==================== bresenham_line_drawer
**bresenham_line_drawer: drive-strength map**

Bar = 50 um.
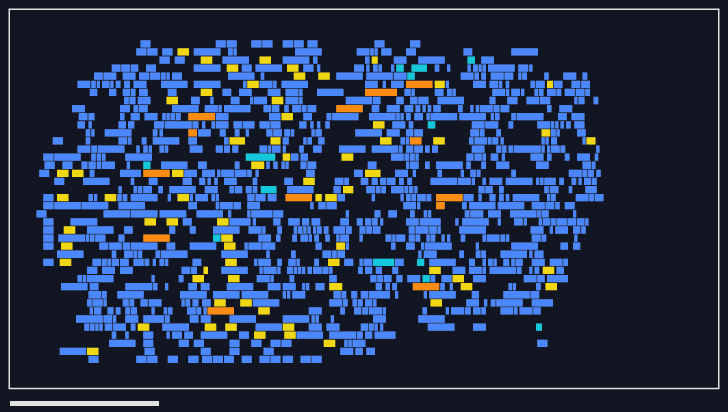

==> src/rtl/bresenham_line_drawer.sv <==
// Line rasteriser feeding a VGA framebuffer: one (x, y, colour) write per clock,
// integer Bresenham with a start/busy/done handshake.
module bresenham_line_drawer #(
    parameter int unsigned X_W = 10,
    parameter int unsigned Y_W = 9
) (
    input  logic           clk,
    input  logic           reset,
    input  logic           start,
    input  logic [X_W-1:0] x0,
    input  logic [X_W-1:0] x1,
    input  logic [Y_W-1:0] y0,
    input  logic [Y_W-1:0] y1,
    input  logic           color_in,
    output logic [X_W-1:0] x,
    output logic [Y_W-1:0] y,
    output logic           pixel_color,
    output logic           pixel_write,
    output logic           busy,
    output logic           done
);

    localparam int unsigned W = ((X_W > Y_W) ? X_W : Y_W) + 2;
    localparam logic [X_W-1:0] XOne = 1;
    localparam logic [Y_W-1:0] YOne = 1;

    typedef enum logic [1:0] {StIdle, StSetup, StDraw, StDone} state_e;

    state_e state_q, state_d;

    logic [X_W-1:0] x0_q, x0_d, x1_q, x1_d, cx_q, cx_d;
    logic [Y_W-1:0] y0_q, y0_d, y1_q, y1_d, cy_q, cy_d;
    logic           color_q, color_d;
    logic           sx_neg_q, sx_neg_d, sy_neg_q, sy_neg_d;
    logic signed [W-1:0] dx_q, dx_d, dy_q, dy_d, err_q, err_d;

    logic [X_W-1:0]      xdiff;
    logic [Y_W-1:0]      ydiff;
    logic signed [W-1:0] dx_calc, dy_mag, dy_calc;
    logic signed [W-1:0] e2, err_n;
    logic                at_end;

    // Endpoint distances from the latched segment, used only in StSetup.
    always_comb begin
        xdiff   = (x1_q >= x0_q) ? (x1_q - x0_q) : (x0_q - x1_q);
        ydiff   = (y1_q >= y0_q) ? (y1_q - y0_q) : (y0_q - y1_q);
        dx_calc = signed'({{(W-X_W){1'b0}}, xdiff});
        dy_mag  = signed'({{(W-Y_W){1'b0}}, ydiff});
        dy_calc = -dy_mag;
        at_end  = (cx_q == x1_q) && (cy_q == y1_q);
    end

    always_comb begin
        state_d  = state_q;
        x0_d     = x0_q;
        x1_d     = x1_q;
        y0_d     = y0_q;
        y1_d     = y1_q;
        color_d  = color_q;
        cx_d     = cx_q;
        cy_d     = cy_q;
        sx_neg_d = sx_neg_q;
        sy_neg_d = sy_neg_q;
        dx_d     = dx_q;
        dy_d     = dy_q;
        err_d    = err_q;
        e2       = err_q <<< 1;
        err_n    = err_q;

        unique case (state_q)
            StIdle: begin
                if (start) begin
                    x0_d    = x0;
                    x1_d    = x1;
                    y0_d    = y0;
                    y1_d    = y1;
                    color_d = color_in;
                    state_d = StSetup;
                end
            end
            StSetup: begin
                dx_d     = dx_calc;
                dy_d     = dy_calc;
                err_d    = dx_calc + dy_calc;
                sx_neg_d = !(x0_q < x1_q);
                sy_neg_d = !(y0_q < y1_q);
                cx_d     = x0_q;
                cy_d     = y0_q;
                state_d  = StDraw;
            end
            StDraw: begin
                if (at_end) begin
                    state_d = StDone;
                end else begin
                    // Both tests see the old err so a diagonal step takes one cycle.
                    if (e2 >= dy_q) begin
                        err_n = err_n + dy_q;
                        cx_d  = sx_neg_q ? (cx_q - XOne) : (cx_q + XOne);
                    end
                    if (e2 <= dx_q) begin
                        err_n = err_n + dx_q;
                        cy_d  = sy_neg_q ? (cy_q - YOne) : (cy_q + YOne);
                    end
                    err_d = err_n;
                end
            end
            StDone: begin
                state_d = StIdle;
            end
            default: begin
                state_d = StIdle;
            end
        endcase
    end

    always_ff @(posedge clk or posedge reset) begin
        if (reset) begin
            state_q  <= StIdle;
            x0_q     <= '0;
            x1_q     <= '0;
            y0_q     <= '0;
            y1_q     <= '0;
            color_q  <= 1'b0;
            cx_q     <= '0;
            cy_q     <= '0;
            sx_neg_q <= 1'b0;
            sy_neg_q <= 1'b0;
            dx_q     <= '0;
            dy_q     <= '0;
            err_q    <= '0;
        end else begin
            state_q  <= state_d;
            x0_q     <= x0_d;
            x1_q     <= x1_d;
            y0_q     <= y0_d;
            y1_q     <= y1_d;
            color_q  <= color_d;
            cx_q     <= cx_d;
            cy_q     <= cy_d;
            sx_neg_q <= sx_neg_d;
            sy_neg_q <= sy_neg_d;
            dx_q     <= dx_d;
            dy_q     <= dy_d;
            err_q    <= err_d;
        end
    end

    // Outputs decode straight from registers so reset clears them without a clock.
    always_comb begin
        x           = cx_q;
        y           = cy_q;
        pixel_color = color_q;
        pixel_write = (state_q == StDraw);
        busy        = (state_q != StIdle);
        done        = (state_q == StDone);
    end

endmodule

==> config.mk <==
export PLATFORM = sky130hd
export DESIGN_NAME = bresenham_line_drawer
export DESIGN_NICKNAME = d
export VERILOG_FILES = /design/src/rtl/bresenham_line_drawer.sv
export SDC_FILE = /design/constraint.sdc
export NUM_CORES = 1
export LEC_CHECK = 0
export ABC_CLOCK_PERIOD_IN_PS = 11800
export CAP_MARGIN = 20
export CORE_ASPECT_RATIO = 0.5
export CORE_MARGIN = 8
export CORE_UTILIZATION = 35
export CTS_CLUSTER_DIAMETER = 50
export DETAILED_ROUTE_END_ITERATION = 16
export PLACE_DENSITY = 0.53
export SLEW_MARGIN = 20
export SYNTH_ARGS = -nofsm -noshare
export SYNTH_HDL_FRONTEND = slang
export SYNTH_SLANG_ARGS = --single-unit
==> constraint.sdc <==
create_clock -name clk -period 11.8 [get_ports clk]
set_clock_uncertainty 0.1 [all_clocks]
set_input_delay 3.54 -clock clk [delete_from_list [all_inputs] [get_ports clk]]
set_output_delay 3.54 -clock clk [all_outputs]
set_load 0.01 [all_outputs]
==================== morse_tx
<file path="src/rtl/morse_tx.sv">
// Morse transmitter for letters A..H: one-hot FSM paced by a unit prescaler.
// Define MORSE_TX_QUEUE_EN to add a one-entry pending request captured while busy.
module morse_tx #(
  parameter int unsigned TICKS_PER_UNIT = 4,
  parameter int unsigned DOT_UNITS      = 1,
  parameter int unsigned DASH_UNITS     = 3,
  parameter int unsigned SYM_GAP_UNITS  = 1,
  parameter int unsigned LTR_GAP_UNITS  = 3
) (
  input  logic       clk,
  input  logic       resetn,
  input  logic       start,
  input  logic [2:0] code,
  output logic       outs,
  output logic       busy,
  output logic       done
);

  localparam int unsigned MAX_MK = (DOT_UNITS > DASH_UNITS) ? DOT_UNITS : DASH_UNITS;
  localparam int unsigned MAX_GP = (SYM_GAP_UNITS > LTR_GAP_UNITS) ? SYM_GAP_UNITS : LTR_GAP_UNITS;
  localparam int unsigned MAX_U  = (MAX_MK > MAX_GP) ? MAX_MK : MAX_GP;
  localparam int unsigned UW     = (MAX_U > 1) ? $clog2(MAX_U) : 1;
  localparam int unsigned PW     = (TICKS_PER_UNIT > 1) ? $clog2(TICKS_PER_UNIT) : 1;
  localparam int unsigned CW     = 3;

  typedef enum logic [3:0] {
    IDLE  = 4'b0001,
    MARK  = 4'b0010,
    SPACE = 4'b0100,
    LGAP  = 4'b1000
  } state_e;

  state_e        state_q, state_d;
  logic [PW-1:0] ps_q, ps_d;
  logic [UW-1:0] unit_q, unit_d;
  logic [3:0]    pat_q, pat_d;
  logic [CW-1:0] cnt_q, cnt_d;
  logic          outs_q, outs_d;
  logic          busy_q, busy_d;
  logic          done_q, done_d;

  logic          launch_c;
  logic [2:0]    lcode_c;
  logic [3:0]    lut_pat_c;
  logic [CW-1:0] lut_cnt_c;
  logic          tick_c;
  logic          phase_end_c;
  logic [UW-1:0] last_unit_c;

`ifdef MORSE_TX_QUEUE_EN
  logic       pend_vld_q, pend_vld_d;
  logic [2:0] pend_code_q, pend_code_d;

  // A fresh start in IDLE is newer than any pending entry, so it takes priority.
  always_comb begin
    pend_vld_d  = pend_vld_q;
    pend_code_d = pend_code_q;
    launch_c    = 1'b0;
    lcode_c     = code;
    if (state_q == IDLE) begin
      launch_c   = start | pend_vld_q;
      lcode_c    = start ? code : pend_code_q;
      pend_vld_d = 1'b0;
    end else if (start) begin
      pend_vld_d  = 1'b1;
      pend_code_d = code;
    end
  end

  always_ff @(posedge clk or posedge resetn) begin
    if (resetn) begin
      pend_vld_q  <= 1'b0;
      pend_code_q <= '0;
    end else begin
      pend_vld_q  <= pend_vld_d;
      pend_code_q <= pend_code_d;
    end
  end
`else
  always_comb begin
    launch_c = start & (state_q == IDLE);
    lcode_c  = code;
  end
`endif

  // Letter table: elements MSB-first, 1 = dash.
  always_comb begin
    lut_pat_c = 4'b0000;
    lut_cnt_c = CW'(1);
    unique case (lcode_c)
      3'd0: begin lut_pat_c = 4'b0100; lut_cnt_c = CW'(2); end
      3'd1: begin lut_pat_c = 4'b1000; lut_cnt_c = CW'(4); end
      3'd2: begin lut_pat_c = 4'b1010; lut_cnt_c = CW'(4); end
      3'd3: begin lut_pat_c = 4'b1000; lut_cnt_c = CW'(3); end
      3'd4: begin lut_pat_c = 4'b0000; lut_cnt_c = CW'(1); end
      3'd5: begin lut_pat_c = 4'b0010; lut_cnt_c = CW'(4); end
      3'd6: begin lut_pat_c = 4'b1100; lut_cnt_c = CW'(3); end
      3'd7: begin lut_pat_c = 4'b0000; lut_cnt_c = CW'(4); end
      default: ;
    endcase
  end

  always_comb begin
    tick_c = (ps_q == PW'(TICKS_PER_UNIT - 1));
    unique case (state_q)
      MARK:    last_unit_c = pat_q[3] ? UW'(DASH_UNITS - 1) : UW'(DOT_UNITS - 1);
      SPACE:   last_unit_c = UW'(SYM_GAP_UNITS - 1);
      LGAP:    last_unit_c = UW'(LTR_GAP_UNITS - 1);
      default: last_unit_c = '0;
    endcase
    phase_end_c = tick_c && (unit_q == last_unit_c);
  end

  // Next-state and registered-output logic.
  always_comb begin
    state_d = state_q;
    ps_d    = ps_q;
    unit_d  = unit_q;
    pat_d   = pat_q;
    cnt_d   = cnt_q;
    done_d  = 1'b0;

    if (state_q != IDLE) begin
      if (phase_end_c) begin
        ps_d   = '0;
        unit_d = '0;
      end else if (tick_c) begin
        ps_d   = '0;
        unit_d = unit_q + UW'(1);
      end else begin
        ps_d   = ps_q + PW'(1);
      end
    end

    unique case (state_q)
      IDLE: begin
        if (launch_c) begin
          state_d = MARK;
          pat_d   = lut_pat_c;
          cnt_d   = lut_cnt_c;
          ps_d    = '0;
          unit_d  = '0;
        end
      end
      MARK: begin
        if (phase_end_c) begin
          if (cnt_q > CW'(1)) begin
            state_d = SPACE;
            pat_d   = {pat_q[2:0], 1'b0};
            cnt_d   = cnt_q - CW'(1);
          end else begin
            state_d = LGAP;
          end
        end
      end
      SPACE: if (phase_end_c) state_d = MARK;
      LGAP: begin
        if (phase_end_c) begin
          state_d = IDLE;
          done_d  = 1'b1;
        end
      end
      default: state_d = IDLE;
    endcase

    outs_d = (state_d == MARK);
    busy_d = (state_d != IDLE);
  end

  always_ff @(posedge clk or posedge resetn) begin
    if (resetn) begin
      state_q <= IDLE;
      ps_q    <= '0;
      unit_q  <= '0;
      pat_q   <= '0;
      cnt_q   <= '0;
      outs_q  <= 1'b0;
      busy_q  <= 1'b0;
      done_q  <= 1'b0;
    end else begin
      state_q <= state_d;
      ps_q    <= ps_d;
      unit_q  <= unit_d;
      pat_q   <= pat_d;
      cnt_q   <= cnt_d;
      outs_q  <= outs_d;
      busy_q  <= busy_d;
      done_q  <= done_d;
    end
  end

  assign outs = outs_q;
  assign busy = busy_q;
  assign done = done_q;

endmodule

</file>
<file path="config.mk">
export PLATFORM = sky130hd
export DESIGN_NAME = morse_tx
export DESIGN_NICKNAME = d
export VERILOG_FILES = /design/src/rtl/morse_tx.sv
export SDC_FILE = /design/constraint.sdc
export NUM_CORES = 1
export LEC_CHECK = 0
export ABC_AREA = 1
export CORE_ASPECT_RATIO = 0.8
export CORE_MARGIN = 3
export CORE_UTILIZATION = 55
export DETAILED_ROUTE_END_ITERATION = 6
export HOLD_SLACK_MARGIN = 0.02
export PLACE_DENSITY_LB_ADDON = 0.15
export SLEW_MARGIN = 5
export SYNTH_ARGS = -nofsm -noshare
export SYNTH_HDL_FRONTEND = slang
export SYNTH_SLANG_ARGS = --single-unit
</file>
<file path="constraint.sdc">
create_clock -name clk -period 1.8 [get_ports clk]
set_input_delay 0.36 -clock clk [delete_from_list [all_inputs] [get_ports clk]]
set_output_delay 0.36 -clock clk [all_outputs]
set_load 0.01 [all_outputs]
</file>
**bresenham_line_drawer: cells coloured by class**

Bar = 50 um.
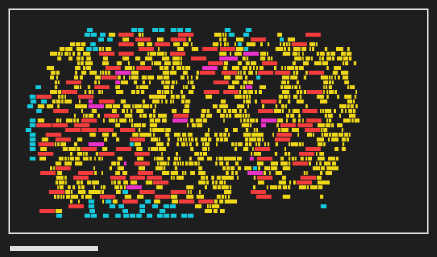
- remaining buffers and delay cells: cyan (cells 70; share of their area 7.3%)
- registers: red (cells 95; share of their area 25%)
- remaining logic cells: yellow (cells 832; share of their area 64%)
- clock drivers and dummy loads: magenta (cells 16; share of their area 3.2%)
Final Util: 41.0%
cell row count: 40
register share of the cell area: 24.1%
Core Region: 24,100 um^2
cell area after layout: 9880 um^2

Notes on 'drive-strength map' of bresenham_line_drawer above:
- x3 and x4: cyan (cells 13; share 1.3%)
- x6 and larger: orange (cells 13; share 1.3%)
- x2: yellow (cells 68; share 6.7%)
- x1 and smaller: blue (cells 919; share 91%)

==> summary.rpt, bresenham_line_drawer <==
===========================================================================
Run status                                                     finished, final reports clean
Register with the highest flop count                                   dy_q
Floorplan utilization                                                 35.8%
IO buf count                                                             64
Required @ worst endpoint                                           8160 ps
# IOs                                                                    65
Multiplexer share of the synthesized area                             9.85%
Maximum number of pins on one net before global-route repair             53
OpenROAD warning count                                                   49
Final Hold Violating Endpoints                                            0
Ys async rst share                                                     100%
Top cell area share                                                   27.6%
Number of endpoints failing setup at the final stage                      0
Aggregate negative setup slack                                         0 ps
Post-route DRC                                                            0
Final critical-path required period                                 5350 ps
Capture point of the worst reg-to-reg path                         err_q[9]
Post-CTS setup-driven buffer insertion count                              0
Hold Crit Class                                                flop to flop
RSZ-0062 raised after global routing                                     no
Total instance count after detailed placement                         1,333
Syn Nets                                                              1,120
Most common cell after layout, fill and taps aside                     ha_1
Vias in the first global route                                        7,047
Startpoint of the most critical register-to-register path           dy_q[7]
Placement Setup Slack                                               6390 ps
===========================================================================
bresenham_line_drawer: worst max-delay path, delay by kind of cell (launching register included):
kind | cells | cell delay (ps)
DFF | 1 | 400
buffers and inverters | 3 | 710
adders and majority gates | 1 | 230
bresenham_line_drawer: kinds of logic (layout without fill, tap and decap cells):
family,Yosys count,after routing
flops,95,95
compound gates,263,263
buf+inv,134,187
fa+ha+maj,118,118
xor+xnor,69,69
simple gates,204,204
mux,77,77
bresenham_line_drawer: cell type report:
type,count,share of cell area [%]
Tap cell,336,4.26
Multi-Input combinational cell,731,57.8
Timing Repair Buffer,70,6.94
Sequential cell,95,24.1
Clock buffer,9,2.28
Clock inverter,7,0.798
Inverter,101,3.86
bresenham_line_drawer: worst min path at each step:
stage                  start        to  slack, ps  cells past startpoint
finish              dy_q[11]  dy_q[11]        390                      1
floorplan           dy_q[11]  dy_q[11]        350                      1
global route        dy_q[11]  dy_q[11]        430                      1
detailed placement  dy_q[11]  dy_q[11]        380                      1
CTS                 dy_q[11]  dy_q[11]        390                      1
global placement    dy_q[11]  dy_q[11]        380                      1
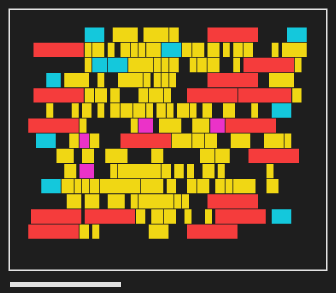
**Above:** morse_tx (cells coloured by class).
Bar = 20 um.
- clock drivers and dummy loads: magenta (cells 4; share of their area 2.2%)
- remaining logic cells: yellow (cells 113; share of their area 56%)
- remaining buffers and delay cells: cyan (cells 10; share of their area 7.6%)
- registers: red (cells 17; share of their area 34%)

==> summary.rpt, morse_tx <==
===============================================================
Run status                                         finished, final reports clean
Slowest CP cell                                    clkdlybuf4s50_1
Number of enable flip-flop cells                              0
Total instance count after detailed placement               164
Starting DRC count in detailed routing                       28
Routed vias                                                 918
Placed Area                                           1260 um^2
Slowest cell delay on critical path                      530 ps
Syn Inst Count                                              130
Critical path depth in cells                                  1
Layout cells sized above 1                                21.5%
Capture point of the worst reg-to-reg path             cnt_q[0]
Gpl congestion                                            0.808
Worst setup slack for register-to-register paths         340 ps
Synthesis warning total                                       0
Seq cells post-synth                                         17
Hold Slack                                               378 ps
Die x size                                              56.8 um
OpenROAD warning count                                       30
Via density per instance                                   5.46
Ranking of synthesized cells by instance count     nand2_1 (22), inv_1 (17), dfrtp_1 (16)
Arrival @ worst endpoint                                1160 ps
Cell row count                                               14
Sequential-to-total area share from yosys stat            37.6%
Slew at the pin closest to its max-slew limit            247 ps
Floorplan utilization                                     59.4%
Rel. slew slack                                           83.5%
DRT Pass-1 Iters                                              4
Most used flip-flop cell after synthesis                dfrtp_1
===============================================================
-- morse_tx: sequential cells by signal, summed over array words and instances, names as in the netlist --
signal   cells
busy         1
done         1
ps_q         2
cnt_q        3
outs         1
unit_q       2
state_q      4
pat_q        3
-- morse_tx: worst min-delay path by stage --
stage                     cells after the start  slack, ps          to
after global routing                          3        410  state_q[2]
after global placement                        2        490    cnt_q[1]
final                                         3        380    pat_q[1]
after detailed placement                      2        490    cnt_q[1]
after floorplan                               1        290        busy
after CTS                                     3        390    cnt_q[2]
-- morse_tx: layer usage --
metal	global-route usage [%]	routed length, um	up-vias
li1	-	-	471
met1	23.2	974	417
met2	31.1	1080	28
met3	5.88	115	2
met4	4.17	10	0
met5	0	0	-
-- morse_tx: area by class of cell --
type | instances | share of cell area [%]
clock buffer | 3 | 1.75
clock inverter | 1 | 0.389
inverter | 20 | 6.61
multi-input combinational | 93 | 48.3
sequential | 17 | 33.2
tap | 24 | 2.33
timing repair buffer | 10 | 7.39

==================== receive
**receive: clock wires, drivers and flops**

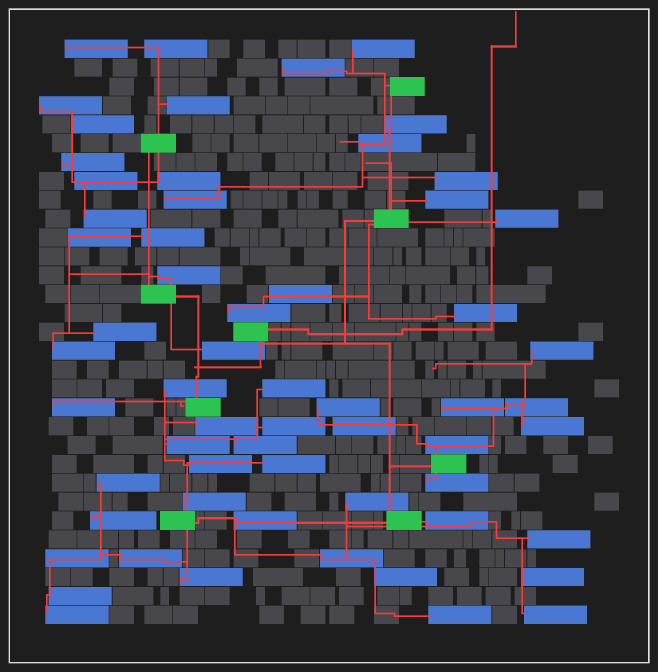

File: src/rtl/receive.sv
// Receiver for the 10-bit parity-protected count link.
// It checks even parity and acquires the 9-bit count sequence (HUNT -> SYNC -> LOCKED).
// It tracks the sequence and issues valid / parity_err / seq_err pulses.
// It also keeps saturating error tallies.
module receive #(
  parameter int LOCK_COUNT  = 3,
  parameter int LOSS_THRESH = 4,
  parameter int ERR_W       = 16
) (
  input  logic             clk,
  input  logic             clear,
  input  logic             enable,
  input  logic [9:0]       data_in,
  output logic [8:0]       data_out,
  output logic             valid,
  output logic             parity_err,
  output logic             seq_err,
  output logic             locked,
  output logic [ERR_W-1:0] parity_errs,
  output logic [ERR_W-1:0] seq_errs
);
  localparam int GW = $clog2(LOCK_COUNT + 1);
  localparam int MW = $clog2(LOSS_THRESH + 1);

  typedef enum logic [1:0] {HUNT, SYNC, LOCKED} state_t;

  state_t        r_state, w_state;
  logic [8:0]    r_ref, w_ref;
  logic [GW-1:0] r_good_cnt, w_gc;
  logic [MW-1:0] r_miss_cnt, w_mc;
  logic [8:0]    w_dout;
  logic          w_valid, w_perr, w_serr;

  logic [8:0] w_pl;
  logic       w_good, w_adv, w_hold;

  assign w_pl   = data_in[8:0];
  assign w_good = ~(^data_in);
  assign w_adv  = (w_pl == r_ref + 9'd1);  // 9-bit add wraps 511 -> 0
  assign w_hold = (w_pl == r_ref);
  assign locked = (r_state == LOCKED);

  // Next-state and next-output decode for the sampled word
  always_comb begin
    w_state = r_state;
    w_ref   = r_ref;
    w_gc    = r_good_cnt;
    w_mc    = r_miss_cnt;
    w_dout  = data_out;
    w_valid = 1'b0;
    w_perr  = 1'b0;
    w_serr  = 1'b0;
    if (enable) begin
      case (r_state)
        HUNT: begin
          if (w_good) begin
            w_ref   = w_pl;
            w_gc    = '0;
            w_state = SYNC;
          end else begin
            w_perr = 1'b1;
          end
        end
        SYNC: begin
          if (!w_good) begin
            w_perr  = 1'b1;
            w_state = HUNT;
          end else if (w_adv) begin
            w_ref = w_pl;
            w_gc  = r_good_cnt + 1'b1;
            if (w_gc == GW'(LOCK_COUNT)) begin
              w_state = LOCKED;
              w_dout  = w_pl;
              w_valid = 1'b1;
              w_mc    = '0;
            end
          end else if (!w_hold) begin
            // restart acquisition on the new count, silently
            w_ref = w_pl;
            w_gc  = '0;
          end
        end
        LOCKED: begin
          if (w_good && w_adv) begin
            w_ref   = w_pl;
            w_dout  = w_pl;
            w_valid = 1'b1;
            w_mc    = '0;
          end else if (w_good && w_hold) begin
            w_mc = '0;  // paused transmitter is not a fault
          end else begin
            if (w_good) begin
              w_serr = 1'b1;
              w_ref  = w_pl;  // resync so a transmitter restart costs one error
            end else begin
              w_perr = 1'b1;
            end
            w_mc = r_miss_cnt + 1'b1;
            if (w_mc == MW'(LOSS_THRESH)) begin
              w_state = HUNT;
              w_gc    = '0;
            end
          end
        end
        default: w_state = HUNT;
      endcase
    end
  end

  // State, payload, pulse and counter registers
  always_ff @(posedge clk or posedge clear) begin
    if (clear) begin
      r_state     <= HUNT;
      r_ref       <= '0;
      r_good_cnt  <= '0;
      r_miss_cnt  <= '0;
      data_out    <= '0;
      valid       <= 1'b0;
      parity_err  <= 1'b0;
      seq_err     <= 1'b0;
      parity_errs <= '0;
      seq_errs    <= '0;
    end else begin
      r_state    <= w_state;
      r_ref      <= w_ref;
      r_good_cnt <= w_gc;
      r_miss_cnt <= w_mc;
      data_out   <= w_dout;
      valid      <= w_valid;
      parity_err <= w_perr;
      seq_err    <= w_serr;
      if (w_perr && parity_errs != '1) parity_errs <= parity_errs + 1'b1;
      if (w_serr && seq_errs != '1)    seq_errs    <= seq_errs + 1'b1;
    end
  end
endmodule

File: config.mk
export PLATFORM = sky130hd
export DESIGN_NAME = receive
export DESIGN_NICKNAME = d
export VERILOG_FILES = /design/src/rtl/receive.sv
export SDC_FILE = /design/constraint.sdc
export NUM_CORES = 1
export LEC_CHECK = 0
export CAP_MARGIN = 0
export CORE_AREA = 4 4 88 90
export DETAILED_ROUTE_END_ITERATION = 10
export DIE_AREA = 0 0 92 94
export PLACE_DENSITY = 0.75
export SETUP_SLACK_MARGIN = 0.2
export SLEW_MARGIN = 5
export SYNTH_ARGS = -nofsm -noshare
export SYNTH_HDL_FRONTEND = slang
export SYNTH_SLANG_ARGS = --single-unit
export TNS_END_PERCENT = 5
File: constraint.sdc
create_clock -name clk -period 2.4 [get_ports clk]
set_input_delay 0.48 -clock clk [delete_from_list [all_inputs] [get_ports clk]]
set_output_delay 0.48 -clock clk [all_outputs]
set_load 0.01 [all_outputs]
==================== button_event
==> src/rtl/button_pkg.sv <==
// -----------------------------------------------------------------------------
// button_pkg
// Shared definitions for the push-button event logic:
//   - FSM state encoding (IDLE / SHORT / LONG) and the matching enum type
//   - default timing constants for the 50 MHz board clock
// -----------------------------------------------------------------------------
package button_pkg;

    localparam logic [1:0] IDLE  = 2'd0;
    localparam logic [1:0] SHORT = 2'd1;
    localparam logic [1:0] LONG  = 2'd2;

    typedef enum logic [1:0] {
        S_IDLE  = IDLE,
        S_SHORT = SHORT,
        S_LONG  = LONG
    } button_state_e;

    // 0.5 s long-press threshold and 0.1 s auto-repeat period at 50 MHz.
    localparam int LONG_PRESS_CYCLES_DEFAULT = 25_000_000;
    localparam int REPEAT_CYCLES_DEFAULT     = 5_000_000;
    localparam int CNT_WIDTH_DEFAULT         = 25;

endpackage

==> src/rtl/button_event.sv <==
// -----------------------------------------------------------------------------
// button_event
// Turns the debounced, active-high button level into single-cycle event
// pulses: press, release, short click, long press and (optionally) repeat.
//
// Optional feature macro: BUTTON_EVENT_AUTO_REPEAT_EN
//   defined   -> repeat_pulse fires every REPEAT_CYCLES while held in LONG
//   undefined -> repeat_pulse tied to 0, no LONG counter logic
//
// Ports:
//   clock              in   system clock, rising edge
//   reset              in   synchronous, active-high reset
//   button_level       in   debounced level, 1 = pressed (clock domain)
//   press_pulse        out  one cycle after the press is sampled
//   release_pulse      out  one cycle after the release is sampled
//   short_click_pulse  out  with release_pulse, if released before long press
//   long_press_pulse   out  one cycle when the hold reaches LONG_PRESS_CYCLES
//   repeat_pulse       out  periodic pulse while held in LONG
//   held               out  1 while the FSM is in SHORT or LONG
// All outputs are registered.
// -----------------------------------------------------------------------------
module button_event
    import button_pkg::*;
#(
    parameter int LONG_PRESS_CYCLES = LONG_PRESS_CYCLES_DEFAULT,
    parameter int REPEAT_CYCLES     = REPEAT_CYCLES_DEFAULT,
    parameter int CNT_WIDTH         = CNT_WIDTH_DEFAULT
) (
    input  logic clock,
    input  logic reset,
    input  logic button_level,
    output logic press_pulse,
    output logic release_pulse,
    output logic short_click_pulse,
    output logic long_press_pulse,
    output logic repeat_pulse,
    output logic held
);

    localparam logic [CNT_WIDTH-1:0] LP_LAST = CNT_WIDTH'(LONG_PRESS_CYCLES - 1);

    button_state_e        state_q, state_d;
    logic [CNT_WIDTH-1:0] cnt_q, cnt_d;

    logic press_q, press_d;
    logic release_q, release_d;
    logic short_q, short_d;
    logic long_q, long_d;
    logic held_q, held_d;

`ifdef BUTTON_EVENT_AUTO_REPEAT_EN
    localparam logic [CNT_WIDTH-1:0] RP_LAST = CNT_WIDTH'(REPEAT_CYCLES - 1);
    logic repeat_q, repeat_d;
`else
    // The repeat period only matters when auto-repeat is built in.
    localparam int unused_repeat_cycles = REPEAT_CYCLES;
`endif

    // Next-state, counter and event decode. A release always takes priority
    // over a threshold hit sampled on the same edge.
    always_comb begin
        state_d   = state_q;
        cnt_d     = cnt_q;
        press_d   = 1'b0;
        release_d = 1'b0;
        short_d   = 1'b0;
        long_d    = 1'b0;
`ifdef BUTTON_EVENT_AUTO_REPEAT_EN
        repeat_d  = 1'b0;
`endif

        case (state_q)
            S_IDLE: begin
                if (button_level) begin
                    state_d = S_SHORT;
                    cnt_d   = '0;
                    press_d = 1'b1;
                end
            end

            S_SHORT: begin
                if (!button_level) begin
                    state_d   = S_IDLE;
                    cnt_d     = '0;
                    release_d = 1'b1;
                    short_d   = 1'b1;
                end else if (cnt_q == LP_LAST) begin
                    state_d = S_LONG;
                    cnt_d   = '0;
                    long_d  = 1'b1;
                end else begin
                    cnt_d = cnt_q + CNT_WIDTH'(1);
                end
            end

            S_LONG: begin
                if (!button_level) begin
                    state_d   = S_IDLE;
                    cnt_d     = '0;
                    release_d = 1'b1;
                end else begin
`ifdef BUTTON_EVENT_AUTO_REPEAT_EN
                    if (cnt_q == RP_LAST) begin
                        cnt_d    = '0;
                        repeat_d = 1'b1;
                    end else begin
                        cnt_d = cnt_q + CNT_WIDTH'(1);
                    end
`else
                    cnt_d = '0;
`endif
                end
            end

            default: begin
                state_d = S_IDLE;
                cnt_d   = '0;
            end
        endcase

        held_d = (state_d != S_IDLE);
    end

    always_ff @(posedge clock) begin
        if (reset) begin
            state_q   <= S_IDLE;
            cnt_q     <= '0;
            press_q   <= 1'b0;
            release_q <= 1'b0;
            short_q   <= 1'b0;
            long_q    <= 1'b0;
            held_q    <= 1'b0;
`ifdef BUTTON_EVENT_AUTO_REPEAT_EN
            repeat_q  <= 1'b0;
`endif
        end else begin
            state_q   <= state_d;
            cnt_q     <= cnt_d;
            press_q   <= press_d;
            release_q <= release_d;
            short_q   <= short_d;
            long_q    <= long_d;
            held_q    <= held_d;
`ifdef BUTTON_EVENT_AUTO_REPEAT_EN
            repeat_q  <= repeat_d;
`endif
        end
    end

    assign press_pulse       = press_q;
    assign release_pulse     = release_q;
    assign short_click_pulse = short_q;
    assign long_press_pulse  = long_q;
    assign held              = held_q;
`ifdef BUTTON_EVENT_AUTO_REPEAT_EN
    assign repeat_pulse      = repeat_q;
`else
    assign repeat_pulse      = 1'b0;
`endif

endmodule

==> config.mk <==
export PLATFORM = sky130hd
export DESIGN_NAME = button_event
export DESIGN_NICKNAME = d
export VERILOG_FILES = /design/src/rtl/button_pkg.sv /design/src/rtl/button_event.sv
export SDC_FILE = /design/constraint.sdc
export NUM_CORES = 1
export LEC_CHECK = 0
export ABC_AREA = 1
export ABC_CLOCK_PERIOD_IN_PS = 3500
export CORE_MARGIN = 1
export CORE_UTILIZATION = 40
export DETAILED_ROUTE_END_ITERATION = 8
export PLACE_DENSITY = 0.54
export SETUP_SLACK_MARGIN = 0.4
export SLEW_MARGIN = 20
export SYNTH_ARGS = -nofsm -noshare
export SYNTH_HDL_FRONTEND = slang
export SYNTH_SLANG_ARGS = --single-unit
export TNS_END_PERCENT = 100
==> constraint.sdc <==
create_clock -name clock -period 3.5 [get_ports clock]
set_clock_uncertainty 0.2 [all_clocks]
set_input_delay 0.7 -clock clock [delete_from_list [all_inputs] [get_ports clock]]
set_output_delay 0.7 -clock clock [all_outputs]
set_load 0.05 [all_outputs]
==================== sccb_config_sequencer
[config.mk]
export PLATFORM = sky130hd
export DESIGN_NAME = sccb_config_sequencer
export DESIGN_NICKNAME = d
export VERILOG_FILES = /design/src/rtl/sccb_config_sequencer.sv
export SDC_FILE = /design/constraint.sdc
export NUM_CORES = 1
export LEC_CHECK = 0
export CORE_MARGIN = 3
export CORE_UTILIZATION = 53
export CTS_CLUSTER_SIZE = 8
export DETAILED_ROUTE_END_ITERATION = 6
export DONT_BUFFER_PORTS = 1
export PLACE_DENSITY = 0.68
export SLEW_MARGIN = 20
export SYNTH_ARGS = -nofsm -noshare
export SYNTH_HDL_FRONTEND = slang
export SYNTH_SLANG_ARGS = --single-unit
[constraint.sdc]
create_clock -name clk -period 2.7 [get_ports clk]
set_input_delay 0.405 -clock clk [delete_from_list [all_inputs] [get_ports clk]]
set_output_delay 0.405 -clock clk [all_outputs]
set_load 0.02 [all_outputs]
[src/rtl/sccb_config_sequencer.sv]
`default_nettype none
// ============================================================================
// Module      : sccb_config_sequencer
// Description : Walks a combinational configuration table and turns every
//               {reg, val} entry into a 3-phase SCCB write request for a
//               byte-level SCCB master. Entry 16'hFFFF ends the table and
//               entry 16'hFFF0 inserts a DELAY_MS wait. While idle or done,
//               single-register host writes are also accepted.
// Options     : `define SCCB_RETRY_EN to re-issue a nacked table entry up to
//               3 times before flagging error. Host writes are never retried.
// Ports       : clk, rst_n (async, active low)
//               start                      - pulse, (re)runs the table
//               rom_addr / rom_data        - table index / entry (same cycle)
//               host_req, host_data        - runtime write request
//               host_ack                   - one-cycle completion pulse
//               sccb_req, sccb_data        - request {SLAVE_ID, reg, val}
//               sccb_ack, sccb_nack        - master completion / missed ACK
//               busy, config_done, error   - status
// Revision    : 1.0 - initial release
// ============================================================================
module sccb_config_sequencer #(
  parameter int         CLK_HZ   = 100000000,
  parameter int         DELAY_MS = 10,
  parameter logic [7:0] SLAVE_ID = 8'h42
) (
  input  logic        clk,
  input  logic        rst_n,
  input  logic        start,
  output logic [7:0]  rom_addr,
  input  logic [15:0] rom_data,
  input  logic        host_req,
  input  logic [15:0] host_data,
  output logic        host_ack,
  output logic        sccb_req,
  output logic [23:0] sccb_data,
  input  logic        sccb_ack,
  input  logic        sccb_nack,
  output logic        busy,
  output logic        config_done,
  output logic        error
);

  localparam int DELAY_CYCLES = CLK_HZ / 1000 * DELAY_MS;
  localparam int CNT_W        = (DELAY_CYCLES > 1) ? $clog2(DELAY_CYCLES) : 1;
  localparam logic [CNT_W-1:0] DELAY_LOAD = CNT_W'(DELAY_CYCLES - 1);

  localparam logic [15:0] ENTRY_END   = 16'hFFFF;
  localparam logic [15:0] ENTRY_DELAY = 16'hFFF0;

  localparam logic [2:0] S_IDLE  = 3'd0;
  localparam logic [2:0] S_FETCH = 3'd1;
  localparam logic [2:0] S_ISSUE = 3'd2;
  localparam logic [2:0] S_WAIT  = 3'd3;
  localparam logic [2:0] S_DELAY = 3'd4;
  localparam logic [2:0] S_HOST  = 3'd5;
  localparam logic [2:0] S_DONE  = 3'd6;

  logic [2:0]       state_q, state_d;
  logic [7:0]       rom_addr_q, rom_addr_d;
  logic             sccb_req_q, sccb_req_d;
  logic [23:0]      sccb_data_q, sccb_data_d;
  logic             host_ack_q, host_ack_d;
  logic             config_done_q, config_done_d;
  logic             error_q, error_d;
  logic [CNT_W-1:0] dly_cnt_q, dly_cnt_d;
  logic             host_ret_q, host_ret_d;   // 1: return to DONE after host write
`ifdef SCCB_RETRY_EN
  logic [1:0]       retry_q, retry_d;
`endif

  always_comb begin
    state_d       = state_q;
    rom_addr_d    = rom_addr_q;
    sccb_req_d    = sccb_req_q;
    sccb_data_d   = sccb_data_q;
    host_ack_d    = 1'b0;
    config_done_d = config_done_q;
    error_d       = error_q;
    dly_cnt_d     = dly_cnt_q;
    host_ret_d    = host_ret_q;
`ifdef SCCB_RETRY_EN
    retry_d       = retry_q;
`endif

    case (state_q)
      S_IDLE, S_DONE: begin
        if (start) begin
          state_d       = S_FETCH;
          rom_addr_d    = 8'd0;
          config_done_d = 1'b0;
          error_d       = 1'b0;
`ifdef SCCB_RETRY_EN
          retry_d       = 2'd0;
`endif
        end else if (host_req && !host_ack_q) begin
          // host_ack_q blocks re-accepting a request the host has not yet
          // had a chance to drop after seeing its ack.
          state_d     = S_HOST;
          host_ret_d  = (state_q == S_DONE);
          sccb_req_d  = 1'b1;
          sccb_data_d = {SLAVE_ID, host_data};
        end
      end

      S_FETCH: begin
        if (rom_data == ENTRY_END) begin
          state_d       = S_DONE;
          config_done_d = 1'b1;
        end else if (rom_data == ENTRY_DELAY) begin
          state_d   = S_DELAY;
          dly_cnt_d = DELAY_LOAD;
        end else begin
          state_d     = S_ISSUE;
          sccb_req_d  = 1'b1;
          sccb_data_d = {SLAVE_ID, rom_data};
        end
      end

      S_ISSUE: begin
        if (sccb_req_q && sccb_ack) begin
          sccb_req_d = 1'b0;
`ifdef SCCB_RETRY_EN
          if (sccb_nack && (retry_q != 2'd3)) begin
            // Stay in ISSUE with req low for one cycle, then re-raise it
            // with the same data.
            retry_d = retry_q + 2'd1;
          end else begin
            if (sccb_nack) begin
              error_d = 1'b1;
            end
            retry_d = 2'd0;
            state_d = S_WAIT;
          end
`else
          if (sccb_nack) begin
            error_d = 1'b1;
          end
          state_d = S_WAIT;
`endif
        end
`ifdef SCCB_RETRY_EN
        else if (!sccb_req_q) begin
          sccb_req_d = 1'b1;
        end
`endif
      end

      S_WAIT: begin
        if (rom_addr_q == 8'hFF) begin
          state_d       = S_DONE;
          config_done_d = 1'b1;
        end else begin
          rom_addr_d = rom_addr_q + 8'd1;
          state_d    = S_FETCH;
        end
      end

      S_DELAY: begin
        if (dly_cnt_q == '0) begin
          if (rom_addr_q == 8'hFF) begin
            state_d       = S_DONE;
            config_done_d = 1'b1;
          end else begin
            rom_addr_d = rom_addr_q + 8'd1;
            state_d    = S_FETCH;
          end
        end else begin
          dly_cnt_d = dly_cnt_q - 1'b1;
        end
      end

      S_HOST: begin
        if (sccb_ack) begin
          sccb_req_d = 1'b0;
          host_ack_d = 1'b1;
          if (sccb_nack) begin
            error_d = 1'b1;
          end
          state_d = host_ret_q ? S_DONE : S_IDLE;
        end
      end

      default: begin
        state_d    = S_IDLE;
        sccb_req_d = 1'b0;
      end
    endcase
  end

  always_ff @(posedge clk or negedge rst_n) begin
    if (!rst_n) begin
      state_q       <= S_IDLE;
      rom_addr_q    <= 8'd0;
      sccb_req_q    <= 1'b0;
      sccb_data_q   <= 24'd0;
      host_ack_q    <= 1'b0;
      config_done_q <= 1'b0;
      error_q       <= 1'b0;
      dly_cnt_q     <= '0;
      host_ret_q    <= 1'b0;
`ifdef SCCB_RETRY_EN
      retry_q       <= 2'd0;
`endif
    end else begin
      state_q       <= state_d;
      rom_addr_q    <= rom_addr_d;
      sccb_req_q    <= sccb_req_d;
      sccb_data_q   <= sccb_data_d;
      host_ack_q    <= host_ack_d;
      config_done_q <= config_done_d;
      error_q       <= error_d;
      dly_cnt_q     <= dly_cnt_d;
      host_ret_q    <= host_ret_d;
`ifdef SCCB_RETRY_EN
      retry_q       <= retry_d;
`endif
    end
  end

  assign rom_addr    = rom_addr_q;
  assign sccb_req    = sccb_req_q;
  assign sccb_data   = sccb_data_q;
  assign host_ack    = host_ack_q;
  assign config_done = config_done_q;
  assign error       = error_q;
  assign busy        = (state_q != S_IDLE) && (state_q != S_DONE);

endmodule
`default_nettype wire

==================== alu_operand_stage_flat
--- config.mk ---
export PLATFORM = sky130hd
export DESIGN_NAME = alu_operand_stage_flat
export DESIGN_NICKNAME = d
export VERILOG_FILES = /design/src/rtl/alu_operand_stage_if.sv /design/src/rtl/alu_operand_stage.sv /design/src/flat_wrapper.sv
export SDC_FILE = /design/constraint.sdc
export NUM_CORES = 1
export LEC_CHECK = 0
export ABC_AREA = 1
export CAP_MARGIN = 40
export CORE_MARGIN = 1.5
export CORE_UTILIZATION = 39
export DETAILED_ROUTE_END_ITERATION = 10
export GPL_TIMING_DRIVEN = 0
export MAX_ROUTING_LAYER = met4
export PLACE_DENSITY = 0.79
export SLEW_MARGIN = 20
export SYNTH_ARGS = -nofsm -noshare
export SYNTH_HDL_FRONTEND = slang
export SYNTH_SLANG_ARGS = --single-unit
--- constraint.sdc ---
create_clock -name clock -period 1.5 [get_ports clock]
set_input_delay 0.225 -clock clock [delete_from_list [all_inputs] [get_ports clock]]
set_output_delay 0.225 -clock clock [all_outputs]
set_load 0.01 [all_outputs]
--- src/rtl/alu_operand_stage_if.sv ---
`default_nettype none
// ============================================================================
// Module      : alu_operand_stage_if
// Description : Operand bus from the decode/execute pipeline register to the
//               ALU. The master drives a valid operation; the slave consumes
//               it with out_ready.
// Revision    : 1.0 - initial release
// ============================================================================
interface alu_operand_stage_if;
  logic        out_valid;
  logic        out_ready;
  logic [31:0] a;
  logic [31:0] b;
  logic [3:0]  aluc;
  logic        wreg_out;
  logic [4:0]  rn_out;

  modport master (
    output out_valid, a, b, aluc, wreg_out, rn_out,
    input  out_ready
  );

  modport slave (
    input  out_valid, a, b, aluc, wreg_out, rn_out,
    output out_ready
  );
endinterface
`default_nettype wire

--- src/rtl/alu_operand_stage.sv ---
`default_nettype none
// ============================================================================
// Module      : alu_operand_stage
// Description : Decode-to-execute pipeline register. Resolves register
//               operands by forwarding from MEM/WB, selects shift amount or
//               extended immediate, stalls on load-use hazards and counts
//               the stall cycles (saturating).
// Revision    : 1.0 - initial release
// ============================================================================
module alu_operand_stage #(
  parameter int unsigned STALL_CNT_W = 16
) (
  input  wire logic                   clock,
  input  wire logic                   resetn,
  // decode side
  input  wire logic                   in_valid,
  output logic                        in_ready,
  input  wire logic [4:0]             rs_num,
  input  wire logic [4:0]             rt_num,
  input  wire logic [31:0]            rs_data,
  input  wire logic [31:0]            rt_data,
  input  wire logic [15:0]            imm,
  input  wire logic [4:0]             sa,
  input  wire logic [3:0]             aluc_in,
  input  wire logic                   shift,
  input  wire logic                   aluimm,
  input  wire logic                   sext,
  input  wire logic                   wreg_in,
  input  wire logic [4:0]             rn_in,
  // instruction currently in EX
  input  wire logic                   exe_m2reg,
  input  wire logic                   exe_wreg,
  input  wire logic [4:0]             exe_rn,
  // forwarding sources
  input  wire logic                   mem_wreg,
  input  wire logic [4:0]             mem_rn,
  input  wire logic [31:0]            mem_data,
  input  wire logic                   wb_wreg,
  input  wire logic [4:0]             wb_rn,
  input  wire logic [31:0]            wb_data,
  input  wire logic                   flush,
  // execute side
  alu_operand_stage_if.master         ex,
  output logic [STALL_CNT_W-1:0]      stall_cnt
);

  localparam logic [STALL_CNT_W-1:0] CNT_MAX = {STALL_CNT_W{1'b1}};
  localparam logic [STALL_CNT_W-1:0] CNT_ONE = {{(STALL_CNT_W-1){1'b0}}, 1'b1};

  logic        uses_rs;
  logic        uses_rt;
  logic [31:0] fwd_rs;
  logic [31:0] fwd_rt;
  logic [31:0] a_next;
  logic [31:0] b_next;
  logic        hazard;
  logic        accept;

  assign uses_rs = ~shift;
  assign uses_rt = ~aluimm;

  // Forward the newest in-flight result; MEM is younger than WB, r0 never forwards.
  always_comb begin
    fwd_rs = rs_data;
    fwd_rt = rt_data;
    if (mem_wreg && (mem_rn == rs_num) && (rs_num != 5'd0))
      fwd_rs = mem_data;
    else if (wb_wreg && (wb_rn == rs_num) && (rs_num != 5'd0))
      fwd_rs = wb_data;
    if (mem_wreg && (mem_rn == rt_num) && (rt_num != 5'd0))
      fwd_rt = mem_data;
    else if (wb_wreg && (wb_rn == rt_num) && (rt_num != 5'd0))
      fwd_rt = wb_data;
  end

  // Operand select: shift amount replaces a, extended immediate replaces b.
  always_comb begin
    a_next = shift ? {27'b0, sa} : fwd_rs;
    if (aluimm)
      b_next = sext ? {{16{imm[15]}}, imm} : {16'b0, imm};
    else
      b_next = fwd_rt;
  end

  // A load in EX cannot forward yet; hold decode if it reads the load target.
  always_comb begin
    hazard = in_valid && exe_m2reg && exe_wreg && (exe_rn != 5'd0) &&
             ((uses_rs && (exe_rn == rs_num)) || (uses_rt && (exe_rn == rt_num)));
    in_ready = resetn && !flush && !hazard && (!ex.out_valid || ex.out_ready);
    accept   = in_valid && in_ready;
  end

  // Pipeline register: flush kills the held op, accept loads, consume empties.
  always_ff @(posedge clock) begin
    if (!resetn) begin
      ex.out_valid <= 1'b0;
      ex.a         <= 32'd0;
      ex.b         <= 32'd0;
      ex.aluc      <= 4'd0;
      ex.wreg_out  <= 1'b0;
      ex.rn_out    <= 5'd0;
    end else if (flush) begin
      ex.out_valid <= 1'b0;
    end else if (accept) begin
      ex.out_valid <= 1'b1;
      ex.a         <= a_next;
      ex.b         <= b_next;
      ex.aluc      <= aluc_in;
      ex.wreg_out  <= wreg_in;
      ex.rn_out    <= rn_in;
    end else if (ex.out_valid && ex.out_ready) begin
      ex.out_valid <= 1'b0;
    end
  end

  // Saturating count of load-use stall cycles; a flush cycle is not a stall.
  always_ff @(posedge clock) begin
    if (!resetn)
      stall_cnt <= '0;
    else if (hazard && !flush && (stall_cnt != CNT_MAX))
      stall_cnt <= stall_cnt + CNT_ONE;
  end

endmodule
`default_nettype wire

--- src/flat_wrapper.sv ---
// flat-port wrapper written by rule: the top's interface ports become plain ports
module alu_operand_stage_flat 
#(
  parameter int unsigned STALL_CNT_W = 16
)
  (clock, resetn, in_valid, in_ready, rs_num, rt_num, rs_data, rt_data, imm, sa, aluc_in, shift, aluimm, sext, wreg_in, rn_in, exe_m2reg, exe_wreg, exe_rn, mem_wreg, mem_rn, mem_data, wb_wreg, wb_rn, wb_data, flush, stall_cnt, ex_out_valid, ex_a, ex_b, ex_aluc, ex_wreg_out, ex_rn_out, ex_out_ready);
  alu_operand_stage_if ex_i ();
  input  wire logic clock;
  input  wire logic resetn;
  input  wire logic in_valid;
  output logic in_ready;
  input  wire logic [4:0] rs_num;
  input  wire logic [4:0] rt_num;
  input  wire logic [31:0] rs_data;
  input  wire logic [31:0] rt_data;
  input  wire logic [15:0] imm;
  input  wire logic [4:0] sa;
  input  wire logic [3:0] aluc_in;
  input  wire logic shift;
  input  wire logic aluimm;
  input  wire logic sext;
  input  wire logic wreg_in;
  input  wire logic [4:0] rn_in;
  input  wire logic exe_m2reg;
  input  wire logic exe_wreg;
  input  wire logic [4:0] exe_rn;
  input  wire logic mem_wreg;
  input  wire logic [4:0] mem_rn;
  input  wire logic [31:0] mem_data;
  input  wire logic wb_wreg;
  input  wire logic [4:0] wb_rn;
  input  wire logic [31:0] wb_data;
  input  wire logic flush;
  output logic [STALL_CNT_W-1:0] stall_cnt;
  output wire logic [$bits(ex_i.out_valid)-1:0] ex_out_valid;
  output wire logic [$bits(ex_i.a)-1:0] ex_a;
  output wire logic [$bits(ex_i.b)-1:0] ex_b;
  output wire logic [$bits(ex_i.aluc)-1:0] ex_aluc;
  output wire logic [$bits(ex_i.wreg_out)-1:0] ex_wreg_out;
  output wire logic [$bits(ex_i.rn_out)-1:0] ex_rn_out;
  input wire logic [$bits(ex_i.out_ready)-1:0] ex_out_ready;
  assign ex_out_valid = ex_i.out_valid;
  assign ex_a = ex_i.a;
  assign ex_b = ex_i.b;
  assign ex_aluc = ex_i.aluc;
  assign ex_wreg_out = ex_i.wreg_out;
  assign ex_rn_out = ex_i.rn_out;
  assign ex_i.out_ready = ex_out_ready;
  alu_operand_stage #(.STALL_CNT_W(STALL_CNT_W)) u_core (.clock(clock), .resetn(resetn), .in_valid(in_valid), .in_ready(in_ready), .rs_num(rs_num), .rt_num(rt_num), .rs_data(rs_data), .rt_data(rt_data), .imm(imm), .sa(sa), .aluc_in(aluc_in), .shift(shift), .aluimm(aluimm), .sext(sext), .wreg_in(wreg_in), .rn_in(rn_in), .exe_m2reg(exe_m2reg), .exe_wreg(exe_wreg), .exe_rn(exe_rn), .mem_wreg(mem_wreg), .mem_rn(mem_rn), .mem_data(mem_data), .wb_wreg(wb_wreg), .wb_rn(wb_rn), .wb_data(wb_data), .flush(flush), .ex(ex_i), .stall_cnt(stall_cnt));
endmodule

==> notes/layouts.md <==
Pictures saved along the way, in no particular order.

Clock routing.
panel A
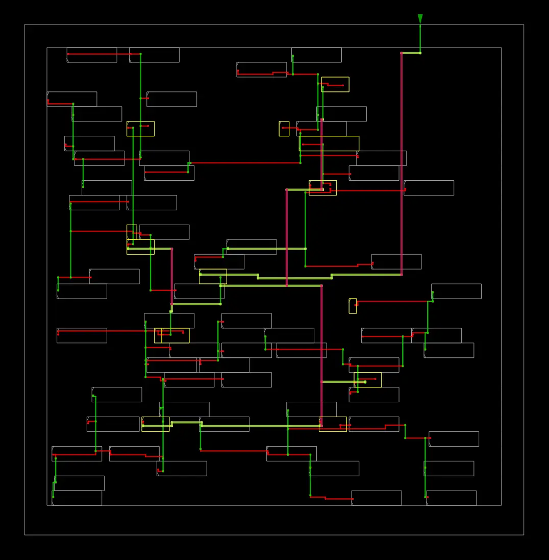
panel B
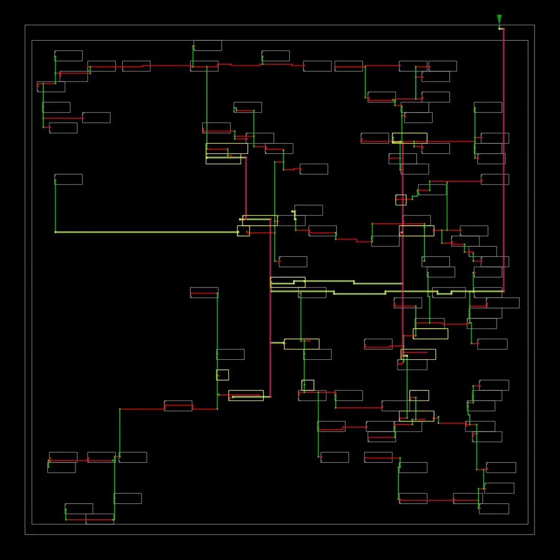
panel C
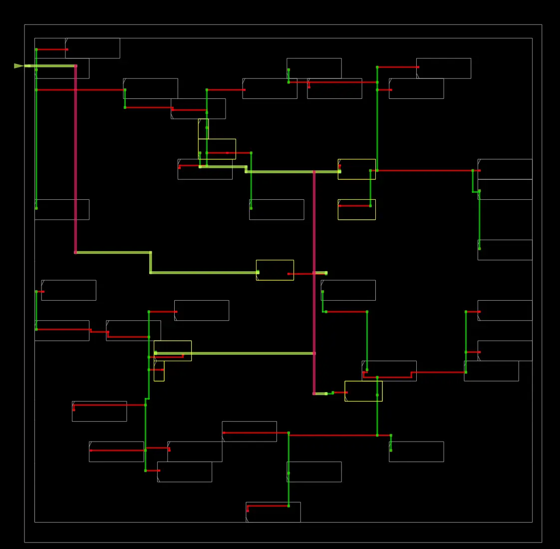
panel D
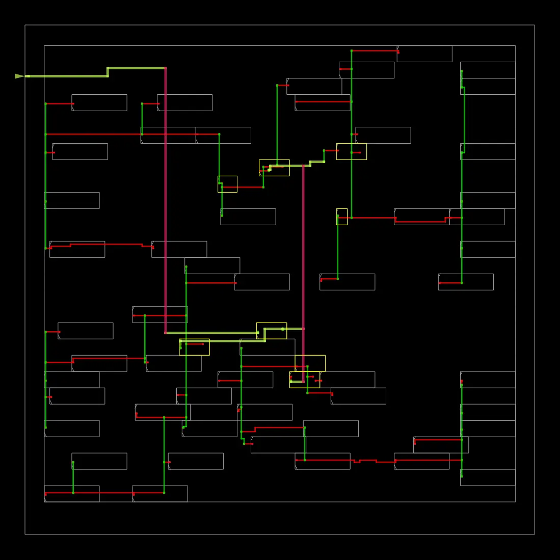
- panel D = sccb_config_sequencer
- panel C = button_event
- panel A = receive
- panel B = alu_operand_stage_flat
Of these, fewest sequential cells: panel C
Of these, most sequential cells: panel B

**receive: signal wires on met4**

Bar = 20 um.
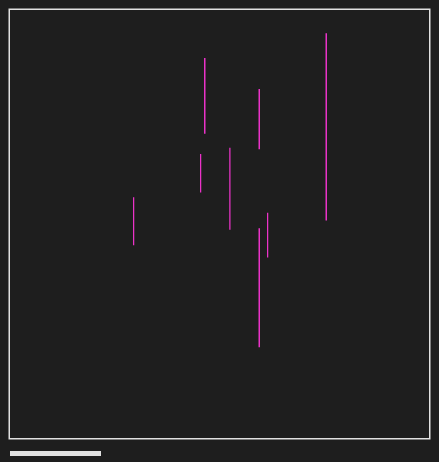
- longest straight run: 40.8 um
- main direction: vertical

About 'clock wires, drivers and flops' of receive:
- clock wires: red (length 916 um)
- clock-net drivers: green (count 9)
- flip-flops: blue (count 60)
- routed clock nets: 10
- flops lie: widely spread

==> summary.rpt, receive <==
===========================================================================
Count of cell types in the netlist                                       50
Count of pins over their slew limit                                       0
Hold Slack                                                           398 ps
Clk slew on worst S/H paths                                           70 ps
Die x size                                                            92 um
Final Hold Violating Endpoints                                            0
Clock root buffer master                                           clkbuf_8
CP Class                                                       flop to flop
Top cell area share                                                   46.0%
Maximum number of pins on one net before global-route repair             61
Clock buffer count from CTS                                               9
Core Region                                                       7060 um^2
Number of hold buffers added after CTS                                    0
Seq Cell Count                                                           60
IO buf count                                                             57
Max cap viols                                                             0
DRT Pass-1 Iters                                                          4
Cells on Worst Hold Path                                                  2
Antenna fix cells                                                         0
Most used flip-flop cell after synthesis                            dfrtp_1
Main area contributors after synthesis                         dfrtp_1 (46%), xor2_1 (7.5%), xnor2_1 (5.6%)
Longest Clk Path Bufs                                                     2
Dominant class by area                                          logic gates
Destination of the worst hold path                                 r_ref[4]
Antenna Nets Post-Route                                                   0
Capture point of the worst reg-to-reg path                     seq_errs[12]
Post-layout worst setup margin                                     -71.4 ps
Rel. slew slack                                                       71.2%
Global-route usage over all layers                                    20.6%
Number of endpoints failing setup at the final stage                     21
Layout cells sized above 1                                            36.1%
CP Launch Type                                                         flop
Filler Cell Count                                                       504
Run status                                                     finished, violations left
Aggregate negative setup slack                                     -1190 ps
Wirelength per Cell                                                 16.0 um
Failing checks                                                 negative setup slack
Hold Crit Class                                                primary input to flop
===========================================================================
receive: repair_timing:
action / CTS / global route
cloned: 1 / 0
pin swaps: 44 / 27
resized: 112 / 15
buffers inserted: 10 / 0
setup endpoints to repair: 59 / 58
receive: flip-flops by register name (all words and copies together), names as in the netlist:
register and flops:
r_good_cnt 2, valid 1, r_ref 9, seq_errs 16
parity_errs 16, r_miss_cnt 3, data_out 9, seq_err 1
r_state 2, parity_err 1
receive: power by group through the flow:
| stage | logic, mW | registers [mW] | clock network, mW |
|---|---|---|---|
| after global placement | 1.66 | 1.57 | 0 |
| after detailed placement | 1.72 | 1.57 | 0 |
| after floorplan | 0.798 | 1.63 | 0 |
| after global routing | 2.21 | 1.64 | 0.917 |
| after CTS | 2.00 | 1.59 | 0.872 |
| final | 2.06 | 1.60 | 0.860 |
receive: critical path: stages, from the launching register on:
cell	delay [ps]
dfrtp_1	440
ha_4	200
and3_4	220
a221o_1	160
a21oi_2	70
o22ai_4	220
o21ai_4	110
or4_4	510
buf_6	170
nor4_4	130
xor2_1	150
receive: routing by layer:
metal,wire (um),share of wire (%),GRT usage [%]
met1,3650,44,27.0
met2,4050,49,33.0
met3,387,4.7,3.61
met4,141,1.7,9.90
met5,0,0,0
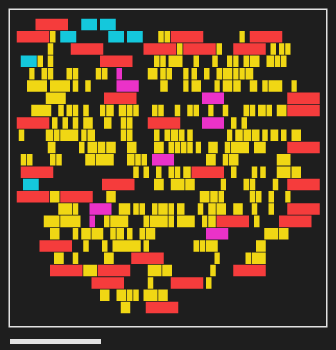
**Above:** button_event (cells coloured by class).
Bar = 20 um.
- remaining buffers and delay cells: cyan (cells 7; share of their area 3.6%)
- clock drivers and dummy loads: magenta (cells 8; share of their area 4.6%)
- remaining logic cells: yellow (cells 229; share of their area 59%)
- registers: red (cells 32; share of their area 33%)
Core Region: 4380 um^2
register share of the cell area: 31.6%
cell area after layout: 2030 um^2

==> summary.rpt, button_event <==
========================================================================
Worst reg2reg path depth                                              10
Hold Slack                                                        279 ps
Fraction of the mapped netlist area in adder cells                 3.40%
Final HPWL from detailed placement                               2740 um
Count of cell types in the netlist                                    28
Layout cells sized above 1                                         15.9%
Clock power frac                                                   40.1%
Slowest cell delay on critical path                               790 ps
P per Cell Area                                              359 nW/um^2
Portion of total power attributed to combinational logic            8.8%
Syn Inst Count                                                       264
Filler Cell Count                                                    465
Floorplan utilization                                              42.0%
Seq Cell Count                                                        32
Required @ worst endpoint                                        2600 ps
Area delta synth->final                                            10.2%
GRT overflow                                                           0
Count of plain and timing-repair buffers in the layout                 7
Worst setup slack for register-to-register paths                 1580 ps
Multi-input gates                                                    188
Leak                                                            0.788 nW
Fmax                                                             437 MHz
Most used flip-flop cell after synthesis                         dfxtp_1
Nets                                                                 283
Sequential-to-total area share from yosys stat                     34.8%
Cells on Worst Hold Path                                               2
Hold Crit Class                                             flop to flop
Arrival @ worst endpoint                                         1390 ps
Met3 usage                                                         4.80%
Flop+latch power                                                0.373 mW
Startpoint of the most critical register-to-register path       cnt_q[1]
AND-OR/OR-AND share of the synthesized area                        2.92%
Number of endpoints failing setup at the final stage                   0
Starting DRC count in detailed routing                                77
Capture point of the worst reg-to-reg path                     cnt_q[21]
Wirelength per Cell                                              10.9 um
Gpl congestion                                                     0.818
XOR/XNOR Fraction of Synth Area                                    5.23%
Seq cells post-synth                                                  32
Run status                                                  finished, final reports clean
Area of the synthesized netlist per yosys stat                 1840 um^2
Reported net switching power                                    0.180 mW
========================================================================
[button_event: cell usage after synthesis, drive strengths merged, types with 2 or more instances]
cell type	n
xnor2	2
nand2	72
buf	3
nor2	59
nand4	7
xor2	9
nor3	3
ha	5
inv	41
dfxtp	32
o21ai	4
nand3	18
[button_event: worst register-to-register path, delay by kind of cell, from the launching register on]
family,cells,cell delay (ps)
buf+inv,1,70
fa+ha+maj,1,260
simple gates,8,920
flops,1,350
[button_event: sequential cells by signal, summed over array words and instances, names as in the netlist]
name	count
cnt_q	25
held	1
long_press_pulse	1
press_pulse	1
release_pulse	1
short_click_pulse	1
state_q	2
[button_event: per-stage QoR]
step | cells | instance area [um^2] | setup slack [ps] | util [%]
after floorplan | 264 | 1840 | 1820 | -
after global placement | 320 | 1940 | 1070 | 44.2
after detailed placement | 320 | 1940 | 1070 | 44.2
after CTS | 328 | 2030 | 1200 | 46.3
after global routing | 328 | 2030 | 1160 | 46.3
final | 328 | 2030 | 1210 | 46.3
[button_event: per-layer routing]
metal	wire length [um]	vias to the layer above
li1	-	823
met1	1800	646
met2	1610	10
met3	95	6
met4	55	0
met5	0	-
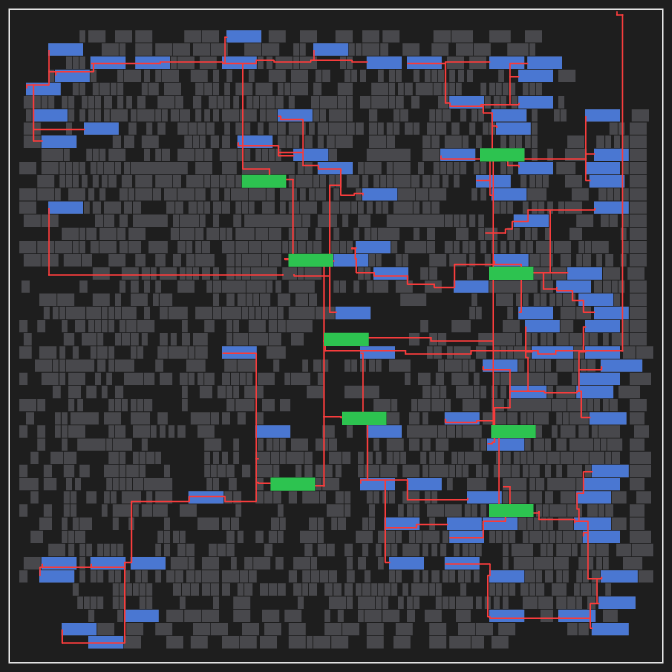
**Above:** alu_operand_stage_flat (clock wires, drivers and flops).
- clock wires: red (length 1,370 um)
- clock-net drivers: green (count 9)
- flip-flops: blue (count 91)
- routed clock nets: 10
Fin Clk Skew: 6.93 ps
Clock power frac: 35.6%
clock network power: 2.54 mW

==> summary.rpt, alu_operand_stage_flat <==
=======================================================================
Run status                                                 finished, violations left
Failing checks                                             negative setup slack
Vias in the first global route                                    8,041
Leak                                                            5.69 nW
Final Hold Violating Endpoints                                        0
Number of endpoints failing setup at the final stage                 16
Portion of total power attributed to combinational logic          28.4%
Reported net switching power                                    2.12 mW
Post-layout worst setup margin                                  -161 ps
Cells on Worst Hold Path                                              5
CP Class                                                   flop to flop
Area of the synthesized netlist per yosys stat                6760 um^2
Max cap viols                                                         0
Cell row count                                                       47
Fraction of the mapped netlist area in adder cells               0.185%
=======================================================================
[alu_operand_stage_flat: layer usage]
layer	up-vias	GRT usage [%]	part of all wire, %
met3	73	4.95	7.7
met4	0	13.1	4.0
li1	4394	-	-
met5	-	-	0
met1	3952	37.2	40
met2	418	51.5	48
[alu_operand_stage_flat: layout make-up]
type | count | area (um^2) | share of cell area (%)
antenna | 2 | 5.00 | 0.0448
buffer | 65 | 568 | 5.08
clock buffer | 11 | 264 | 2.36
clock inverter | 5 | 63.8 | 0.571
inverter | 176 | 673 | 6.02
multi-input combinational | 877 | 4230 | 37.9
sequential | 91 | 1850 | 16.5
tap | 220 | 275 | 2.46
timing repair buffer | 333 | 3250 | 29.1
[alu_operand_stage_flat: cell usage after synthesis (all sizes together)]
cell / number / share of area [%]
a21boi: 1 / 0.11
o21ai: 25 / 1.9
a21oi: 57 / 4.2
nor2: 143 / 8.3
nor3: 6 / 0.61
inv: 176 / 9.8
nand3: 174 / 14
nand4: 8 / 0.96
clkbuf: 16 / 0.89
nor2b: 1 / 0.093
dfxtp: 91 / 27
xor2: 11 / 1.4
buf: 49 / 4.6
or2: 19 / 1.8
ha: 1 / 0.19
xnor2: 6 / 0.78
nand2: 425 / 24
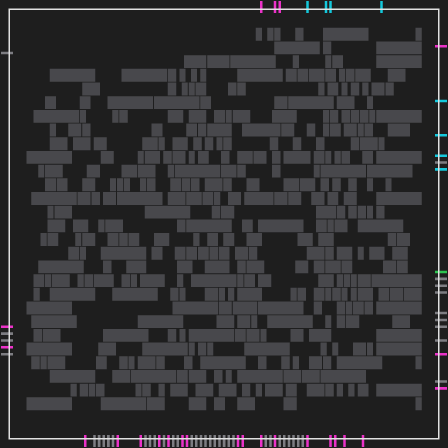
**Above:** sccb_config_sequencer (ports around the boundary).
Pins as bars across the die edge, other pins in grey.
- rom_addr: cyan (pins 8; direction output; edge 4 right, 4 top)
- sccb_data: magenta (pins 24; direction output; edge 16 bottom, 3 top, 3 right, 2 left)
- start: green (pins 1; direction input; edge right)
- all pins by edge: 45 bottom, 17 right, 7 top, 6 left

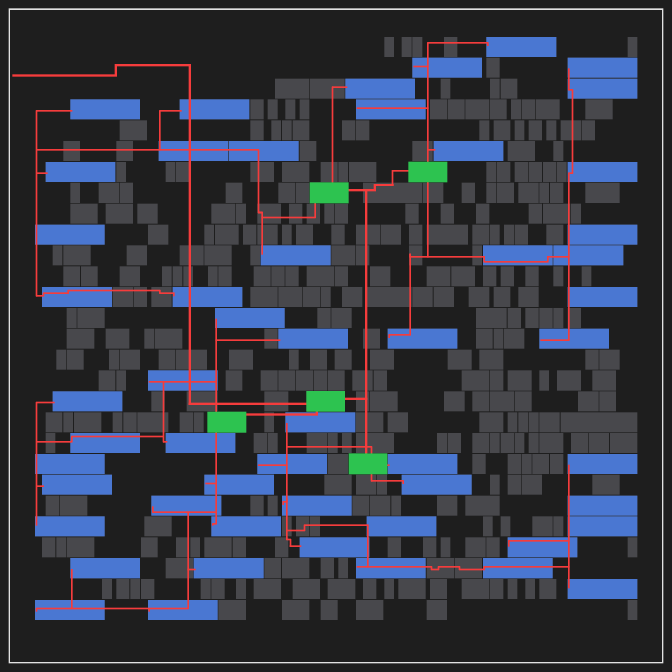
**Above:** sccb_config_sequencer (clock wires, drivers and flops).
- flip-flops: blue (count 53)
- clock wires: red (length 675 um)
- clock-net drivers: green (count 5)
- flops lie: widely spread
- routed clock nets: 6
worst-skew pair later-pin latency: 310 ps
Fin Clk Skew: 4.67 ps
clock network power: 0.475 mW
Clock power frac: 14.8%

==> summary.rpt, sccb_config_sequencer <==
================================================================================
Cell row count                                                                28
Worst setup path startpoint                                         dly_cnt_q[16]
Maximum number of pins on one net before global-route repair                  54
Run status                                                          finished, final reports clean
Seq pwr share                                                              44.5%
Clk slew on worst S/H paths                                                90 ps
Total number of H-tree levels                                                  2
Final Total Pwr                                                          3.20 mW
Routed vias                                                                2,828
Multiplexer share of the synthesized area                                  9.10%
Longest Clk Path Bufs                                                          2
Global-route usage over all layers                                         22.1%
Full die area                                                          7230 um^2
Placement Setup Slack                                                     304 ps
Number of antenna violations at the first check in global routing              0
Leading cell types in the layout, fill and taps excluded            dfrtp_1 (53), nor2_1 (46), mux2i_1 (29)
Fmax                                                                     413 MHz
XOR/XNOR Fraction of Synth Area                                           0.264%
Antenna fix cells                                                              0
Top cell area share                                                        40.0%
Cell area after layout                                                 3550 um^2
Number of endpoints failing setup at the final stage                           0
Die Span Y                                                               85.1 um
IO buf count                                                                   0
Final critical-path required period                                      2420 ps
================================================================================
sccb_config_sequencer: area by class of cell:
class                   count  area (um^2)  share of cell area [%]
repair buffers             22          188                    5.28
multi-input cells         289         1810                    50.9
clock buffers               6         82.6                    2.32
well taps                  75         93.8                    2.64
flip-flops and latches     53         1330                    37.3
clock inverters             2         13.8                   0.387
inverters                  11         41.3                    1.16
sccb_config_sequencer: worst max-delay path: stages (launching register included):
cell and delay [ps]:
dfrtp_1 400, or4_1 550, or4_1 490, o21ai_4 390
nand2_1 140, mux2_1 340
sccb_config_sequencer: routing by layer:
layer | GRT usage [%] | share of wire (%)
met2 | 37.9 | 50
met4 | 6.91 | 1.5
met3 | 3.20 | 4.5
met1 | 28.7 | 44
met5 | 0 | 0
sccb_config_sequencer: power by group through the flow:
stage                     clock, mW  sequential, mW  combinational, mW
after floorplan                   0            1.36               1.08
after global placement            0            1.44               1.26
final                         0.475            1.42               1.30
after global routing          0.520            1.45               1.48
after detailed placement          0            1.44               1.28
after CTS                     0.491            1.43               1.30

==================== p3_datapath_seq
$ cat src/rtl/p3_dp_pkg.sv
// Shared encodings for the Simple RISC Machine execute sequencer:
// ALU operations, B-operand shifts and sequencer states.
package p3_dp_pkg;

  localparam int DATA_W_DEF = 16;
  localparam int REG_AW_DEF = 3;

  typedef enum logic [1:0] {
    OP_ADD = 2'b00,
    OP_SUB = 2'b01,
    OP_AND = 2'b10,
    OP_MVN = 2'b11
  } alu_op_e;

  typedef enum logic [1:0] {
    SH_NONE = 2'b00,
    SH_LSL  = 2'b01,
    SH_LSR  = 2'b10,
    SH_ASR  = 2'b11
  } shift_e;

  typedef enum logic [2:0] {
    ST_IDLE   = 3'd0,
    ST_READ_A = 3'd1,
    ST_READ_B = 3'd2,
    ST_EXEC   = 3'd3,
    ST_WB     = 3'd4
  } state_e;

endpackage

$ cat src/rtl/p3_shift_alu.sv
// Combinational shifter + ALU: shifts B by one position, then combines
// it with A and derives zero/negative/signed-overflow status.
module p3_shift_alu
  import p3_dp_pkg::*;
#(
  parameter int DATA_W = DATA_W_DEF
) (
  input  logic [DATA_W-1:0] a,
  input  logic [DATA_W-1:0] b,
  input  shift_e            shift,
  input  alu_op_e           op,
  output logic [DATA_W-1:0] c,
  output logic              z,
  output logic              n,
  output logic              v
);

  localparam int MSB = DATA_W - 1;

  logic [DATA_W-1:0] bs;

  always_comb begin
    bs = b;
    case (shift)
      SH_LSL:  bs = {b[MSB-1:0], 1'b0};
      SH_LSR:  bs = {1'b0, b[MSB:1]};
      SH_ASR:  bs = {b[MSB], b[MSB:1]};
      default: bs = b;
    endcase
  end

  // Overflow only exists for the arithmetic ops; logic ops report V=0.
  always_comb begin
    c = '0;
    v = 1'b0;
    case (op)
      OP_ADD: begin
        c = a + bs;
        v = (a[MSB] == bs[MSB]) && (c[MSB] != a[MSB]);
      end
      OP_SUB: begin
        c = a - bs;
        v = (a[MSB] != bs[MSB]) && (c[MSB] != a[MSB]);
      end
      OP_AND:  c = a & bs;
      OP_MVN:  c = ~bs;
      default: c = '0;
    endcase
  end

  assign z = (c == '0);
  assign n = c[MSB];

endmodule

$ cat src/rtl/p3_datapath_seq.sv
// Multi-cycle execute sequencer: reads A then B from the register file,
// runs the shift/ALU stage, latches C and flags, then writes C back.
module p3_datapath_seq
  import p3_dp_pkg::*;
#(
  parameter int DATA_W = DATA_W_DEF,
  parameter int REG_AW = REG_AW_DEF
) (
  input  logic              clk,
  input  logic              reset,
  input  logic              req_valid,
  output logic              req_ready,
  input  logic [1:0]        req_op,
  input  logic [1:0]        req_shift,
  input  logic              req_asel,
  input  logic              req_wb,
  input  logic [REG_AW-1:0] req_rn,
  input  logic [REG_AW-1:0] req_rm,
  input  logic [REG_AW-1:0] req_rd,
  input  logic [DATA_W-1:0] rf_rdata,
  output logic [REG_AW-1:0] readnum,
  output logic [REG_AW-1:0] writenum,
  output logic              write,
  output logic [DATA_W-1:0] data_in,
  output logic [DATA_W-1:0] result,
  output logic              flag_z,
  output logic              flag_n,
  output logic              flag_v,
  output logic              done
);

  state_e state, next_state;

  alu_op_e           op_q;
  shift_e            shift_q;
  logic              asel_q;
  logic              wb_q;
  logic [REG_AW-1:0] rm_q;
  logic [REG_AW-1:0] rd_q;

  logic [DATA_W-1:0] a_q, b_q, c_q;
  logic [DATA_W-1:0] alu_c;
  logic              alu_z, alu_n, alu_v;

  logic accept;

  assign accept = (state == ST_IDLE) && req_valid;

  always_ff @(posedge clk or posedge reset) begin
    if (reset) state <= ST_IDLE;
    else       state <= next_state;
  end

  // Fixed five-state walk; only IDLE waits on the request.
  always_comb begin
    next_state = state;
    case (state)
      ST_IDLE:   if (req_valid) next_state = ST_READ_A;
      ST_READ_A: next_state = ST_READ_B;
      ST_READ_B: next_state = ST_EXEC;
      ST_EXEC:   next_state = ST_WB;
      ST_WB:     next_state = ST_IDLE;
      default:   next_state = ST_IDLE;
    endcase
  end

  always_ff @(posedge clk or posedge reset) begin
    if (reset) begin
      op_q    <= OP_ADD;
      shift_q <= SH_NONE;
      asel_q  <= 1'b0;
      wb_q    <= 1'b0;
      rm_q    <= '0;
      rd_q    <= '0;
    end else if (accept) begin
      op_q    <= alu_op_e'(req_op);
      shift_q <= shift_e'(req_shift);
      asel_q  <= req_asel;
      wb_q    <= req_wb;
      rm_q    <= req_rm;
      rd_q    <= req_rd;
    end
  end

  // readnum is registered so the register file sees rn throughout READ_A
  // and rm throughout READ_B; it simply holds elsewhere.
  always_ff @(posedge clk or posedge reset) begin
    if (reset) begin
      readnum  <= '0;
      writenum <= '0;
    end else begin
      if (accept)
        readnum <= req_rn;
      else if (state == ST_READ_A)
        readnum <= rm_q;
      if ((state == ST_EXEC) && wb_q)
        writenum <= rd_q;
    end
  end

  always_ff @(posedge clk or posedge reset) begin
    if (reset) begin
      a_q    <= '0;
      b_q    <= '0;
      c_q    <= '0;
      flag_z <= 1'b0;
      flag_n <= 1'b0;
      flag_v <= 1'b0;
    end else begin
      case (state)
        ST_READ_A: a_q <= asel_q ? '0 : rf_rdata;
        ST_READ_B: b_q <= rf_rdata;
        ST_EXEC: begin
          c_q    <= alu_c;
          flag_z <= alu_z;
          flag_n <= alu_n;
          flag_v <= alu_v;
        end
        default: ;
      endcase
    end
  end

  p3_shift_alu #(
    .DATA_W(DATA_W)
  ) u_shift_alu (
    .a    (a_q),
    .b    (b_q),
    .shift(shift_q),
    .op   (op_q),
    .c    (alu_c),
    .z    (alu_z),
    .n    (alu_n),
    .v    (alu_v)
  );

  assign req_ready = (state == ST_IDLE);
  assign done      = (state == ST_WB);
  assign write     = (state == ST_WB) && wb_q;
  assign data_in   = c_q;
  assign result    = c_q;

endmodule

$ cat config.mk
export PLATFORM = sky130hd
export DESIGN_NAME = p3_datapath_seq
export DESIGN_NICKNAME = d
export VERILOG_FILES = /design/src/rtl/p3_dp_pkg.sv /design/src/rtl/p3_shift_alu.sv /design/src/rtl/p3_datapath_seq.sv
export SDC_FILE = /design/constraint.sdc
export NUM_CORES = 1
export LEC_CHECK = 0
export CAP_MARGIN = 15
export CORE_UTILIZATION = 57
export CTS_BUF_LIST = sky130_fd_sc_hd__clkbuf_4
export DETAILED_ROUTE_END_ITERATION = 16
export HOLD_SLACK_MARGIN = 0.1
export PLACE_DENSITY_LB_ADDON = 0.05
export SYNTH_ARGS = -nofsm -noshare
export SYNTH_HDL_FRONTEND = slang
export SYNTH_SLANG_ARGS = --single-unit
$ cat constraint.sdc
create_clock -name clk -period 4.7 [get_ports clk]
set_input_delay 0.94 -clock clk [delete_from_list [all_inputs] [get_ports clk]]
set_output_delay 0.94 -clock clk [all_outputs]
set_load 0.02 [all_outputs]
==================== cube_calc_flat
==> src/rtl/cube_calc_if.sv <==
// Start/busy handshake bundle for the cube unit. The master side issues start
// and the operand, and the slave side (the cube unit) returns busy, done and the result.
interface cube_calc_if #(parameter int WIDTH = 8);
  logic                 start;
  logic [WIDTH-1:0]     x_bi;
  logic                 busy_o;
  logic                 done_o;
  logic [3*WIDTH-1:0]   y_bo;

  modport master (output start, x_bi, input busy_o, done_o, y_bo);
  modport slave  (input start, x_bi, output busy_o, done_o, y_bo);
endinterface

==> src/rtl/cube_calc.sv <==
// Sequential integer cube unit: y = x^3 using one shift-add multiplier,
// run first as x*x (SQ) and then as (x*x)*x (CUBE). 2*WIDTH+2 cycle latency.
module cube_calc #(
  parameter int WIDTH = 8
) (
  input  logic         clk,
  input  logic         rst,
  cube_calc_if.slave   bus
);
  localparam int RW = 3 * WIDTH;
  localparam int CW = (WIDTH > 1) ? $clog2(WIDTH) : 1;

  typedef enum logic [2:0] {
    S_IDLE = 3'd0,
    S_SQ   = 3'd1,
    S_LOAD = 3'd2,
    S_CUBE = 3'd3,
    S_DONE = 3'd4
  } state_t;

  state_t           state_q, state_d;
  logic [WIDTH-1:0] x_q, x_d;
  logic [RW-1:0]    mcand_q, mcand_d;
  logic [WIDTH-1:0] mplier_q, mplier_d;
  logic [RW-1:0]    acc_q, acc_d;
  logic [CW-1:0]    cnt_q, cnt_d;
  logic [RW-1:0]    y_q, y_d;
  logic             busy_q, busy_d;
  logic             done_q, done_d;

  // Next-state and datapath: one multiplier bit per SQ/CUBE cycle.
  always_comb begin
    state_d  = state_q;
    x_d      = x_q;
    mcand_d  = mcand_q;
    mplier_d = mplier_q;
    acc_d    = acc_q;
    cnt_d    = cnt_q;
    y_d      = y_q;
    done_d   = 1'b0;
    case (state_q)
      S_IDLE: begin
        if (bus.start) begin
          x_d      = bus.x_bi;
          mcand_d  = RW'(bus.x_bi);
          mplier_d = bus.x_bi;
          acc_d    = '0;
          cnt_d    = '0;
          state_d  = S_SQ;
        end
      end
      S_SQ, S_CUBE: begin
        if (mplier_q[0]) acc_d = acc_q + mcand_q;
        mcand_d  = mcand_q << 1;
        mplier_d = mplier_q >> 1;
        cnt_d    = cnt_q + CW'(1);
        if (cnt_q == CW'(WIDTH - 1))
          state_d = (state_q == S_SQ) ? S_LOAD : S_DONE;
      end
      S_LOAD: begin
        // Square becomes the multiplicand; operand is replayed as multiplier.
        mcand_d  = acc_q;
        mplier_d = x_q;
        acc_d    = '0;
        cnt_d    = '0;
        state_d  = S_CUBE;
      end
      S_DONE: begin
        y_d     = acc_q;
        done_d  = 1'b1;
        state_d = S_IDLE;
      end
      default: state_d = S_IDLE;
    endcase
    busy_d = (state_d != S_IDLE);
  end

  // State registers with synchronous reset; rst overrides any pending start.
  always_ff @(posedge clk) begin
    if (rst) begin
      state_q  <= S_IDLE;
      x_q      <= '0;
      mcand_q  <= '0;
      mplier_q <= '0;
      acc_q    <= '0;
      cnt_q    <= '0;
      y_q      <= '0;
      busy_q   <= 1'b0;
      done_q   <= 1'b0;
    end else begin
      state_q  <= state_d;
      x_q      <= x_d;
      mcand_q  <= mcand_d;
      mplier_q <= mplier_d;
      acc_q    <= acc_d;
      cnt_q    <= cnt_d;
      y_q      <= y_d;
      busy_q   <= busy_d;
      done_q   <= done_d;
    end
  end

  assign bus.busy_o = busy_q;
  assign bus.done_o = done_q;
  assign bus.y_bo   = y_q;
endmodule

==> src/flat_wrapper.sv <==
// flat-port wrapper written by rule: the top's interface ports become plain ports
module cube_calc_flat 
#(
  parameter int WIDTH = 8
)
  (clk, rst, bus_start, bus_x_bi, bus_busy_o, bus_done_o, bus_y_bo);
  cube_calc_if #(.WIDTH(WIDTH)) bus_i ();
  input  logic clk;
  input  logic rst;
  input wire logic [$bits(bus_i.start)-1:0] bus_start;
  input wire logic [$bits(bus_i.x_bi)-1:0] bus_x_bi;
  output wire logic [$bits(bus_i.busy_o)-1:0] bus_busy_o;
  output wire logic [$bits(bus_i.done_o)-1:0] bus_done_o;
  output wire logic [$bits(bus_i.y_bo)-1:0] bus_y_bo;
  assign bus_i.start = bus_start;
  assign bus_i.x_bi = bus_x_bi;
  assign bus_busy_o = bus_i.busy_o;
  assign bus_done_o = bus_i.done_o;
  assign bus_y_bo = bus_i.y_bo;
  cube_calc #(.WIDTH(WIDTH)) u_core (.clk(clk), .rst(rst), .bus(bus_i));
endmodule
==> config.mk <==
export PLATFORM = sky130hd
export DESIGN_NAME = cube_calc_flat
export DESIGN_NICKNAME = d
export VERILOG_FILES = /design/src/rtl/cube_calc_if.sv /design/src/rtl/cube_calc.sv /design/src/flat_wrapper.sv
export SDC_FILE = /design/constraint.sdc
export NUM_CORES = 1
export LEC_CHECK = 0
export ABC_CLOCK_PERIOD_IN_PS = 7400
export CAP_MARGIN = 25
export CORE_MARGIN = 3
export CORE_UTILIZATION = 42
export CTS_CLUSTER_DIAMETER = 40
export DETAILED_ROUTE_END_ITERATION = 6
export GPL_TIMING_DRIVEN = 0
export MAX_ROUTING_LAYER = met4
export PLACE_DENSITY_LB_ADDON = 0.15
export SLEW_MARGIN = 20
export SYNTH_ARGS = -nofsm -noshare
export SYNTH_HDL_FRONTEND = slang
export SYNTH_SLANG_ARGS = --single-unit
==> constraint.sdc <==
create_clock -name clk -period 7.4 [get_ports clk]
set_clock_uncertainty 0.2 [all_clocks]
set_input_delay 1.11 -clock clk [delete_from_list [all_inputs] [get_ports clk]]
set_output_delay 1.11 -clock clk [all_outputs]
set_load 0.01 [all_outputs]
==================== imem_port_arbiter
File: src/rtl/imem_port_arbiter.sv
// imem_port_arbiter
//   Shares a single-port instruction memory between the fetch stage (reads)
//   and the program loader (word writes). Loader writes wait in a small FIFO
//   that drains into idle fetch cycles. Fetch is stalled, and the FIFO drained,
//   when a queued write has been starved for STARVE_LIMIT fetch-won cycles or
//   when fetch targets a word that is still queued.
//
// Parameters
//   DEPTH         loader FIFO entries (power of two, >= 2)
//   STARVE_LIMIT  max consecutive fetch-won cycles while the FIFO is non-empty (>= 1)
//
// Ports
//   clock, reset_n        clock, asynchronous active-low reset
//   fetch_req/fetch_pc    fetch request and word-aligned absolute address
//   fetch_valid           fetch_data valid this cycle
//   fetch_stall           fetch_req refused this cycle; hold fetch_pc
//   fetch_data            pass-through of mem_data_out
//   ld_valid/ld_ready     loader write handshake
//   ld_addr/ld_data       loader write address (bits [1:0] dropped) and data
//   ld_count              number of queued entries
//   mem_pc                memory address (absolute, unmodified)
//   mem_read_write        1 = write cycle, 0 = read cycle
//   mem_data_in           write data to memory
//   mem_data_out          read data from memory
//
// Every output except the registered ld_count is a same-cycle function of the
// request inputs, so fetch sees zero-latency reads.

module imem_port_arbiter #(
    parameter int unsigned DEPTH        = 4,
    parameter int unsigned STARVE_LIMIT = 8
) (
    input  logic                     clock,
    input  logic                     reset_n,
    input  logic                     fetch_req,
    input  logic [31:0]              fetch_pc,
    output logic                     fetch_valid,
    output logic                     fetch_stall,
    output logic [31:0]              fetch_data,
    input  logic                     ld_valid,
    output logic                     ld_ready,
    input  logic [31:0]              ld_addr,
    input  logic [31:0]              ld_data,
    output logic [$clog2(DEPTH):0]   ld_count,
    output logic [31:0]              mem_pc,
    output logic                     mem_read_write,
    output logic [31:0]              mem_data_in,
    input  logic [31:0]              mem_data_out
);

    localparam int unsigned PW = $clog2(DEPTH);
    localparam int unsigned CW = PW + 1;
    localparam int unsigned SW = $clog2(STARVE_LIMIT + 1);

    // Queued loader write; addr keeps bits [1:0] forced to zero.
    typedef struct packed {
        logic [31:0] addr;
        logic [31:0] data;
    } ld_entry_t;

    typedef enum logic {
        S_FETCH = 1'b0,
        S_DRAIN = 1'b1
    } state_t;

    state_t          state;
    state_t          state_nxt;
    logic [PW-1:0]   rd_ptr;
    logic [PW-1:0]   wr_ptr;
    logic [CW-1:0]   count;
    logic [CW-1:0]   count_nxt;
    logic [CW-1:0]   drain_left;
    logic [CW-1:0]   drain_left_nxt;
    logic [SW-1:0]   starve_cnt;
    logic [SW-1:0]   starve_nxt;
    logic [DEPTH-1:0] valid;
    logic [DEPTH-1:0] valid_nxt;
    ld_entry_t       entries [DEPTH];

    logic            non_empty;
    logic            full;
    logic            push;
    logic            pop;
    logic            hazard;
    logic            starved;
    logic            go_drain;
    logic            write_cycle;
    logic [31:0]     ld_addr_aligned;
    ld_entry_t       head;

    // FIFO status and handshake.
    assign non_empty       = (count != '0);
    assign full            = (count == CW'(DEPTH));
    assign ld_ready        = reset_n && !full;
    assign push            = ld_valid && ld_ready;
    assign ld_addr_aligned = ld_addr & 32'hFFFF_FFFC;
    assign head            = entries[rd_ptr];
    assign ld_count        = count;

    // Read-after-queued-write hazard: compares only registered entries, so a
    // same-cycle push is not seen until the next cycle.
    always_comb begin
        hazard = 1'b0;
        for (int unsigned i = 0; i < DEPTH; i++) begin
            if (valid[i] && (entries[i].addr == {fetch_pc[31:2], 2'b00})) begin
                hazard = 1'b1;
            end
        end
        hazard = hazard && fetch_req;
    end

    // Arbitration: the drain decision is combinational so the first drain
    // write lands in the same cycle that triggers it.
    assign starved     = (starve_cnt == SW'(STARVE_LIMIT));
    assign go_drain    = (state == S_FETCH) && non_empty && (starved || hazard);
    assign write_cycle = non_empty && ((state == S_DRAIN) || !fetch_req || go_drain);
    assign pop         = write_cycle;

    // Memory port and fetch responses.
    assign mem_read_write = reset_n && write_cycle;
    assign mem_pc         = write_cycle ? head.addr : fetch_pc;
    assign mem_data_in    = write_cycle ? head.data : 32'h0;
    assign fetch_valid    = reset_n && fetch_req && !write_cycle;
    assign fetch_stall    = reset_n && fetch_req && write_cycle;
    assign fetch_data     = mem_data_out;

    // Next-state: drain mode and drain budget.
    always_comb begin
        state_nxt      = state;
        drain_left_nxt = drain_left;
        case (state)
            S_FETCH: begin
                if (go_drain) begin
                    // The pop in this cycle already counts toward the drain.
                    drain_left_nxt = CW'(count - CW'(1));
                    if (count != CW'(1)) begin
                        state_nxt = S_DRAIN;
                    end
                end
            end
            S_DRAIN: begin
                // Only entries present at drain entry are drained, bounding the stall.
                if (!non_empty || (drain_left <= CW'(1))) begin
                    state_nxt      = S_FETCH;
                    drain_left_nxt = '0;
                end else begin
                    drain_left_nxt = CW'(drain_left - CW'(1));
                end
            end
            default: begin
                state_nxt      = S_FETCH;
                drain_left_nxt = '0;
            end
        endcase
    end

    // Starvation counter: counts fetch-won cycles while writes are waiting.
    always_comb begin
        starve_nxt = starve_cnt;
        if (write_cycle || !non_empty) begin
            starve_nxt = '0;
        end else if (fetch_req && !starved) begin
            starve_nxt = SW'(starve_cnt + SW'(1));
        end
    end

    // Occupancy and per-entry valid bits.
    always_comb begin
        count_nxt = count;
        case ({push, pop})
            2'b10:   count_nxt = CW'(count + CW'(1));
            2'b01:   count_nxt = CW'(count - CW'(1));
            default: count_nxt = count;
        endcase

        valid_nxt = valid;
        if (pop) begin
            valid_nxt[rd_ptr] = 1'b0;
        end
        if (push) begin
            valid_nxt[wr_ptr] = 1'b1;
        end
    end

    // Control state register.
    always_ff @(posedge clock or negedge reset_n) begin
        if (!reset_n) begin
            state      <= S_FETCH;
            rd_ptr     <= '0;
            wr_ptr     <= '0;
            count      <= '0;
            drain_left <= '0;
            starve_cnt <= '0;
            valid      <= '0;
        end else begin
            state      <= state_nxt;
            count      <= count_nxt;
            drain_left <= drain_left_nxt;
            starve_cnt <= starve_nxt;
            valid      <= valid_nxt;
            if (push) begin
                wr_ptr <= PW'(wr_ptr + PW'(1));
            end
            if (pop) begin
                rd_ptr <= PW'(rd_ptr + PW'(1));
            end
        end
    end

    // Entry storage; contents are qualified by the valid bits, so no reset.
    always_ff @(posedge clock) begin
        if (push) begin
            entries[wr_ptr] <= '{addr: ld_addr_aligned, data: ld_data};
        end
    end

endmodule

File: config.mk
export PLATFORM = sky130hd
export DESIGN_NAME = imem_port_arbiter
export DESIGN_NICKNAME = d
export VERILOG_FILES = /design/src/rtl/imem_port_arbiter.sv
export SDC_FILE = /design/constraint.sdc
export NUM_CORES = 1
export LEC_CHECK = 0
export CELL_PAD_IN_SITES_DETAIL_PLACEMENT = 1
export CELL_PAD_IN_SITES_GLOBAL_PLACEMENT = 1
export CORE_AREA = 8 8 180 182
export CTS_CLUSTER_DIAMETER = 200
export DETAILED_ROUTE_END_ITERATION = 7
export DIE_AREA = 0 0 188 190
export GPL_TIMING_DRIVEN = 0
export PLACE_DENSITY_LB_ADDON = 0.1
export SYNTH_ARGS = -nofsm -noshare
export SYNTH_HDL_FRONTEND = slang
export SYNTH_SLANG_ARGS = --single-unit
File: constraint.sdc
create_clock -name clock -period 3.67 [get_ports clock]
set_clock_uncertainty 0.15 [all_clocks]
set_input_delay 0.5505 -clock clock [delete_from_list [all_inputs] [get_ports clock]]
set_output_delay 0.5505 -clock clock [all_outputs]
set_load 0.02 [all_outputs]
**cube_calc_flat: drive-strength map**

Bar = 20 um.
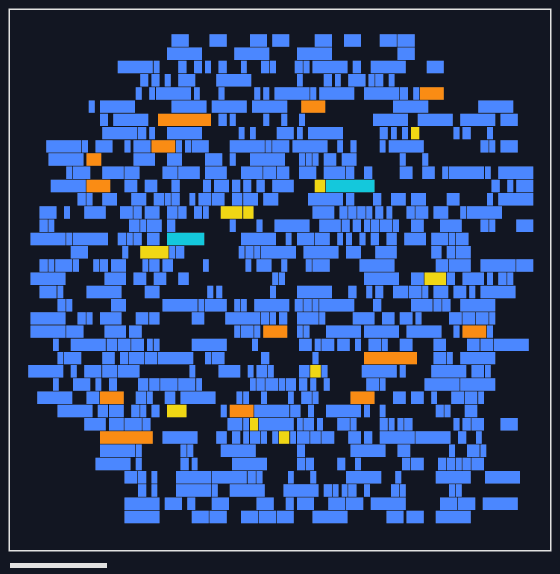
- x1 and smaller: blue (cells 576; share 96%)
- x6 and larger: orange (cells 13; share 2.2%)
- x2: yellow (cells 10; share 1.7%)
- x3 and x4: cyan (cells 2; share 0.33%)
cell area after layout: 5400 um^2
count of plain and timing-repair buffers in the layout: 69

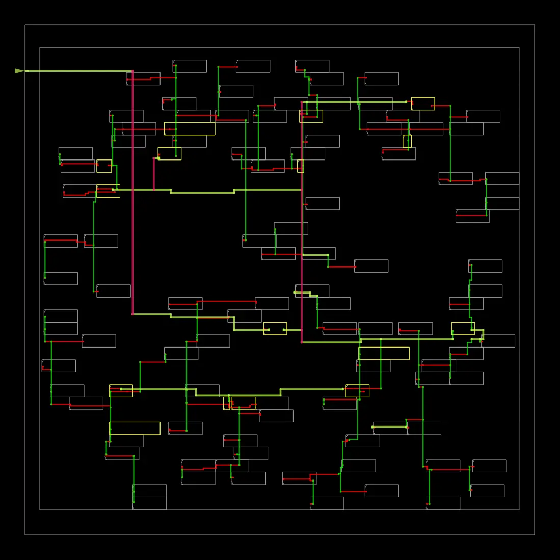
**Above:** cube_calc_flat (clock routing).
total number of clock tree sinks: 96
worst-skew pair later-pin latency: 380 ps
Seq Cell Count: 96
layout clock buffer count: 11

==> summary.rpt, cube_calc_flat <==
===========================================================================
Run status                                                     finished, final reports clean
Final critical-path required period                                 3420 ps
Floorplan utilization                                                 44.1%
Slew at the pin closest to its max-slew limit                        949 ps
Maximum number of pins on one net before global-route repair             16
Leading cell types in the layout, fill and taps excluded       dfxtp_1 (96), nand2_1 (91), a21oi_1 (58)
Number of endpoints failing setup at the final stage                      0
CP Launch Type                                                 primary input
Destination of the worst hold path                             u_core.bus.y_bo[18]
Die x size                                                           111 um
Area delta synth->final                                               16.5%
RSZ-0062 raised after global routing                                     no
Total number of H-tree levels                                             3
Count of pins over their slew limit                                       0
Nets                                                                    633
Number of hold buffers added after CTS                                    0
Synthesis warning total                                                   0
Aggregate negative setup slack                                         0 ps
Dominant class by area                                          logic gates
Cycle use final                                                       46.3%
Starting DRC count in detailed routing                                  281
CP endpoint                                                    u_core.acc_q[20]
Core Region                                                     10,500 um^2
Ranking of synthesized cells by instance count                 dfxtp_1 (96), nand2_1 (91), a21oi_1 (58)
Via density per instance                                               5.71
Netlist Area Pre-Place                                            4630 um^2
===========================================================================
cube_calc_flat: worst max-delay path, stage by stage:
cell and delay, ps:
clkdlybuf4s50_1 490, nor3_1 90, or3_1 350, clkbuf_1 190, nor3_1 800, nand2_1 120, a211o_1 290, o211ai_1 80
cube_calc_flat: metal layers:
metal	vias to the layer above	GRT usage, %
met5	-	-
met4	0	4.93
met3	12	4.97
met2	87	34.5
met1	2023	24.5
li1	2089	-
cube_calc_flat: kinds of logic after synthesis:
family                     after synthesis  synth area share, %
and+or+nand+nor                        190                 17.5
AOI/OAI and AO/OA                      177                 26.6
buffers and inverters                   39                 3.19
muxes                                    1                0.243
xor gates and xnor gates                20                 3.78
adders and majority gates               26                 7.19
DFF                                     96                 41.5
cube_calc_flat: through the flow:
stage,utilization [%],std cells,hold WS (ps),area (um^2)
global placement,49.1,721,243,5160
detailed placement,49.1,721,248,5160
floorplan,-,549,236,4630
finish,51.3,737,256,5400
CTS,51.3,737,259,5400
global route,51.3,737,276,5400
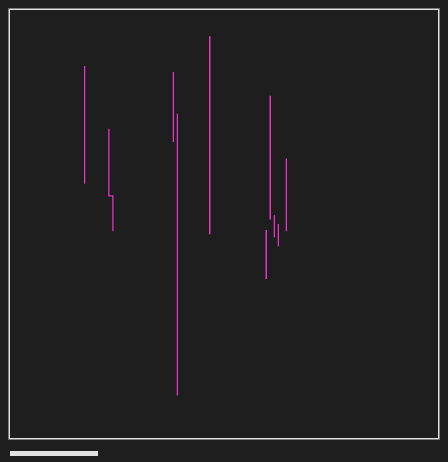
**Above:** p3_datapath_seq (signal wires on met4).
Bar = 20 um.
- longest straight run: 63.9 um
- main direction: vertical
- share of all routed wire: 1.9%
- wire length on this layer: 240 um
- nets with wire on the layer: 8

==> summary.rpt, p3_datapath_seq <==
=================================================================
Arrival @ worst endpoint                                  4460 ps
Worst setup slack for register-to-register paths           570 ps
Slowest cell delay on critical path                        680 ps
Worst setup path startpoint                            shift_q[0]
Full die area                                           9520 um^2
Filler Cell Count                                             705
Global-route usage over all layers                          27.2%
Ranking of synthesized cells by instance count       nand2_1 (83), dfrtp_1 (71), o21ai_0 (52)
GRT overflow                                                    0
Destination of the worst hold path                         flag_v
Final critical-path required period                       4130 ps
Multiplexer share of the synthesized area                   11.0%
Cell count listed in synth_stat.txt                           595
Final Hold Violating Endpoints                                  0
Most common cell after layout, fill and taps aside        nand2_1
Placement Setup Slack                                      409 ps
Run status                                           finished, final reports clean
Wire length of the first global-routing pass            20,700 um
Clock tree from TritonCTS                                    done
Critical path depth in cells                                   13
=================================================================
-- p3_datapath_seq: layer usage --
layer  track usage [%]  up-vias  wire [um]
met5                 0        -          0
met4              8.26        0        239
met3              3.38       21        784
met1              40.8     2104       5990
met2              41.1      200       5700
li1                  -     2178          -
-- p3_datapath_seq: worst reg2reg max path: stages (launching register included) --
cell      delay (ps)
dfrtp_2          680
mux2i_1          140
o21ai_1          390
inv_1            150
fa_1             440
nor2b_1          160
o311ai_1         470
a211oi_1         250
xnor2_1          180
o221ai_1         220
and4_1           230
nand4_1          100
or4b_1           470
a21oi_1          150
-- p3_datapath_seq: final cells by class --
class | instances | area (um^2) | share of cell area (%)
clock inverters | 6 | 85.1 | 1.41
flip-flops and latches | 71 | 1780 | 29.4
multi-input cells | 442 | 3050 | 50.4
repair buffers | 83 | 816 | 13.5
inverters | 32 | 120 | 1.99
well taps | 108 | 135 | 2.23
clock buffers | 9 | 67.6 | 1.12
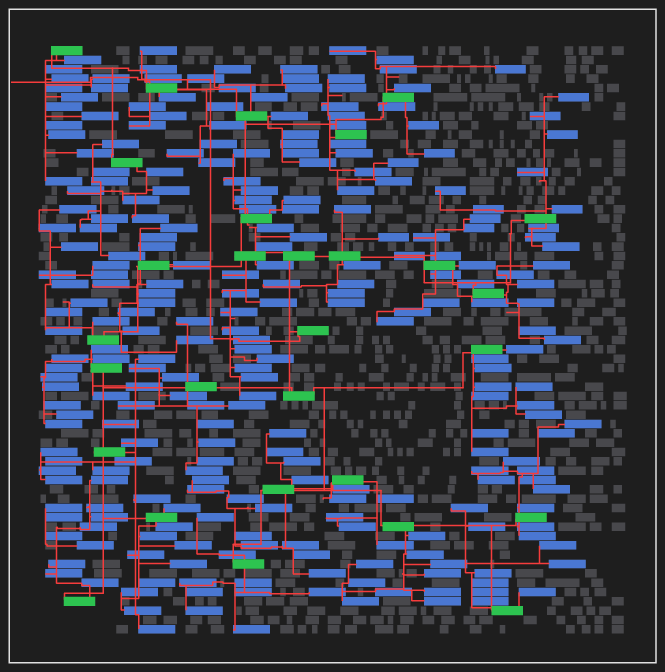
**Above:** imem_port_arbiter (clock wires, drivers and flops).
- clock wires: red (length 3,280 um)
- clock-net drivers: green (count 29)
- flip-flops: blue (count 267)
- flops lie: widely spread
- routed clock nets: 30

==> summary.rpt, imem_port_arbiter <==
================================================================================
Most common cell after layout, fill and taps aside                      edfxtp_1
Syn Inst Count                                                               783
Final Util                                                                 57.1%
Detail Route met2 WL                                                   17,800 um
Hold Slack                                                                138 ps
Number of endpoints failing setup at the final stage                           8
Top cell area share                                                        57.9%
Max FFs per register                                                         248
Gr busiest metal                                                            met2
Layout clock buffer count                                                     32
Crit-path leading delay family                                      simple AND/OR/NAND/NOR gates
Worst setup slack for register-to-register paths                          800 ps
Cell type with the largest total area after synthesis                   edfxtp_1
Final Hold Violating Endpoints                                                 0
Post-layout worst setup margin                                          -64.3 ps
GR met1 Demand/Resource                                                    24.9%
Failing checks                                                      negative setup slack
XOR/XNOR Fraction of Synth Area                                            8.65%
Die x size                                                                188 um
Largest fanout of any net on the critical path                                 5
IO buf count                                                                 170
Die Span Y                                                                190 um
Number of antenna violations at the first check in global routing              3
Run status                                                          finished, violations left
Hold Crit Class                                                     primary input to asynchronous set/reset pin
Syn Nets                                                                     931
================================================================================
imem_port_arbiter: kinds of logic (layout without fill, tap and decap cells):
family / after synthesis / after routing
flip-flops: 267 / 267
multiplexers: 95 / 95
AND-OR/OR-AND: 29 / 29
XOR/XNOR: 127 / 127
AND/OR/NAND/NOR: 149 / 149
adder cells (fa/ha/maj): 16 / 16
buffers and inverters: 100 / 335
imem_port_arbiter: worst max-delay path by stage:
stage,startpoint,endpoint,cells after the start
final,entries[3][45],mem_pc[8],11
after global routing,entries[3][48],mem_pc[22],11
after CTS,entries[3][52],mem_data_in[24],11
after detailed placement,fetch_pc[15],mem_data_in[24],10
after global placement,reset_n,entries[3][4],4
after floorplan,ld_count[0],entries[0][0],4
imem_port_arbiter: per-stage QoR:
stage	cells	setup TNS, ps
after floorplan	783	0
after global placement	1343	-558680
after detailed placement	1347	-34950
after CTS	1409	-1410
after global routing	1408	-4000
final	1408	-411

==> notes/layouts.md <==
Pictures saved along the way, in no particular order.

Ports around the boundary.
Pins as bars across the die edge, other pins in grey.
picture 1
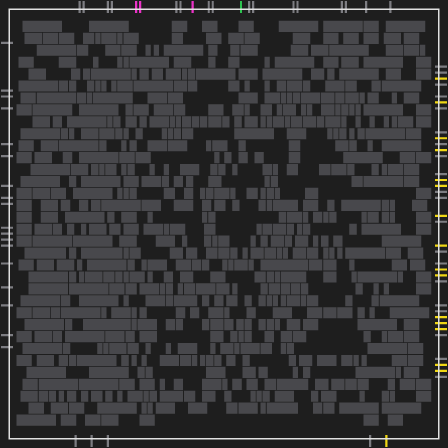
picture 2
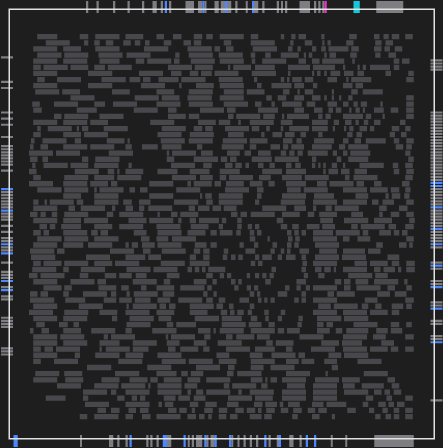
picture 3
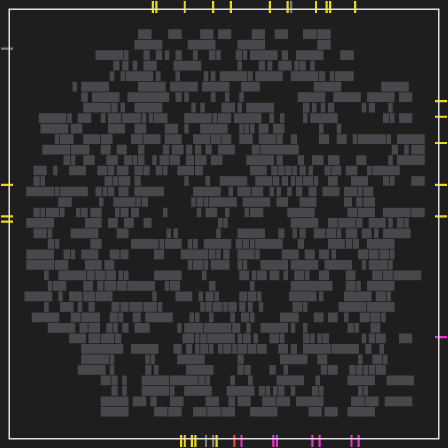
p3_datapath_seq is picture 1.
cube_calc_flat is picture 3.
imem_port_arbiter is picture 2.
- fewest pins: picture 3
- most pins: picture 2

Key to picture 3:
- bus_start: red (pins 1; direction input; edge bottom)
- bus_y_bo: yellow (pins 24; direction output; edge 11 top, 5 bottom, 5 right, 3 left)
- bus_x_bi: magenta (pins 8; direction input; edge 7 bottom, 1 right)
- all pins by edge: 15 bottom, 12 top, 6 right, 4 left


==================== arbitro_roteador
**arbitro_roteador: ports around the boundary**

Pins as bars across the die edge, other pins in grey.
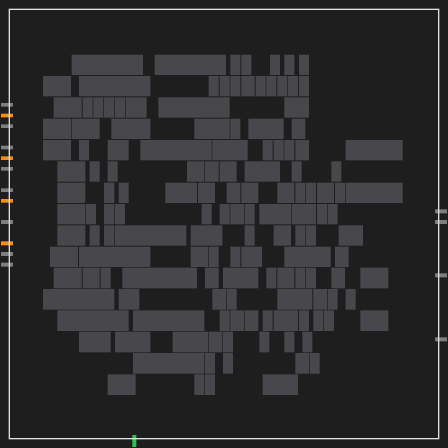

[src/rtl/arbitro_roteador.sv]
// arbitro_roteador: round-robin, burst-bounded arbiter driving a 2:1 router SEL, with a 1-deep registered output stage
// Ports:
//   clock_i      rising-edge clock
//   reset_n_i    asynchronous active-low reset
//   a_valid_i    source A has a word on the router's A input
//   a_ready_o    A's word is taken this cycle
//   b_valid_i    source B has a word on the router's B input
//   b_ready_o    B's word is taken this cycle
//   sel_o        router SEL (0 = A, 1 = B)
//   mux_data_i   router output, combinational in sel_o
//   out_valid_o  out_data_o holds a word
//   out_data_o   registered captured word
//   out_ready_i  downstream accepts out_data_o this cycle
module arbitro_roteador #(
  parameter int WIDTH     = 4,
  parameter int MAX_BURST = 4
) (
  input  logic             clock_i,
  input  logic             reset_n_i,
  input  logic             a_valid_i,
  output logic             a_ready_o,
  input  logic             b_valid_i,
  output logic             b_ready_o,
  output logic             sel_o,
  input  logic [WIDTH-1:0] mux_data_i,
  output logic             out_valid_o,
  output logic [WIDTH-1:0] out_data_o,
  input  logic             out_ready_i
);
  localparam int CW = $clog2(MAX_BURST) + 1;
  localparam logic [CW-1:0] LAST_BEAT = CW'(MAX_BURST - 1);
  typedef enum logic [1:0] {IDLE, GNT_A, GNT_B} state_e;
  state_e state_q, state_d;
  logic last_q, last_d;
  logic [CW-1:0] cnt_q, cnt_d;
  logic sel_q, sel_d;
  logic out_valid_q, out_valid_d;
  logic [WIDTH-1:0] out_data_q, out_data_d;
  logic can_accept, xfer_a, xfer_b, xfer, own_valid, rel;
  always_ff @(posedge clock_i or negedge reset_n_i)
    if (!reset_n_i) begin
      state_q     <= IDLE;
      last_q      <= 1'b1;
      cnt_q       <= '0;
      sel_q       <= 1'b0;
      out_valid_q <= 1'b0;
      out_data_q  <= '0;
    end else begin
      state_q     <= state_d;
      last_q      <= last_d;
      cnt_q       <= cnt_d;
      sel_q       <= sel_d;
      out_valid_q <= out_valid_d;
      out_data_q  <= out_data_d;
    end
  // last_q: 0 = A was granted most recently, 1 = B
  always_comb begin
    state_d   = state_q;
    last_d    = last_q;
    cnt_d     = cnt_q;
    own_valid = state_q == GNT_A ? a_valid_i : b_valid_i;
    rel       = (xfer && cnt_q == LAST_BEAT) || !own_valid;
    case (state_q)
      IDLE:
        if (a_valid_i && (!b_valid_i || last_q)) begin
          state_d = GNT_A;
          last_d  = 1'b0;
          cnt_d   = '0;
        end else if (b_valid_i) begin
          state_d = GNT_B;
          last_d  = 1'b1;
          cnt_d   = '0;
        end
      GNT_A:
        if (!rel) cnt_d = cnt_q + CW'(xfer_a);
        else if (b_valid_i) begin
          state_d = GNT_B;
          last_d  = 1'b1;
          cnt_d   = '0;
        end else if (a_valid_i) cnt_d = '0;
        else state_d = IDLE;
      GNT_B:
        if (!rel) cnt_d = cnt_q + CW'(xfer_b);
        else if (a_valid_i) begin
          state_d = GNT_A;
          last_d  = 1'b0;
          cnt_d   = '0;
        end else if (b_valid_i) cnt_d = '0;
        else state_d = IDLE;
      default: state_d = IDLE;
    endcase
    // SEL follows the grant a cycle ahead so it is registered and holds through IDLE
    sel_d = state_d == GNT_B ? 1'b1 : state_d == GNT_A ? 1'b0 : sel_q;
  end
  always_comb begin
    can_accept  = !out_valid_q || out_ready_i;
    a_ready_o   = state_q == GNT_A && can_accept;
    b_ready_o   = state_q == GNT_B && can_accept;
    xfer_a      = a_ready_o && a_valid_i;
    xfer_b      = b_ready_o && b_valid_i;
    xfer        = xfer_a || xfer_b;
    out_valid_d = xfer ? 1'b1 : out_ready_i ? 1'b0 : out_valid_q;
    out_data_d  = xfer ? mux_data_i : out_data_q;
  end
  assign sel_o       = sel_q;
  assign out_valid_o = out_valid_q;
  assign out_data_o  = out_data_q;
endmodule
[config.mk]
export PLATFORM = sky130hd
export DESIGN_NAME = arbitro_roteador
export DESIGN_NICKNAME = d
export VERILOG_FILES = /design/src/rtl/arbitro_roteador.sv
export SDC_FILE = /design/constraint.sdc
export NUM_CORES = 1
export LEC_CHECK = 0
export ABC_AREA = 1
export CORE_MARGIN = 4
export CORE_UTILIZATION = 42
export DETAILED_ROUTE_END_ITERATION = 12
export PLACE_DENSITY_LB_ADDON = 0.15
export SLEW_MARGIN = 10
export SYNTH_ARGS = -nofsm -noshare
export SYNTH_HDL_FRONTEND = slang
export SYNTH_SLANG_ARGS = --single-unit
[constraint.sdc]
create_clock -name clock_i -period 3.5 [get_ports clock_i]
set_input_delay 1.05 -clock clock_i [delete_from_list [all_inputs] [get_ports clock_i]]
set_output_delay 1.05 -clock clock_i [all_outputs]
set_load 0.05 [all_outputs]
==================== sim_checkpoint_monitor
$ cat config.mk
export PLATFORM = sky130hd
export DESIGN_NAME = sim_checkpoint_monitor
export DESIGN_NICKNAME = d
export VERILOG_FILES = /design/src/rtl/sim_checkpoint_monitor.sv
export SDC_FILE = /design/constraint.sdc
export NUM_CORES = 1
export LEC_CHECK = 0
export CORE_ASPECT_RATIO = 0.6
export CORE_MARGIN = 8
export CORE_UTILIZATION = 53
export CTS_BUF_LIST = sky130_fd_sc_hd__clkbuf_16
export CTS_CLUSTER_DIAMETER = 60
export DETAILED_ROUTE_END_ITERATION = 12
export PLACE_DENSITY = 0.75
export SKIP_LAST_GASP = 1
export SLEW_MARGIN = 20
export SYNTH_ARGS = -nofsm -noshare
export SYNTH_HDL_FRONTEND = slang
export SYNTH_SLANG_ARGS = --single-unit
$ cat constraint.sdc
create_clock -name clk -period 4.7 [get_ports clk]
set_input_delay 0.705 -clock clk [delete_from_list [all_inputs] [get_ports clk]]
set_output_delay 0.705 -clock clk [all_outputs]
set_load 0.01 [all_outputs]
$ cat src/rtl/sim_checkpoint_monitor.sv
// ============================================================================
// sim_checkpoint_monitor: compares DUT channels against a (cycle, value) table.
// Optional CKPT_MASK_EN adds per-entry channel masks.  Rev 1.0
// ============================================================================
`default_nettype none

module sim_checkpoint_monitor #(
    parameter int NUM_CH   = 4,
    parameter int DATA_W   = 8,
    parameter int NUM_CKPT = 8,
    parameter int CYC_W    = 16,
    parameter int ERR_W    = 8
) (
    input  logic                            clk,
    input  logic                            rst,
    input  logic                            start,
    input  logic                            cfg_we,
    input  logic [$clog2(NUM_CKPT)-1:0]     cfg_idx,
    input  logic [CYC_W-1:0]                cfg_cycle,
    input  logic [NUM_CH*DATA_W-1:0]        cfg_exp,
    input  logic [NUM_CH-1:0]               cfg_mask,
    input  logic [$clog2(NUM_CKPT+1)-1:0]   cfg_num,
    input  logic [NUM_CH*DATA_W-1:0]        dut_obs,
    output logic                            busy,
    output logic                            done,
    output logic                            pass,
    output logic [ERR_W-1:0]                err_cnt,
    output logic [$clog2(NUM_CKPT)-1:0]     fail_idx,
    output logic                            fail_vld
);

    localparam int c_idx_w = $clog2(NUM_CKPT);
    localparam int c_num_w = $clog2(NUM_CKPT+1);
    localparam int c_cnt_w = $clog2(NUM_CH+1);
    localparam int c_sum_w = ((ERR_W > c_cnt_w) ? ERR_W : c_cnt_w) + 1;

    localparam logic [1:0] c_idle = 2'd0;
    localparam logic [1:0] c_run  = 2'd1;
    localparam logic [1:0] c_done = 2'd2;

    localparam logic [ERR_W-1:0]   c_err_max = {ERR_W{1'b1}};
    localparam logic [c_num_w-1:0] c_num_max = c_num_w'(NUM_CKPT);

    logic [1:0]               r_state;
    logic [c_idx_w-1:0]       r_ptr;
    logic [c_idx_w-1:0]       r_last;
    logic [CYC_W-1:0]         r_cyc;
    logic [ERR_W-1:0]         r_err;
    logic [c_idx_w-1:0]       r_fail_idx;
    logic                     r_fail_vld;

    logic [CYC_W-1:0]         r_tab_cyc [NUM_CKPT];
    logic [NUM_CH*DATA_W-1:0] r_tab_exp [NUM_CKPT];

    logic [CYC_W-1:0]         w_cur_cyc;
    logic [NUM_CH*DATA_W-1:0] w_cur_exp;
    logic [NUM_CH-1:0]        w_mask;
    logic [NUM_CH-1:0]        w_ne;
    logic [c_cnt_w-1:0]       w_ne_cnt;
    logic [c_cnt_w-1:0]       w_mask_cnt;
    logic [c_cnt_w-1:0]       w_add;
    logic [c_sum_w-1:0]       w_sum;
    logic [ERR_W-1:0]         w_err_next;
    logic                     w_hit;
    logic                     w_miss;
    logic                     w_wr_ok;
    logic [c_num_w-1:0]       w_num;

    assign w_wr_ok = rst && cfg_we && (r_state != c_run);

    // Table storage is deliberately left out of reset.
    always_ff @(posedge clk) begin
        if (w_wr_ok) begin
            r_tab_cyc[cfg_idx] <= cfg_cycle;
            r_tab_exp[cfg_idx] <= cfg_exp;
        end
    end

`ifdef CKPT_MASK_EN
    logic [NUM_CH-1:0] r_tab_mask [NUM_CKPT];

    always_ff @(posedge clk) begin
        if (w_wr_ok) begin
            r_tab_mask[cfg_idx] <= cfg_mask;
        end
    end

    assign w_mask = r_tab_mask[r_ptr];
`else
    logic w_unused_mask;
    assign w_unused_mask = ^cfg_mask;
    assign w_mask        = '1;
`endif

    assign w_cur_cyc = r_tab_cyc[r_ptr];
    assign w_cur_exp = r_tab_exp[r_ptr];
    assign w_hit     = (r_state == c_run) && (r_cyc == w_cur_cyc);
    assign w_miss    = (r_state == c_run) && (r_cyc >  w_cur_cyc);

    generate
        for (genvar i = 0; i < NUM_CH; i++) begin : g_ch
            assign w_ne[i] = w_mask[i] &&
                (w_cur_exp[i*DATA_W +: DATA_W] != dut_obs[i*DATA_W +: DATA_W]);
        end
    endgenerate

    always_comb begin
        w_ne_cnt   = '0;
        w_mask_cnt = '0;
        for (int i = 0; i < NUM_CH; i++) begin
            w_ne_cnt   = w_ne_cnt   + c_cnt_w'(w_ne[i]);
            w_mask_cnt = w_mask_cnt + c_cnt_w'(w_mask[i]);
        end
    end

    // A missed entry is charged as if every enabled channel had mismatched.
    assign w_add      = w_hit ? w_ne_cnt : (w_miss ? w_mask_cnt : '0);
    assign w_sum      = c_sum_w'(r_err) + c_sum_w'(w_add);
    assign w_err_next = (w_sum > c_sum_w'(c_err_max)) ? c_err_max : w_sum[ERR_W-1:0];
    assign w_num      = (cfg_num > c_num_max) ? c_num_max : cfg_num;

    always_ff @(posedge clk) begin
        if (!rst) begin
            r_state    <= c_idle;
            r_ptr      <= '0;
            r_last     <= '0;
            r_cyc      <= '0;
            r_err      <= '0;
            r_fail_idx <= '0;
            r_fail_vld <= 1'b0;
        end else begin
            case (r_state)
                c_idle, c_done: begin
                    if (start) begin
                        r_ptr      <= '0;
                        r_cyc      <= '0;
                        r_err      <= '0;
                        r_fail_idx <= '0;
                        r_fail_vld <= 1'b0;
                        r_last     <= c_idx_w'(w_num - c_num_w'(1));
                        r_state    <= (w_num == '0) ? c_done : c_run;
                    end
                end
                c_run: begin
                    if (r_cyc != {CYC_W{1'b1}}) begin
                        r_cyc <= r_cyc + CYC_W'(1);
                    end
                    if (w_hit || w_miss) begin
                        r_err <= w_err_next;
                        if ((w_add != '0) && !r_fail_vld) begin
                            r_fail_idx <= r_ptr;
                            r_fail_vld <= 1'b1;
                        end
                        if (r_ptr == r_last) begin
                            r_state <= c_done;
                        end else begin
                            r_ptr <= r_ptr + c_idx_w'(1);
                        end
                    end
                end
                default: r_state <= c_idle;
            endcase
        end
    end

    assign busy     = (r_state == c_run);
    assign done     = (r_state == c_done);
    assign pass     = done && (r_err == '0);
    assign err_cnt  = r_err;
    assign fail_idx = r_fail_idx;
    assign fail_vld = r_fail_vld;

endmodule

`default_nettype wire


==> layout pictures side by side <==
Clock wires, drivers and flops.
shot_01.png
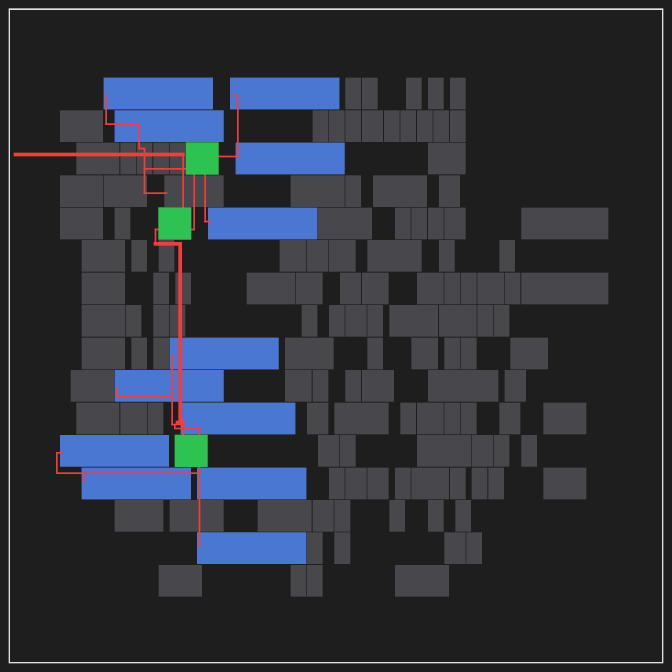
shot_02.png
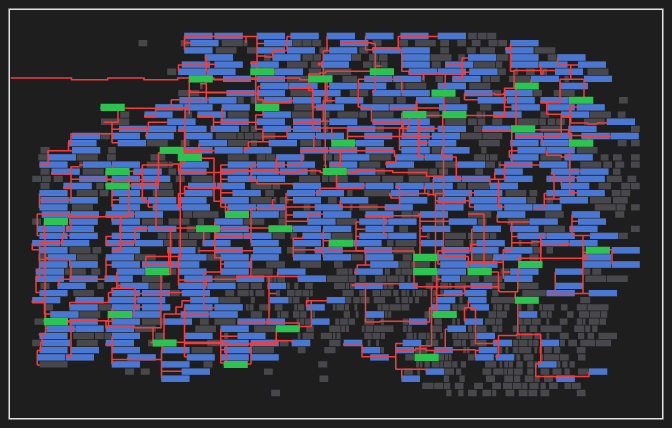
shot_02.png: sim_checkpoint_monitor
shot_01.png: arbitro_roteador

Key to shot_01.png:
- clock wires: red (length 121 um)
- clock-net drivers: green (count 3)
- flip-flops: blue (count 12)
- routed clock nets: 4

**arbitro_roteador: drive-strength map**

Bar = 20 um.
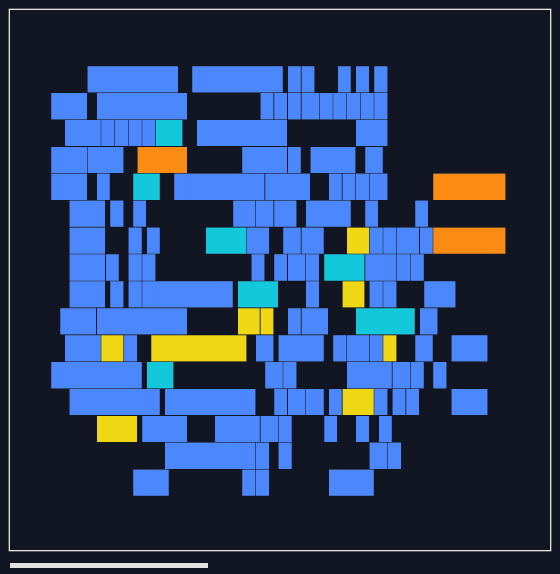
- x3 and x4: cyan (cells 7; share 4.9%)
- x2: yellow (cells 9; share 6.3%)
- x6 and larger: orange (cells 3; share 2.1%)
- x1 and smaller: blue (cells 124; share 87%)
count of plain and timing-repair buffers in the layout: 16
area delta synth->final: 26.9%
post-layout worst setup margin: 402 ps
cell area after layout: 1160 um^2

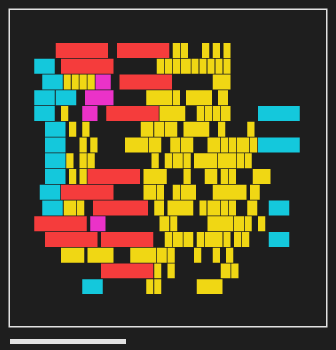
**Above:** arbitro_roteador (cells coloured by class).
Bar = 20 um.
- clock drivers and dummy loads: magenta (cells 4; share of their area 3.2%)
- remaining buffers and delay cells: cyan (cells 16; share of their area 16%)
- registers: red (cells 12; share of their area 27%)
- remaining logic cells: yellow (cells 111; share of their area 54%)
Core Region: 2020 um^2
cell row count: 16
register share of the cell area: 26.1%
Final Util: 57.2%

About 'ports around the boundary' of arbitro_roteador:
- sel_o: green (pins 1; direction output; edge bottom)
- out_data_o: orange (pins 4; direction output; edge left)
- all pins by edge: 12 left, 4 right, 1 bottom
IO buf count: 16
Die Span Y: 54.6 um
die x size: 54.6 um

==> summary.rpt, arbitro_roteador <==
================================================================================
Slowest CP cell                                                     clkdlybuf4s50_1
Most common cell after layout, fill and taps aside                       nand2_1
CP Launch Type                                                      primary input
Resize count post-CTS                                                          0
RSZ-0062 raised after global routing                                          no
DRT Pass-1 Iters                                                               4
Hold Slack                                                                483 ps
Number of antenna violations at the first check in global routing              0
Worst setup slack for register-to-register paths                         1010 ps
Final HPWL from detailed placement                                       1600 um
Start point of the worst min-delay path                             out_data_o[3]
Run status                                                          finished, final reports clean
Met3 usage                                                                 1.91%
Full die area                                                          2980 um^2
Hold Crit Class                                                     flop to flop
Maximum number of pins on one net before global-route repair                  13
Fin Clk Skew                                                             2.87 ps
Sequential-to-total area share from yosys stat                             33.1%
Longest Clk Path Bufs                                                          2
================================================================================
## arbitro_roteador: registers in the layout, indices dropped and copies added (netlist names)
signal       flops
out_data_o       4
cnt_q            3
state_q          2
last_q           1
out_valid_o      1
sel_o            1
## arbitro_roteador: final cells by class
cell class	count	share of cell area [%]
Tap cell	27	2.92
Timing Repair Buffer	16	15.6
Sequential cell	12	26.1
Inverter	19	6.16
Multi-Input combinational cell	92	46.2
Clock buffer	4	3.14
## arbitro_roteador: worst max path at each step
| stage | startpoint | end | slack, ps |
|---|---|---|---|
| detailed placement | b_valid_i | sel_o | 260 |
| floorplan | out_ready_i | a_ready_o | 590 |
| global route | out_ready_i | b_ready_o | 330 |
| global placement | b_valid_i | sel_o | 280 |
| finish | out_ready_i | b_ready_o | 400 |
| CTS | out_ready_i | b_ready_o | 380 |
## arbitro_roteador: power by group
part	leakage, nW	total, mW	internal, mW	switching (mW)
Sequential	0.152	0.267	0.209	0.0578
Combinational	0.431	0.671	0.246	0.425
Clock	0.0210	0.105	0.0632	0.0423
## arbitro_roteador: layer usage
metal,wire length (um),vias up
met3,96,2
met5,0,-
met4,14,0
met1,869,380
li1,-,434
met2,891,28
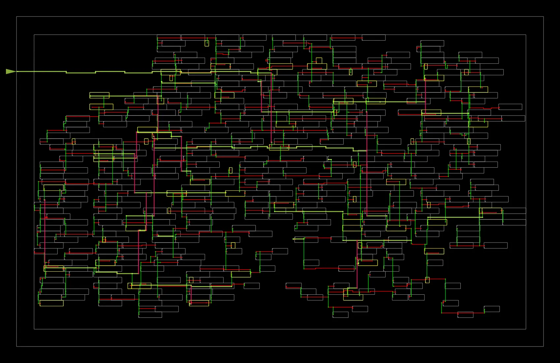
**Above:** sim_checkpoint_monitor (clock routing).
layout clock buffer count: 39
clock buffer count from CTS: 38

==> summary.rpt, sim_checkpoint_monitor <==
=======================================================================
Run status                                                 finished, final reports clean
Sequential cell area                                        12,300 um^2
Seq Cell Count                                                      423
Final Hold Violating Endpoints                                        0
Hold Crit Class                                            flop to flop
Global-route usage over all layers                                19.6%
Final critical-path required period                             4620 ps
Final HPWL from detailed placement                            22,800 um
Leading cell types in the layout, fill and taps excluded   edfxtp_1 (384), clkdlybuf4s50_1 (105), mux4_2 (96)
Final-layout clock-cell area share                                5.70%
P per Cell Area                                             358 nW/um^2
Gpl congestion                                                    0.765
Fin Clk Skew                                                    18.0 ps
Sum of buffers and inverters on the critical path                     5
Synthesis warning total                                               0
Arrival @ worst endpoint                                        5100 ps
=======================================================================
## sim_checkpoint_monitor: stage by stage
stage / TNS [ps] / util [%] / cell area (um^2) / total power [mW] / hold WS (ps)
finish: 0 / 64.4 / 20700 / 7.42 / 474
detailed placement: -163 / 59.5 / 19100 / 4.51 / 470
floorplan: 0 / - / 17200 / 4.34 / 457
global placement: 0 / 59.5 / 19100 / 4.50 / 470
global route: -211 / 64.4 / 20700 / 7.64 / 509
CTS: 0 / 63.6 / 20500 / 7.47 / 479
## sim_checkpoint_monitor: metal layers
layer | vias up | share of wire [%] | GRT usage, %
met4 | 8 | 0.93 | 3.21
met2 | 302 | 46 | 30.5
met5 | - | 0.13 | 0
li1 | 3943 | - | -
met3 | 44 | 7.1 | 4.85
met1 | 4674 | 46 | 28.3
## sim_checkpoint_monitor: path summary, 6_finish.rpt
check | depth (start not counted) | startpoint | end
max reg2reg | 20 | flop | err_cnt[5]
min reg2reg | 2 | r_last[0] | r_last[0]
min | 2 | r_last[0] | r_last[0]
max | 20 | flop | err_cnt[5]
## sim_checkpoint_monitor: where the power goes
group | internal [mW] | switching, mW
Combinational | 0.120 | 0.164
Clock | 1.67 | 1.31
Sequential | 4.14 | 0.0133
Total | 5.93 | 1.49


## Gallery

Signal wires on met4.
Bar = 50 um.
(a)
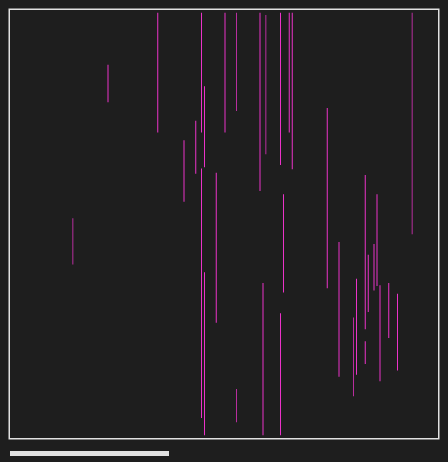
(b)
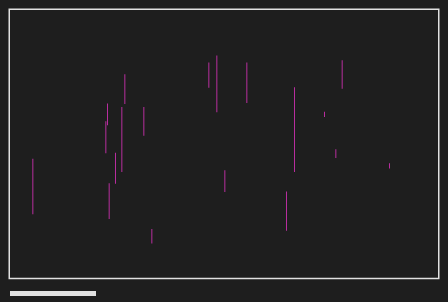
(c)
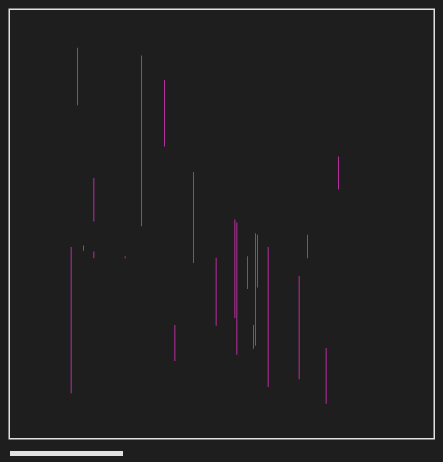
(b): sim_checkpoint_monitor
(c): imem_port_arbiter
(a): alu_operand_stage_flat
Of these, smallest die: (a)

Key to (b):
- nets with wire on the layer: 11
- wire length on this layer: 360 um
- share of all routed wire: 0.94%
- main direction: vertical


==> gallery <==
Clock wires, drivers and flops.
image #1
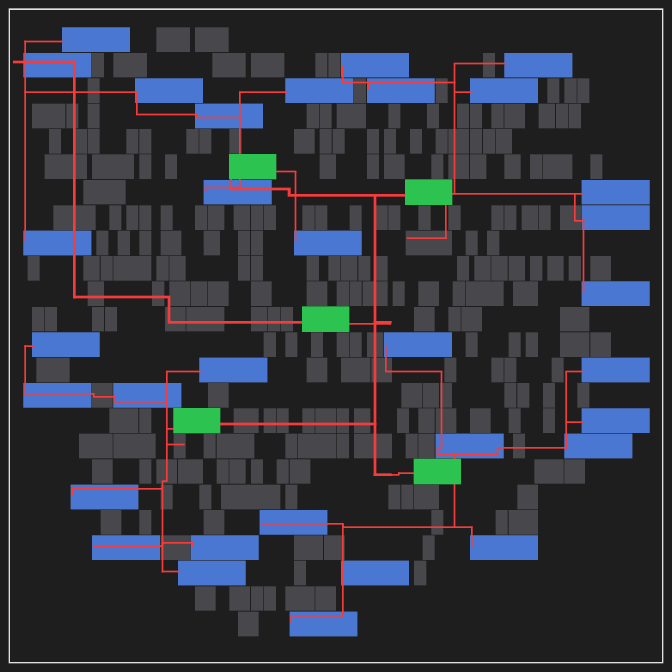
image #2
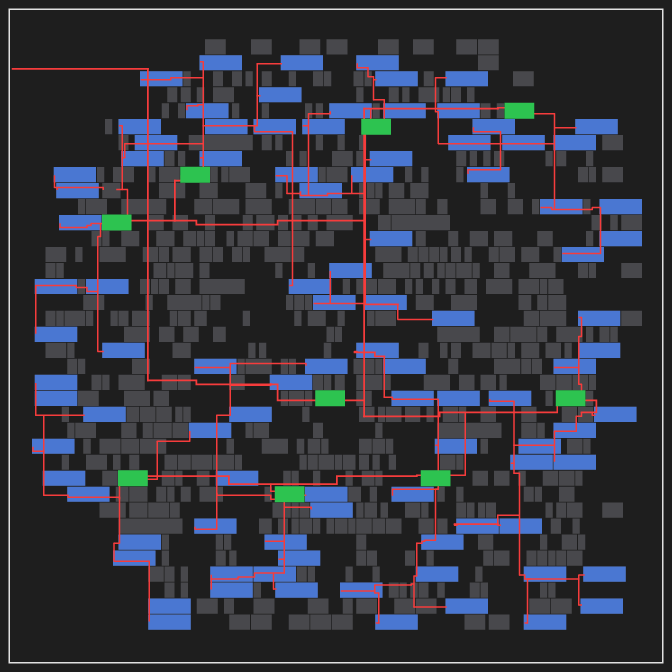
image #3
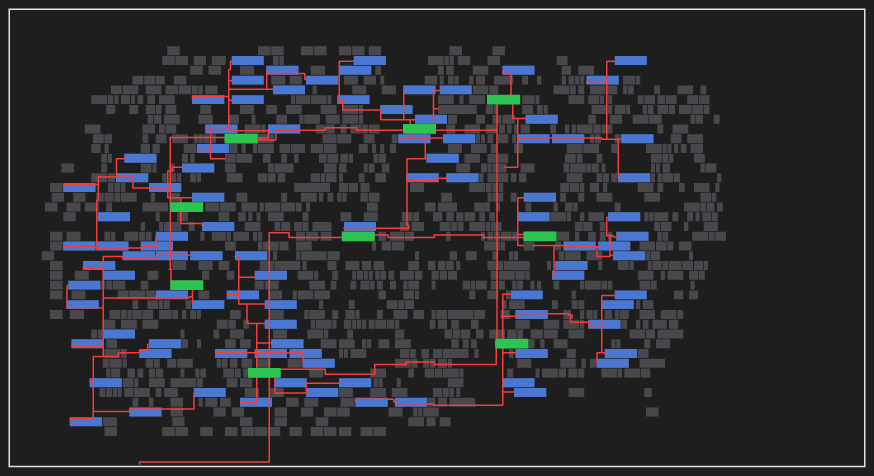
image #4
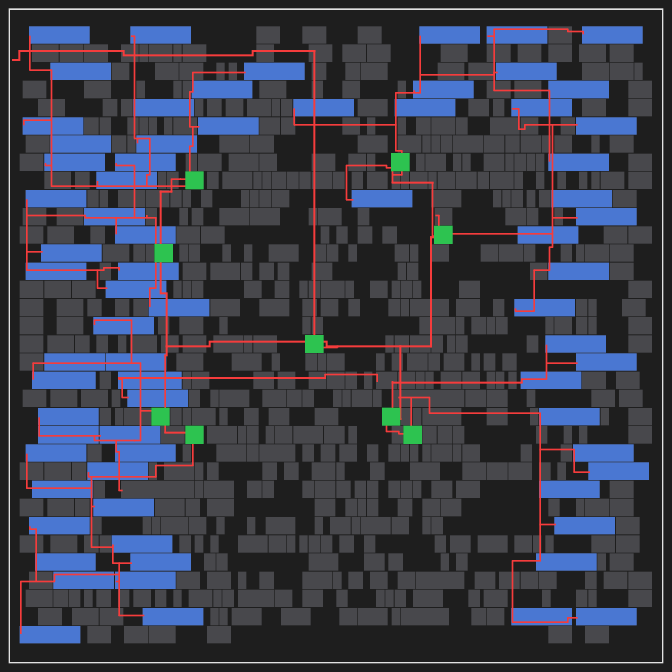
image #5
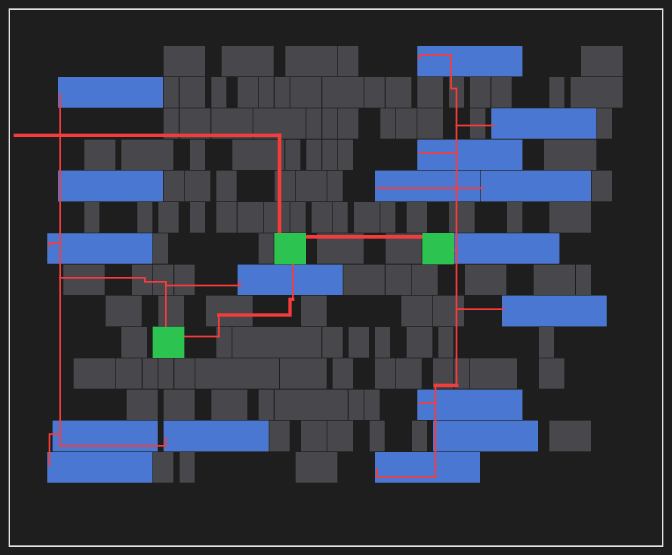
For p3_datapath_seq, see image #4.
For bresenham_line_drawer, see image #3.
For button_event, see image #1.
For morse_tx, see image #5.
For cube_calc_flat, see image #2.
The one with the fewest sequential cells is image #5.

Key to image #2:
- clock wires: red (length 1,210 um)
- clock-net drivers: green (count 9)
- flip-flops: blue (count 96)
- flops lie: widely spread
- routed clock nets: 10

No activity file was given, so power comes from the tool's default toggle rates.
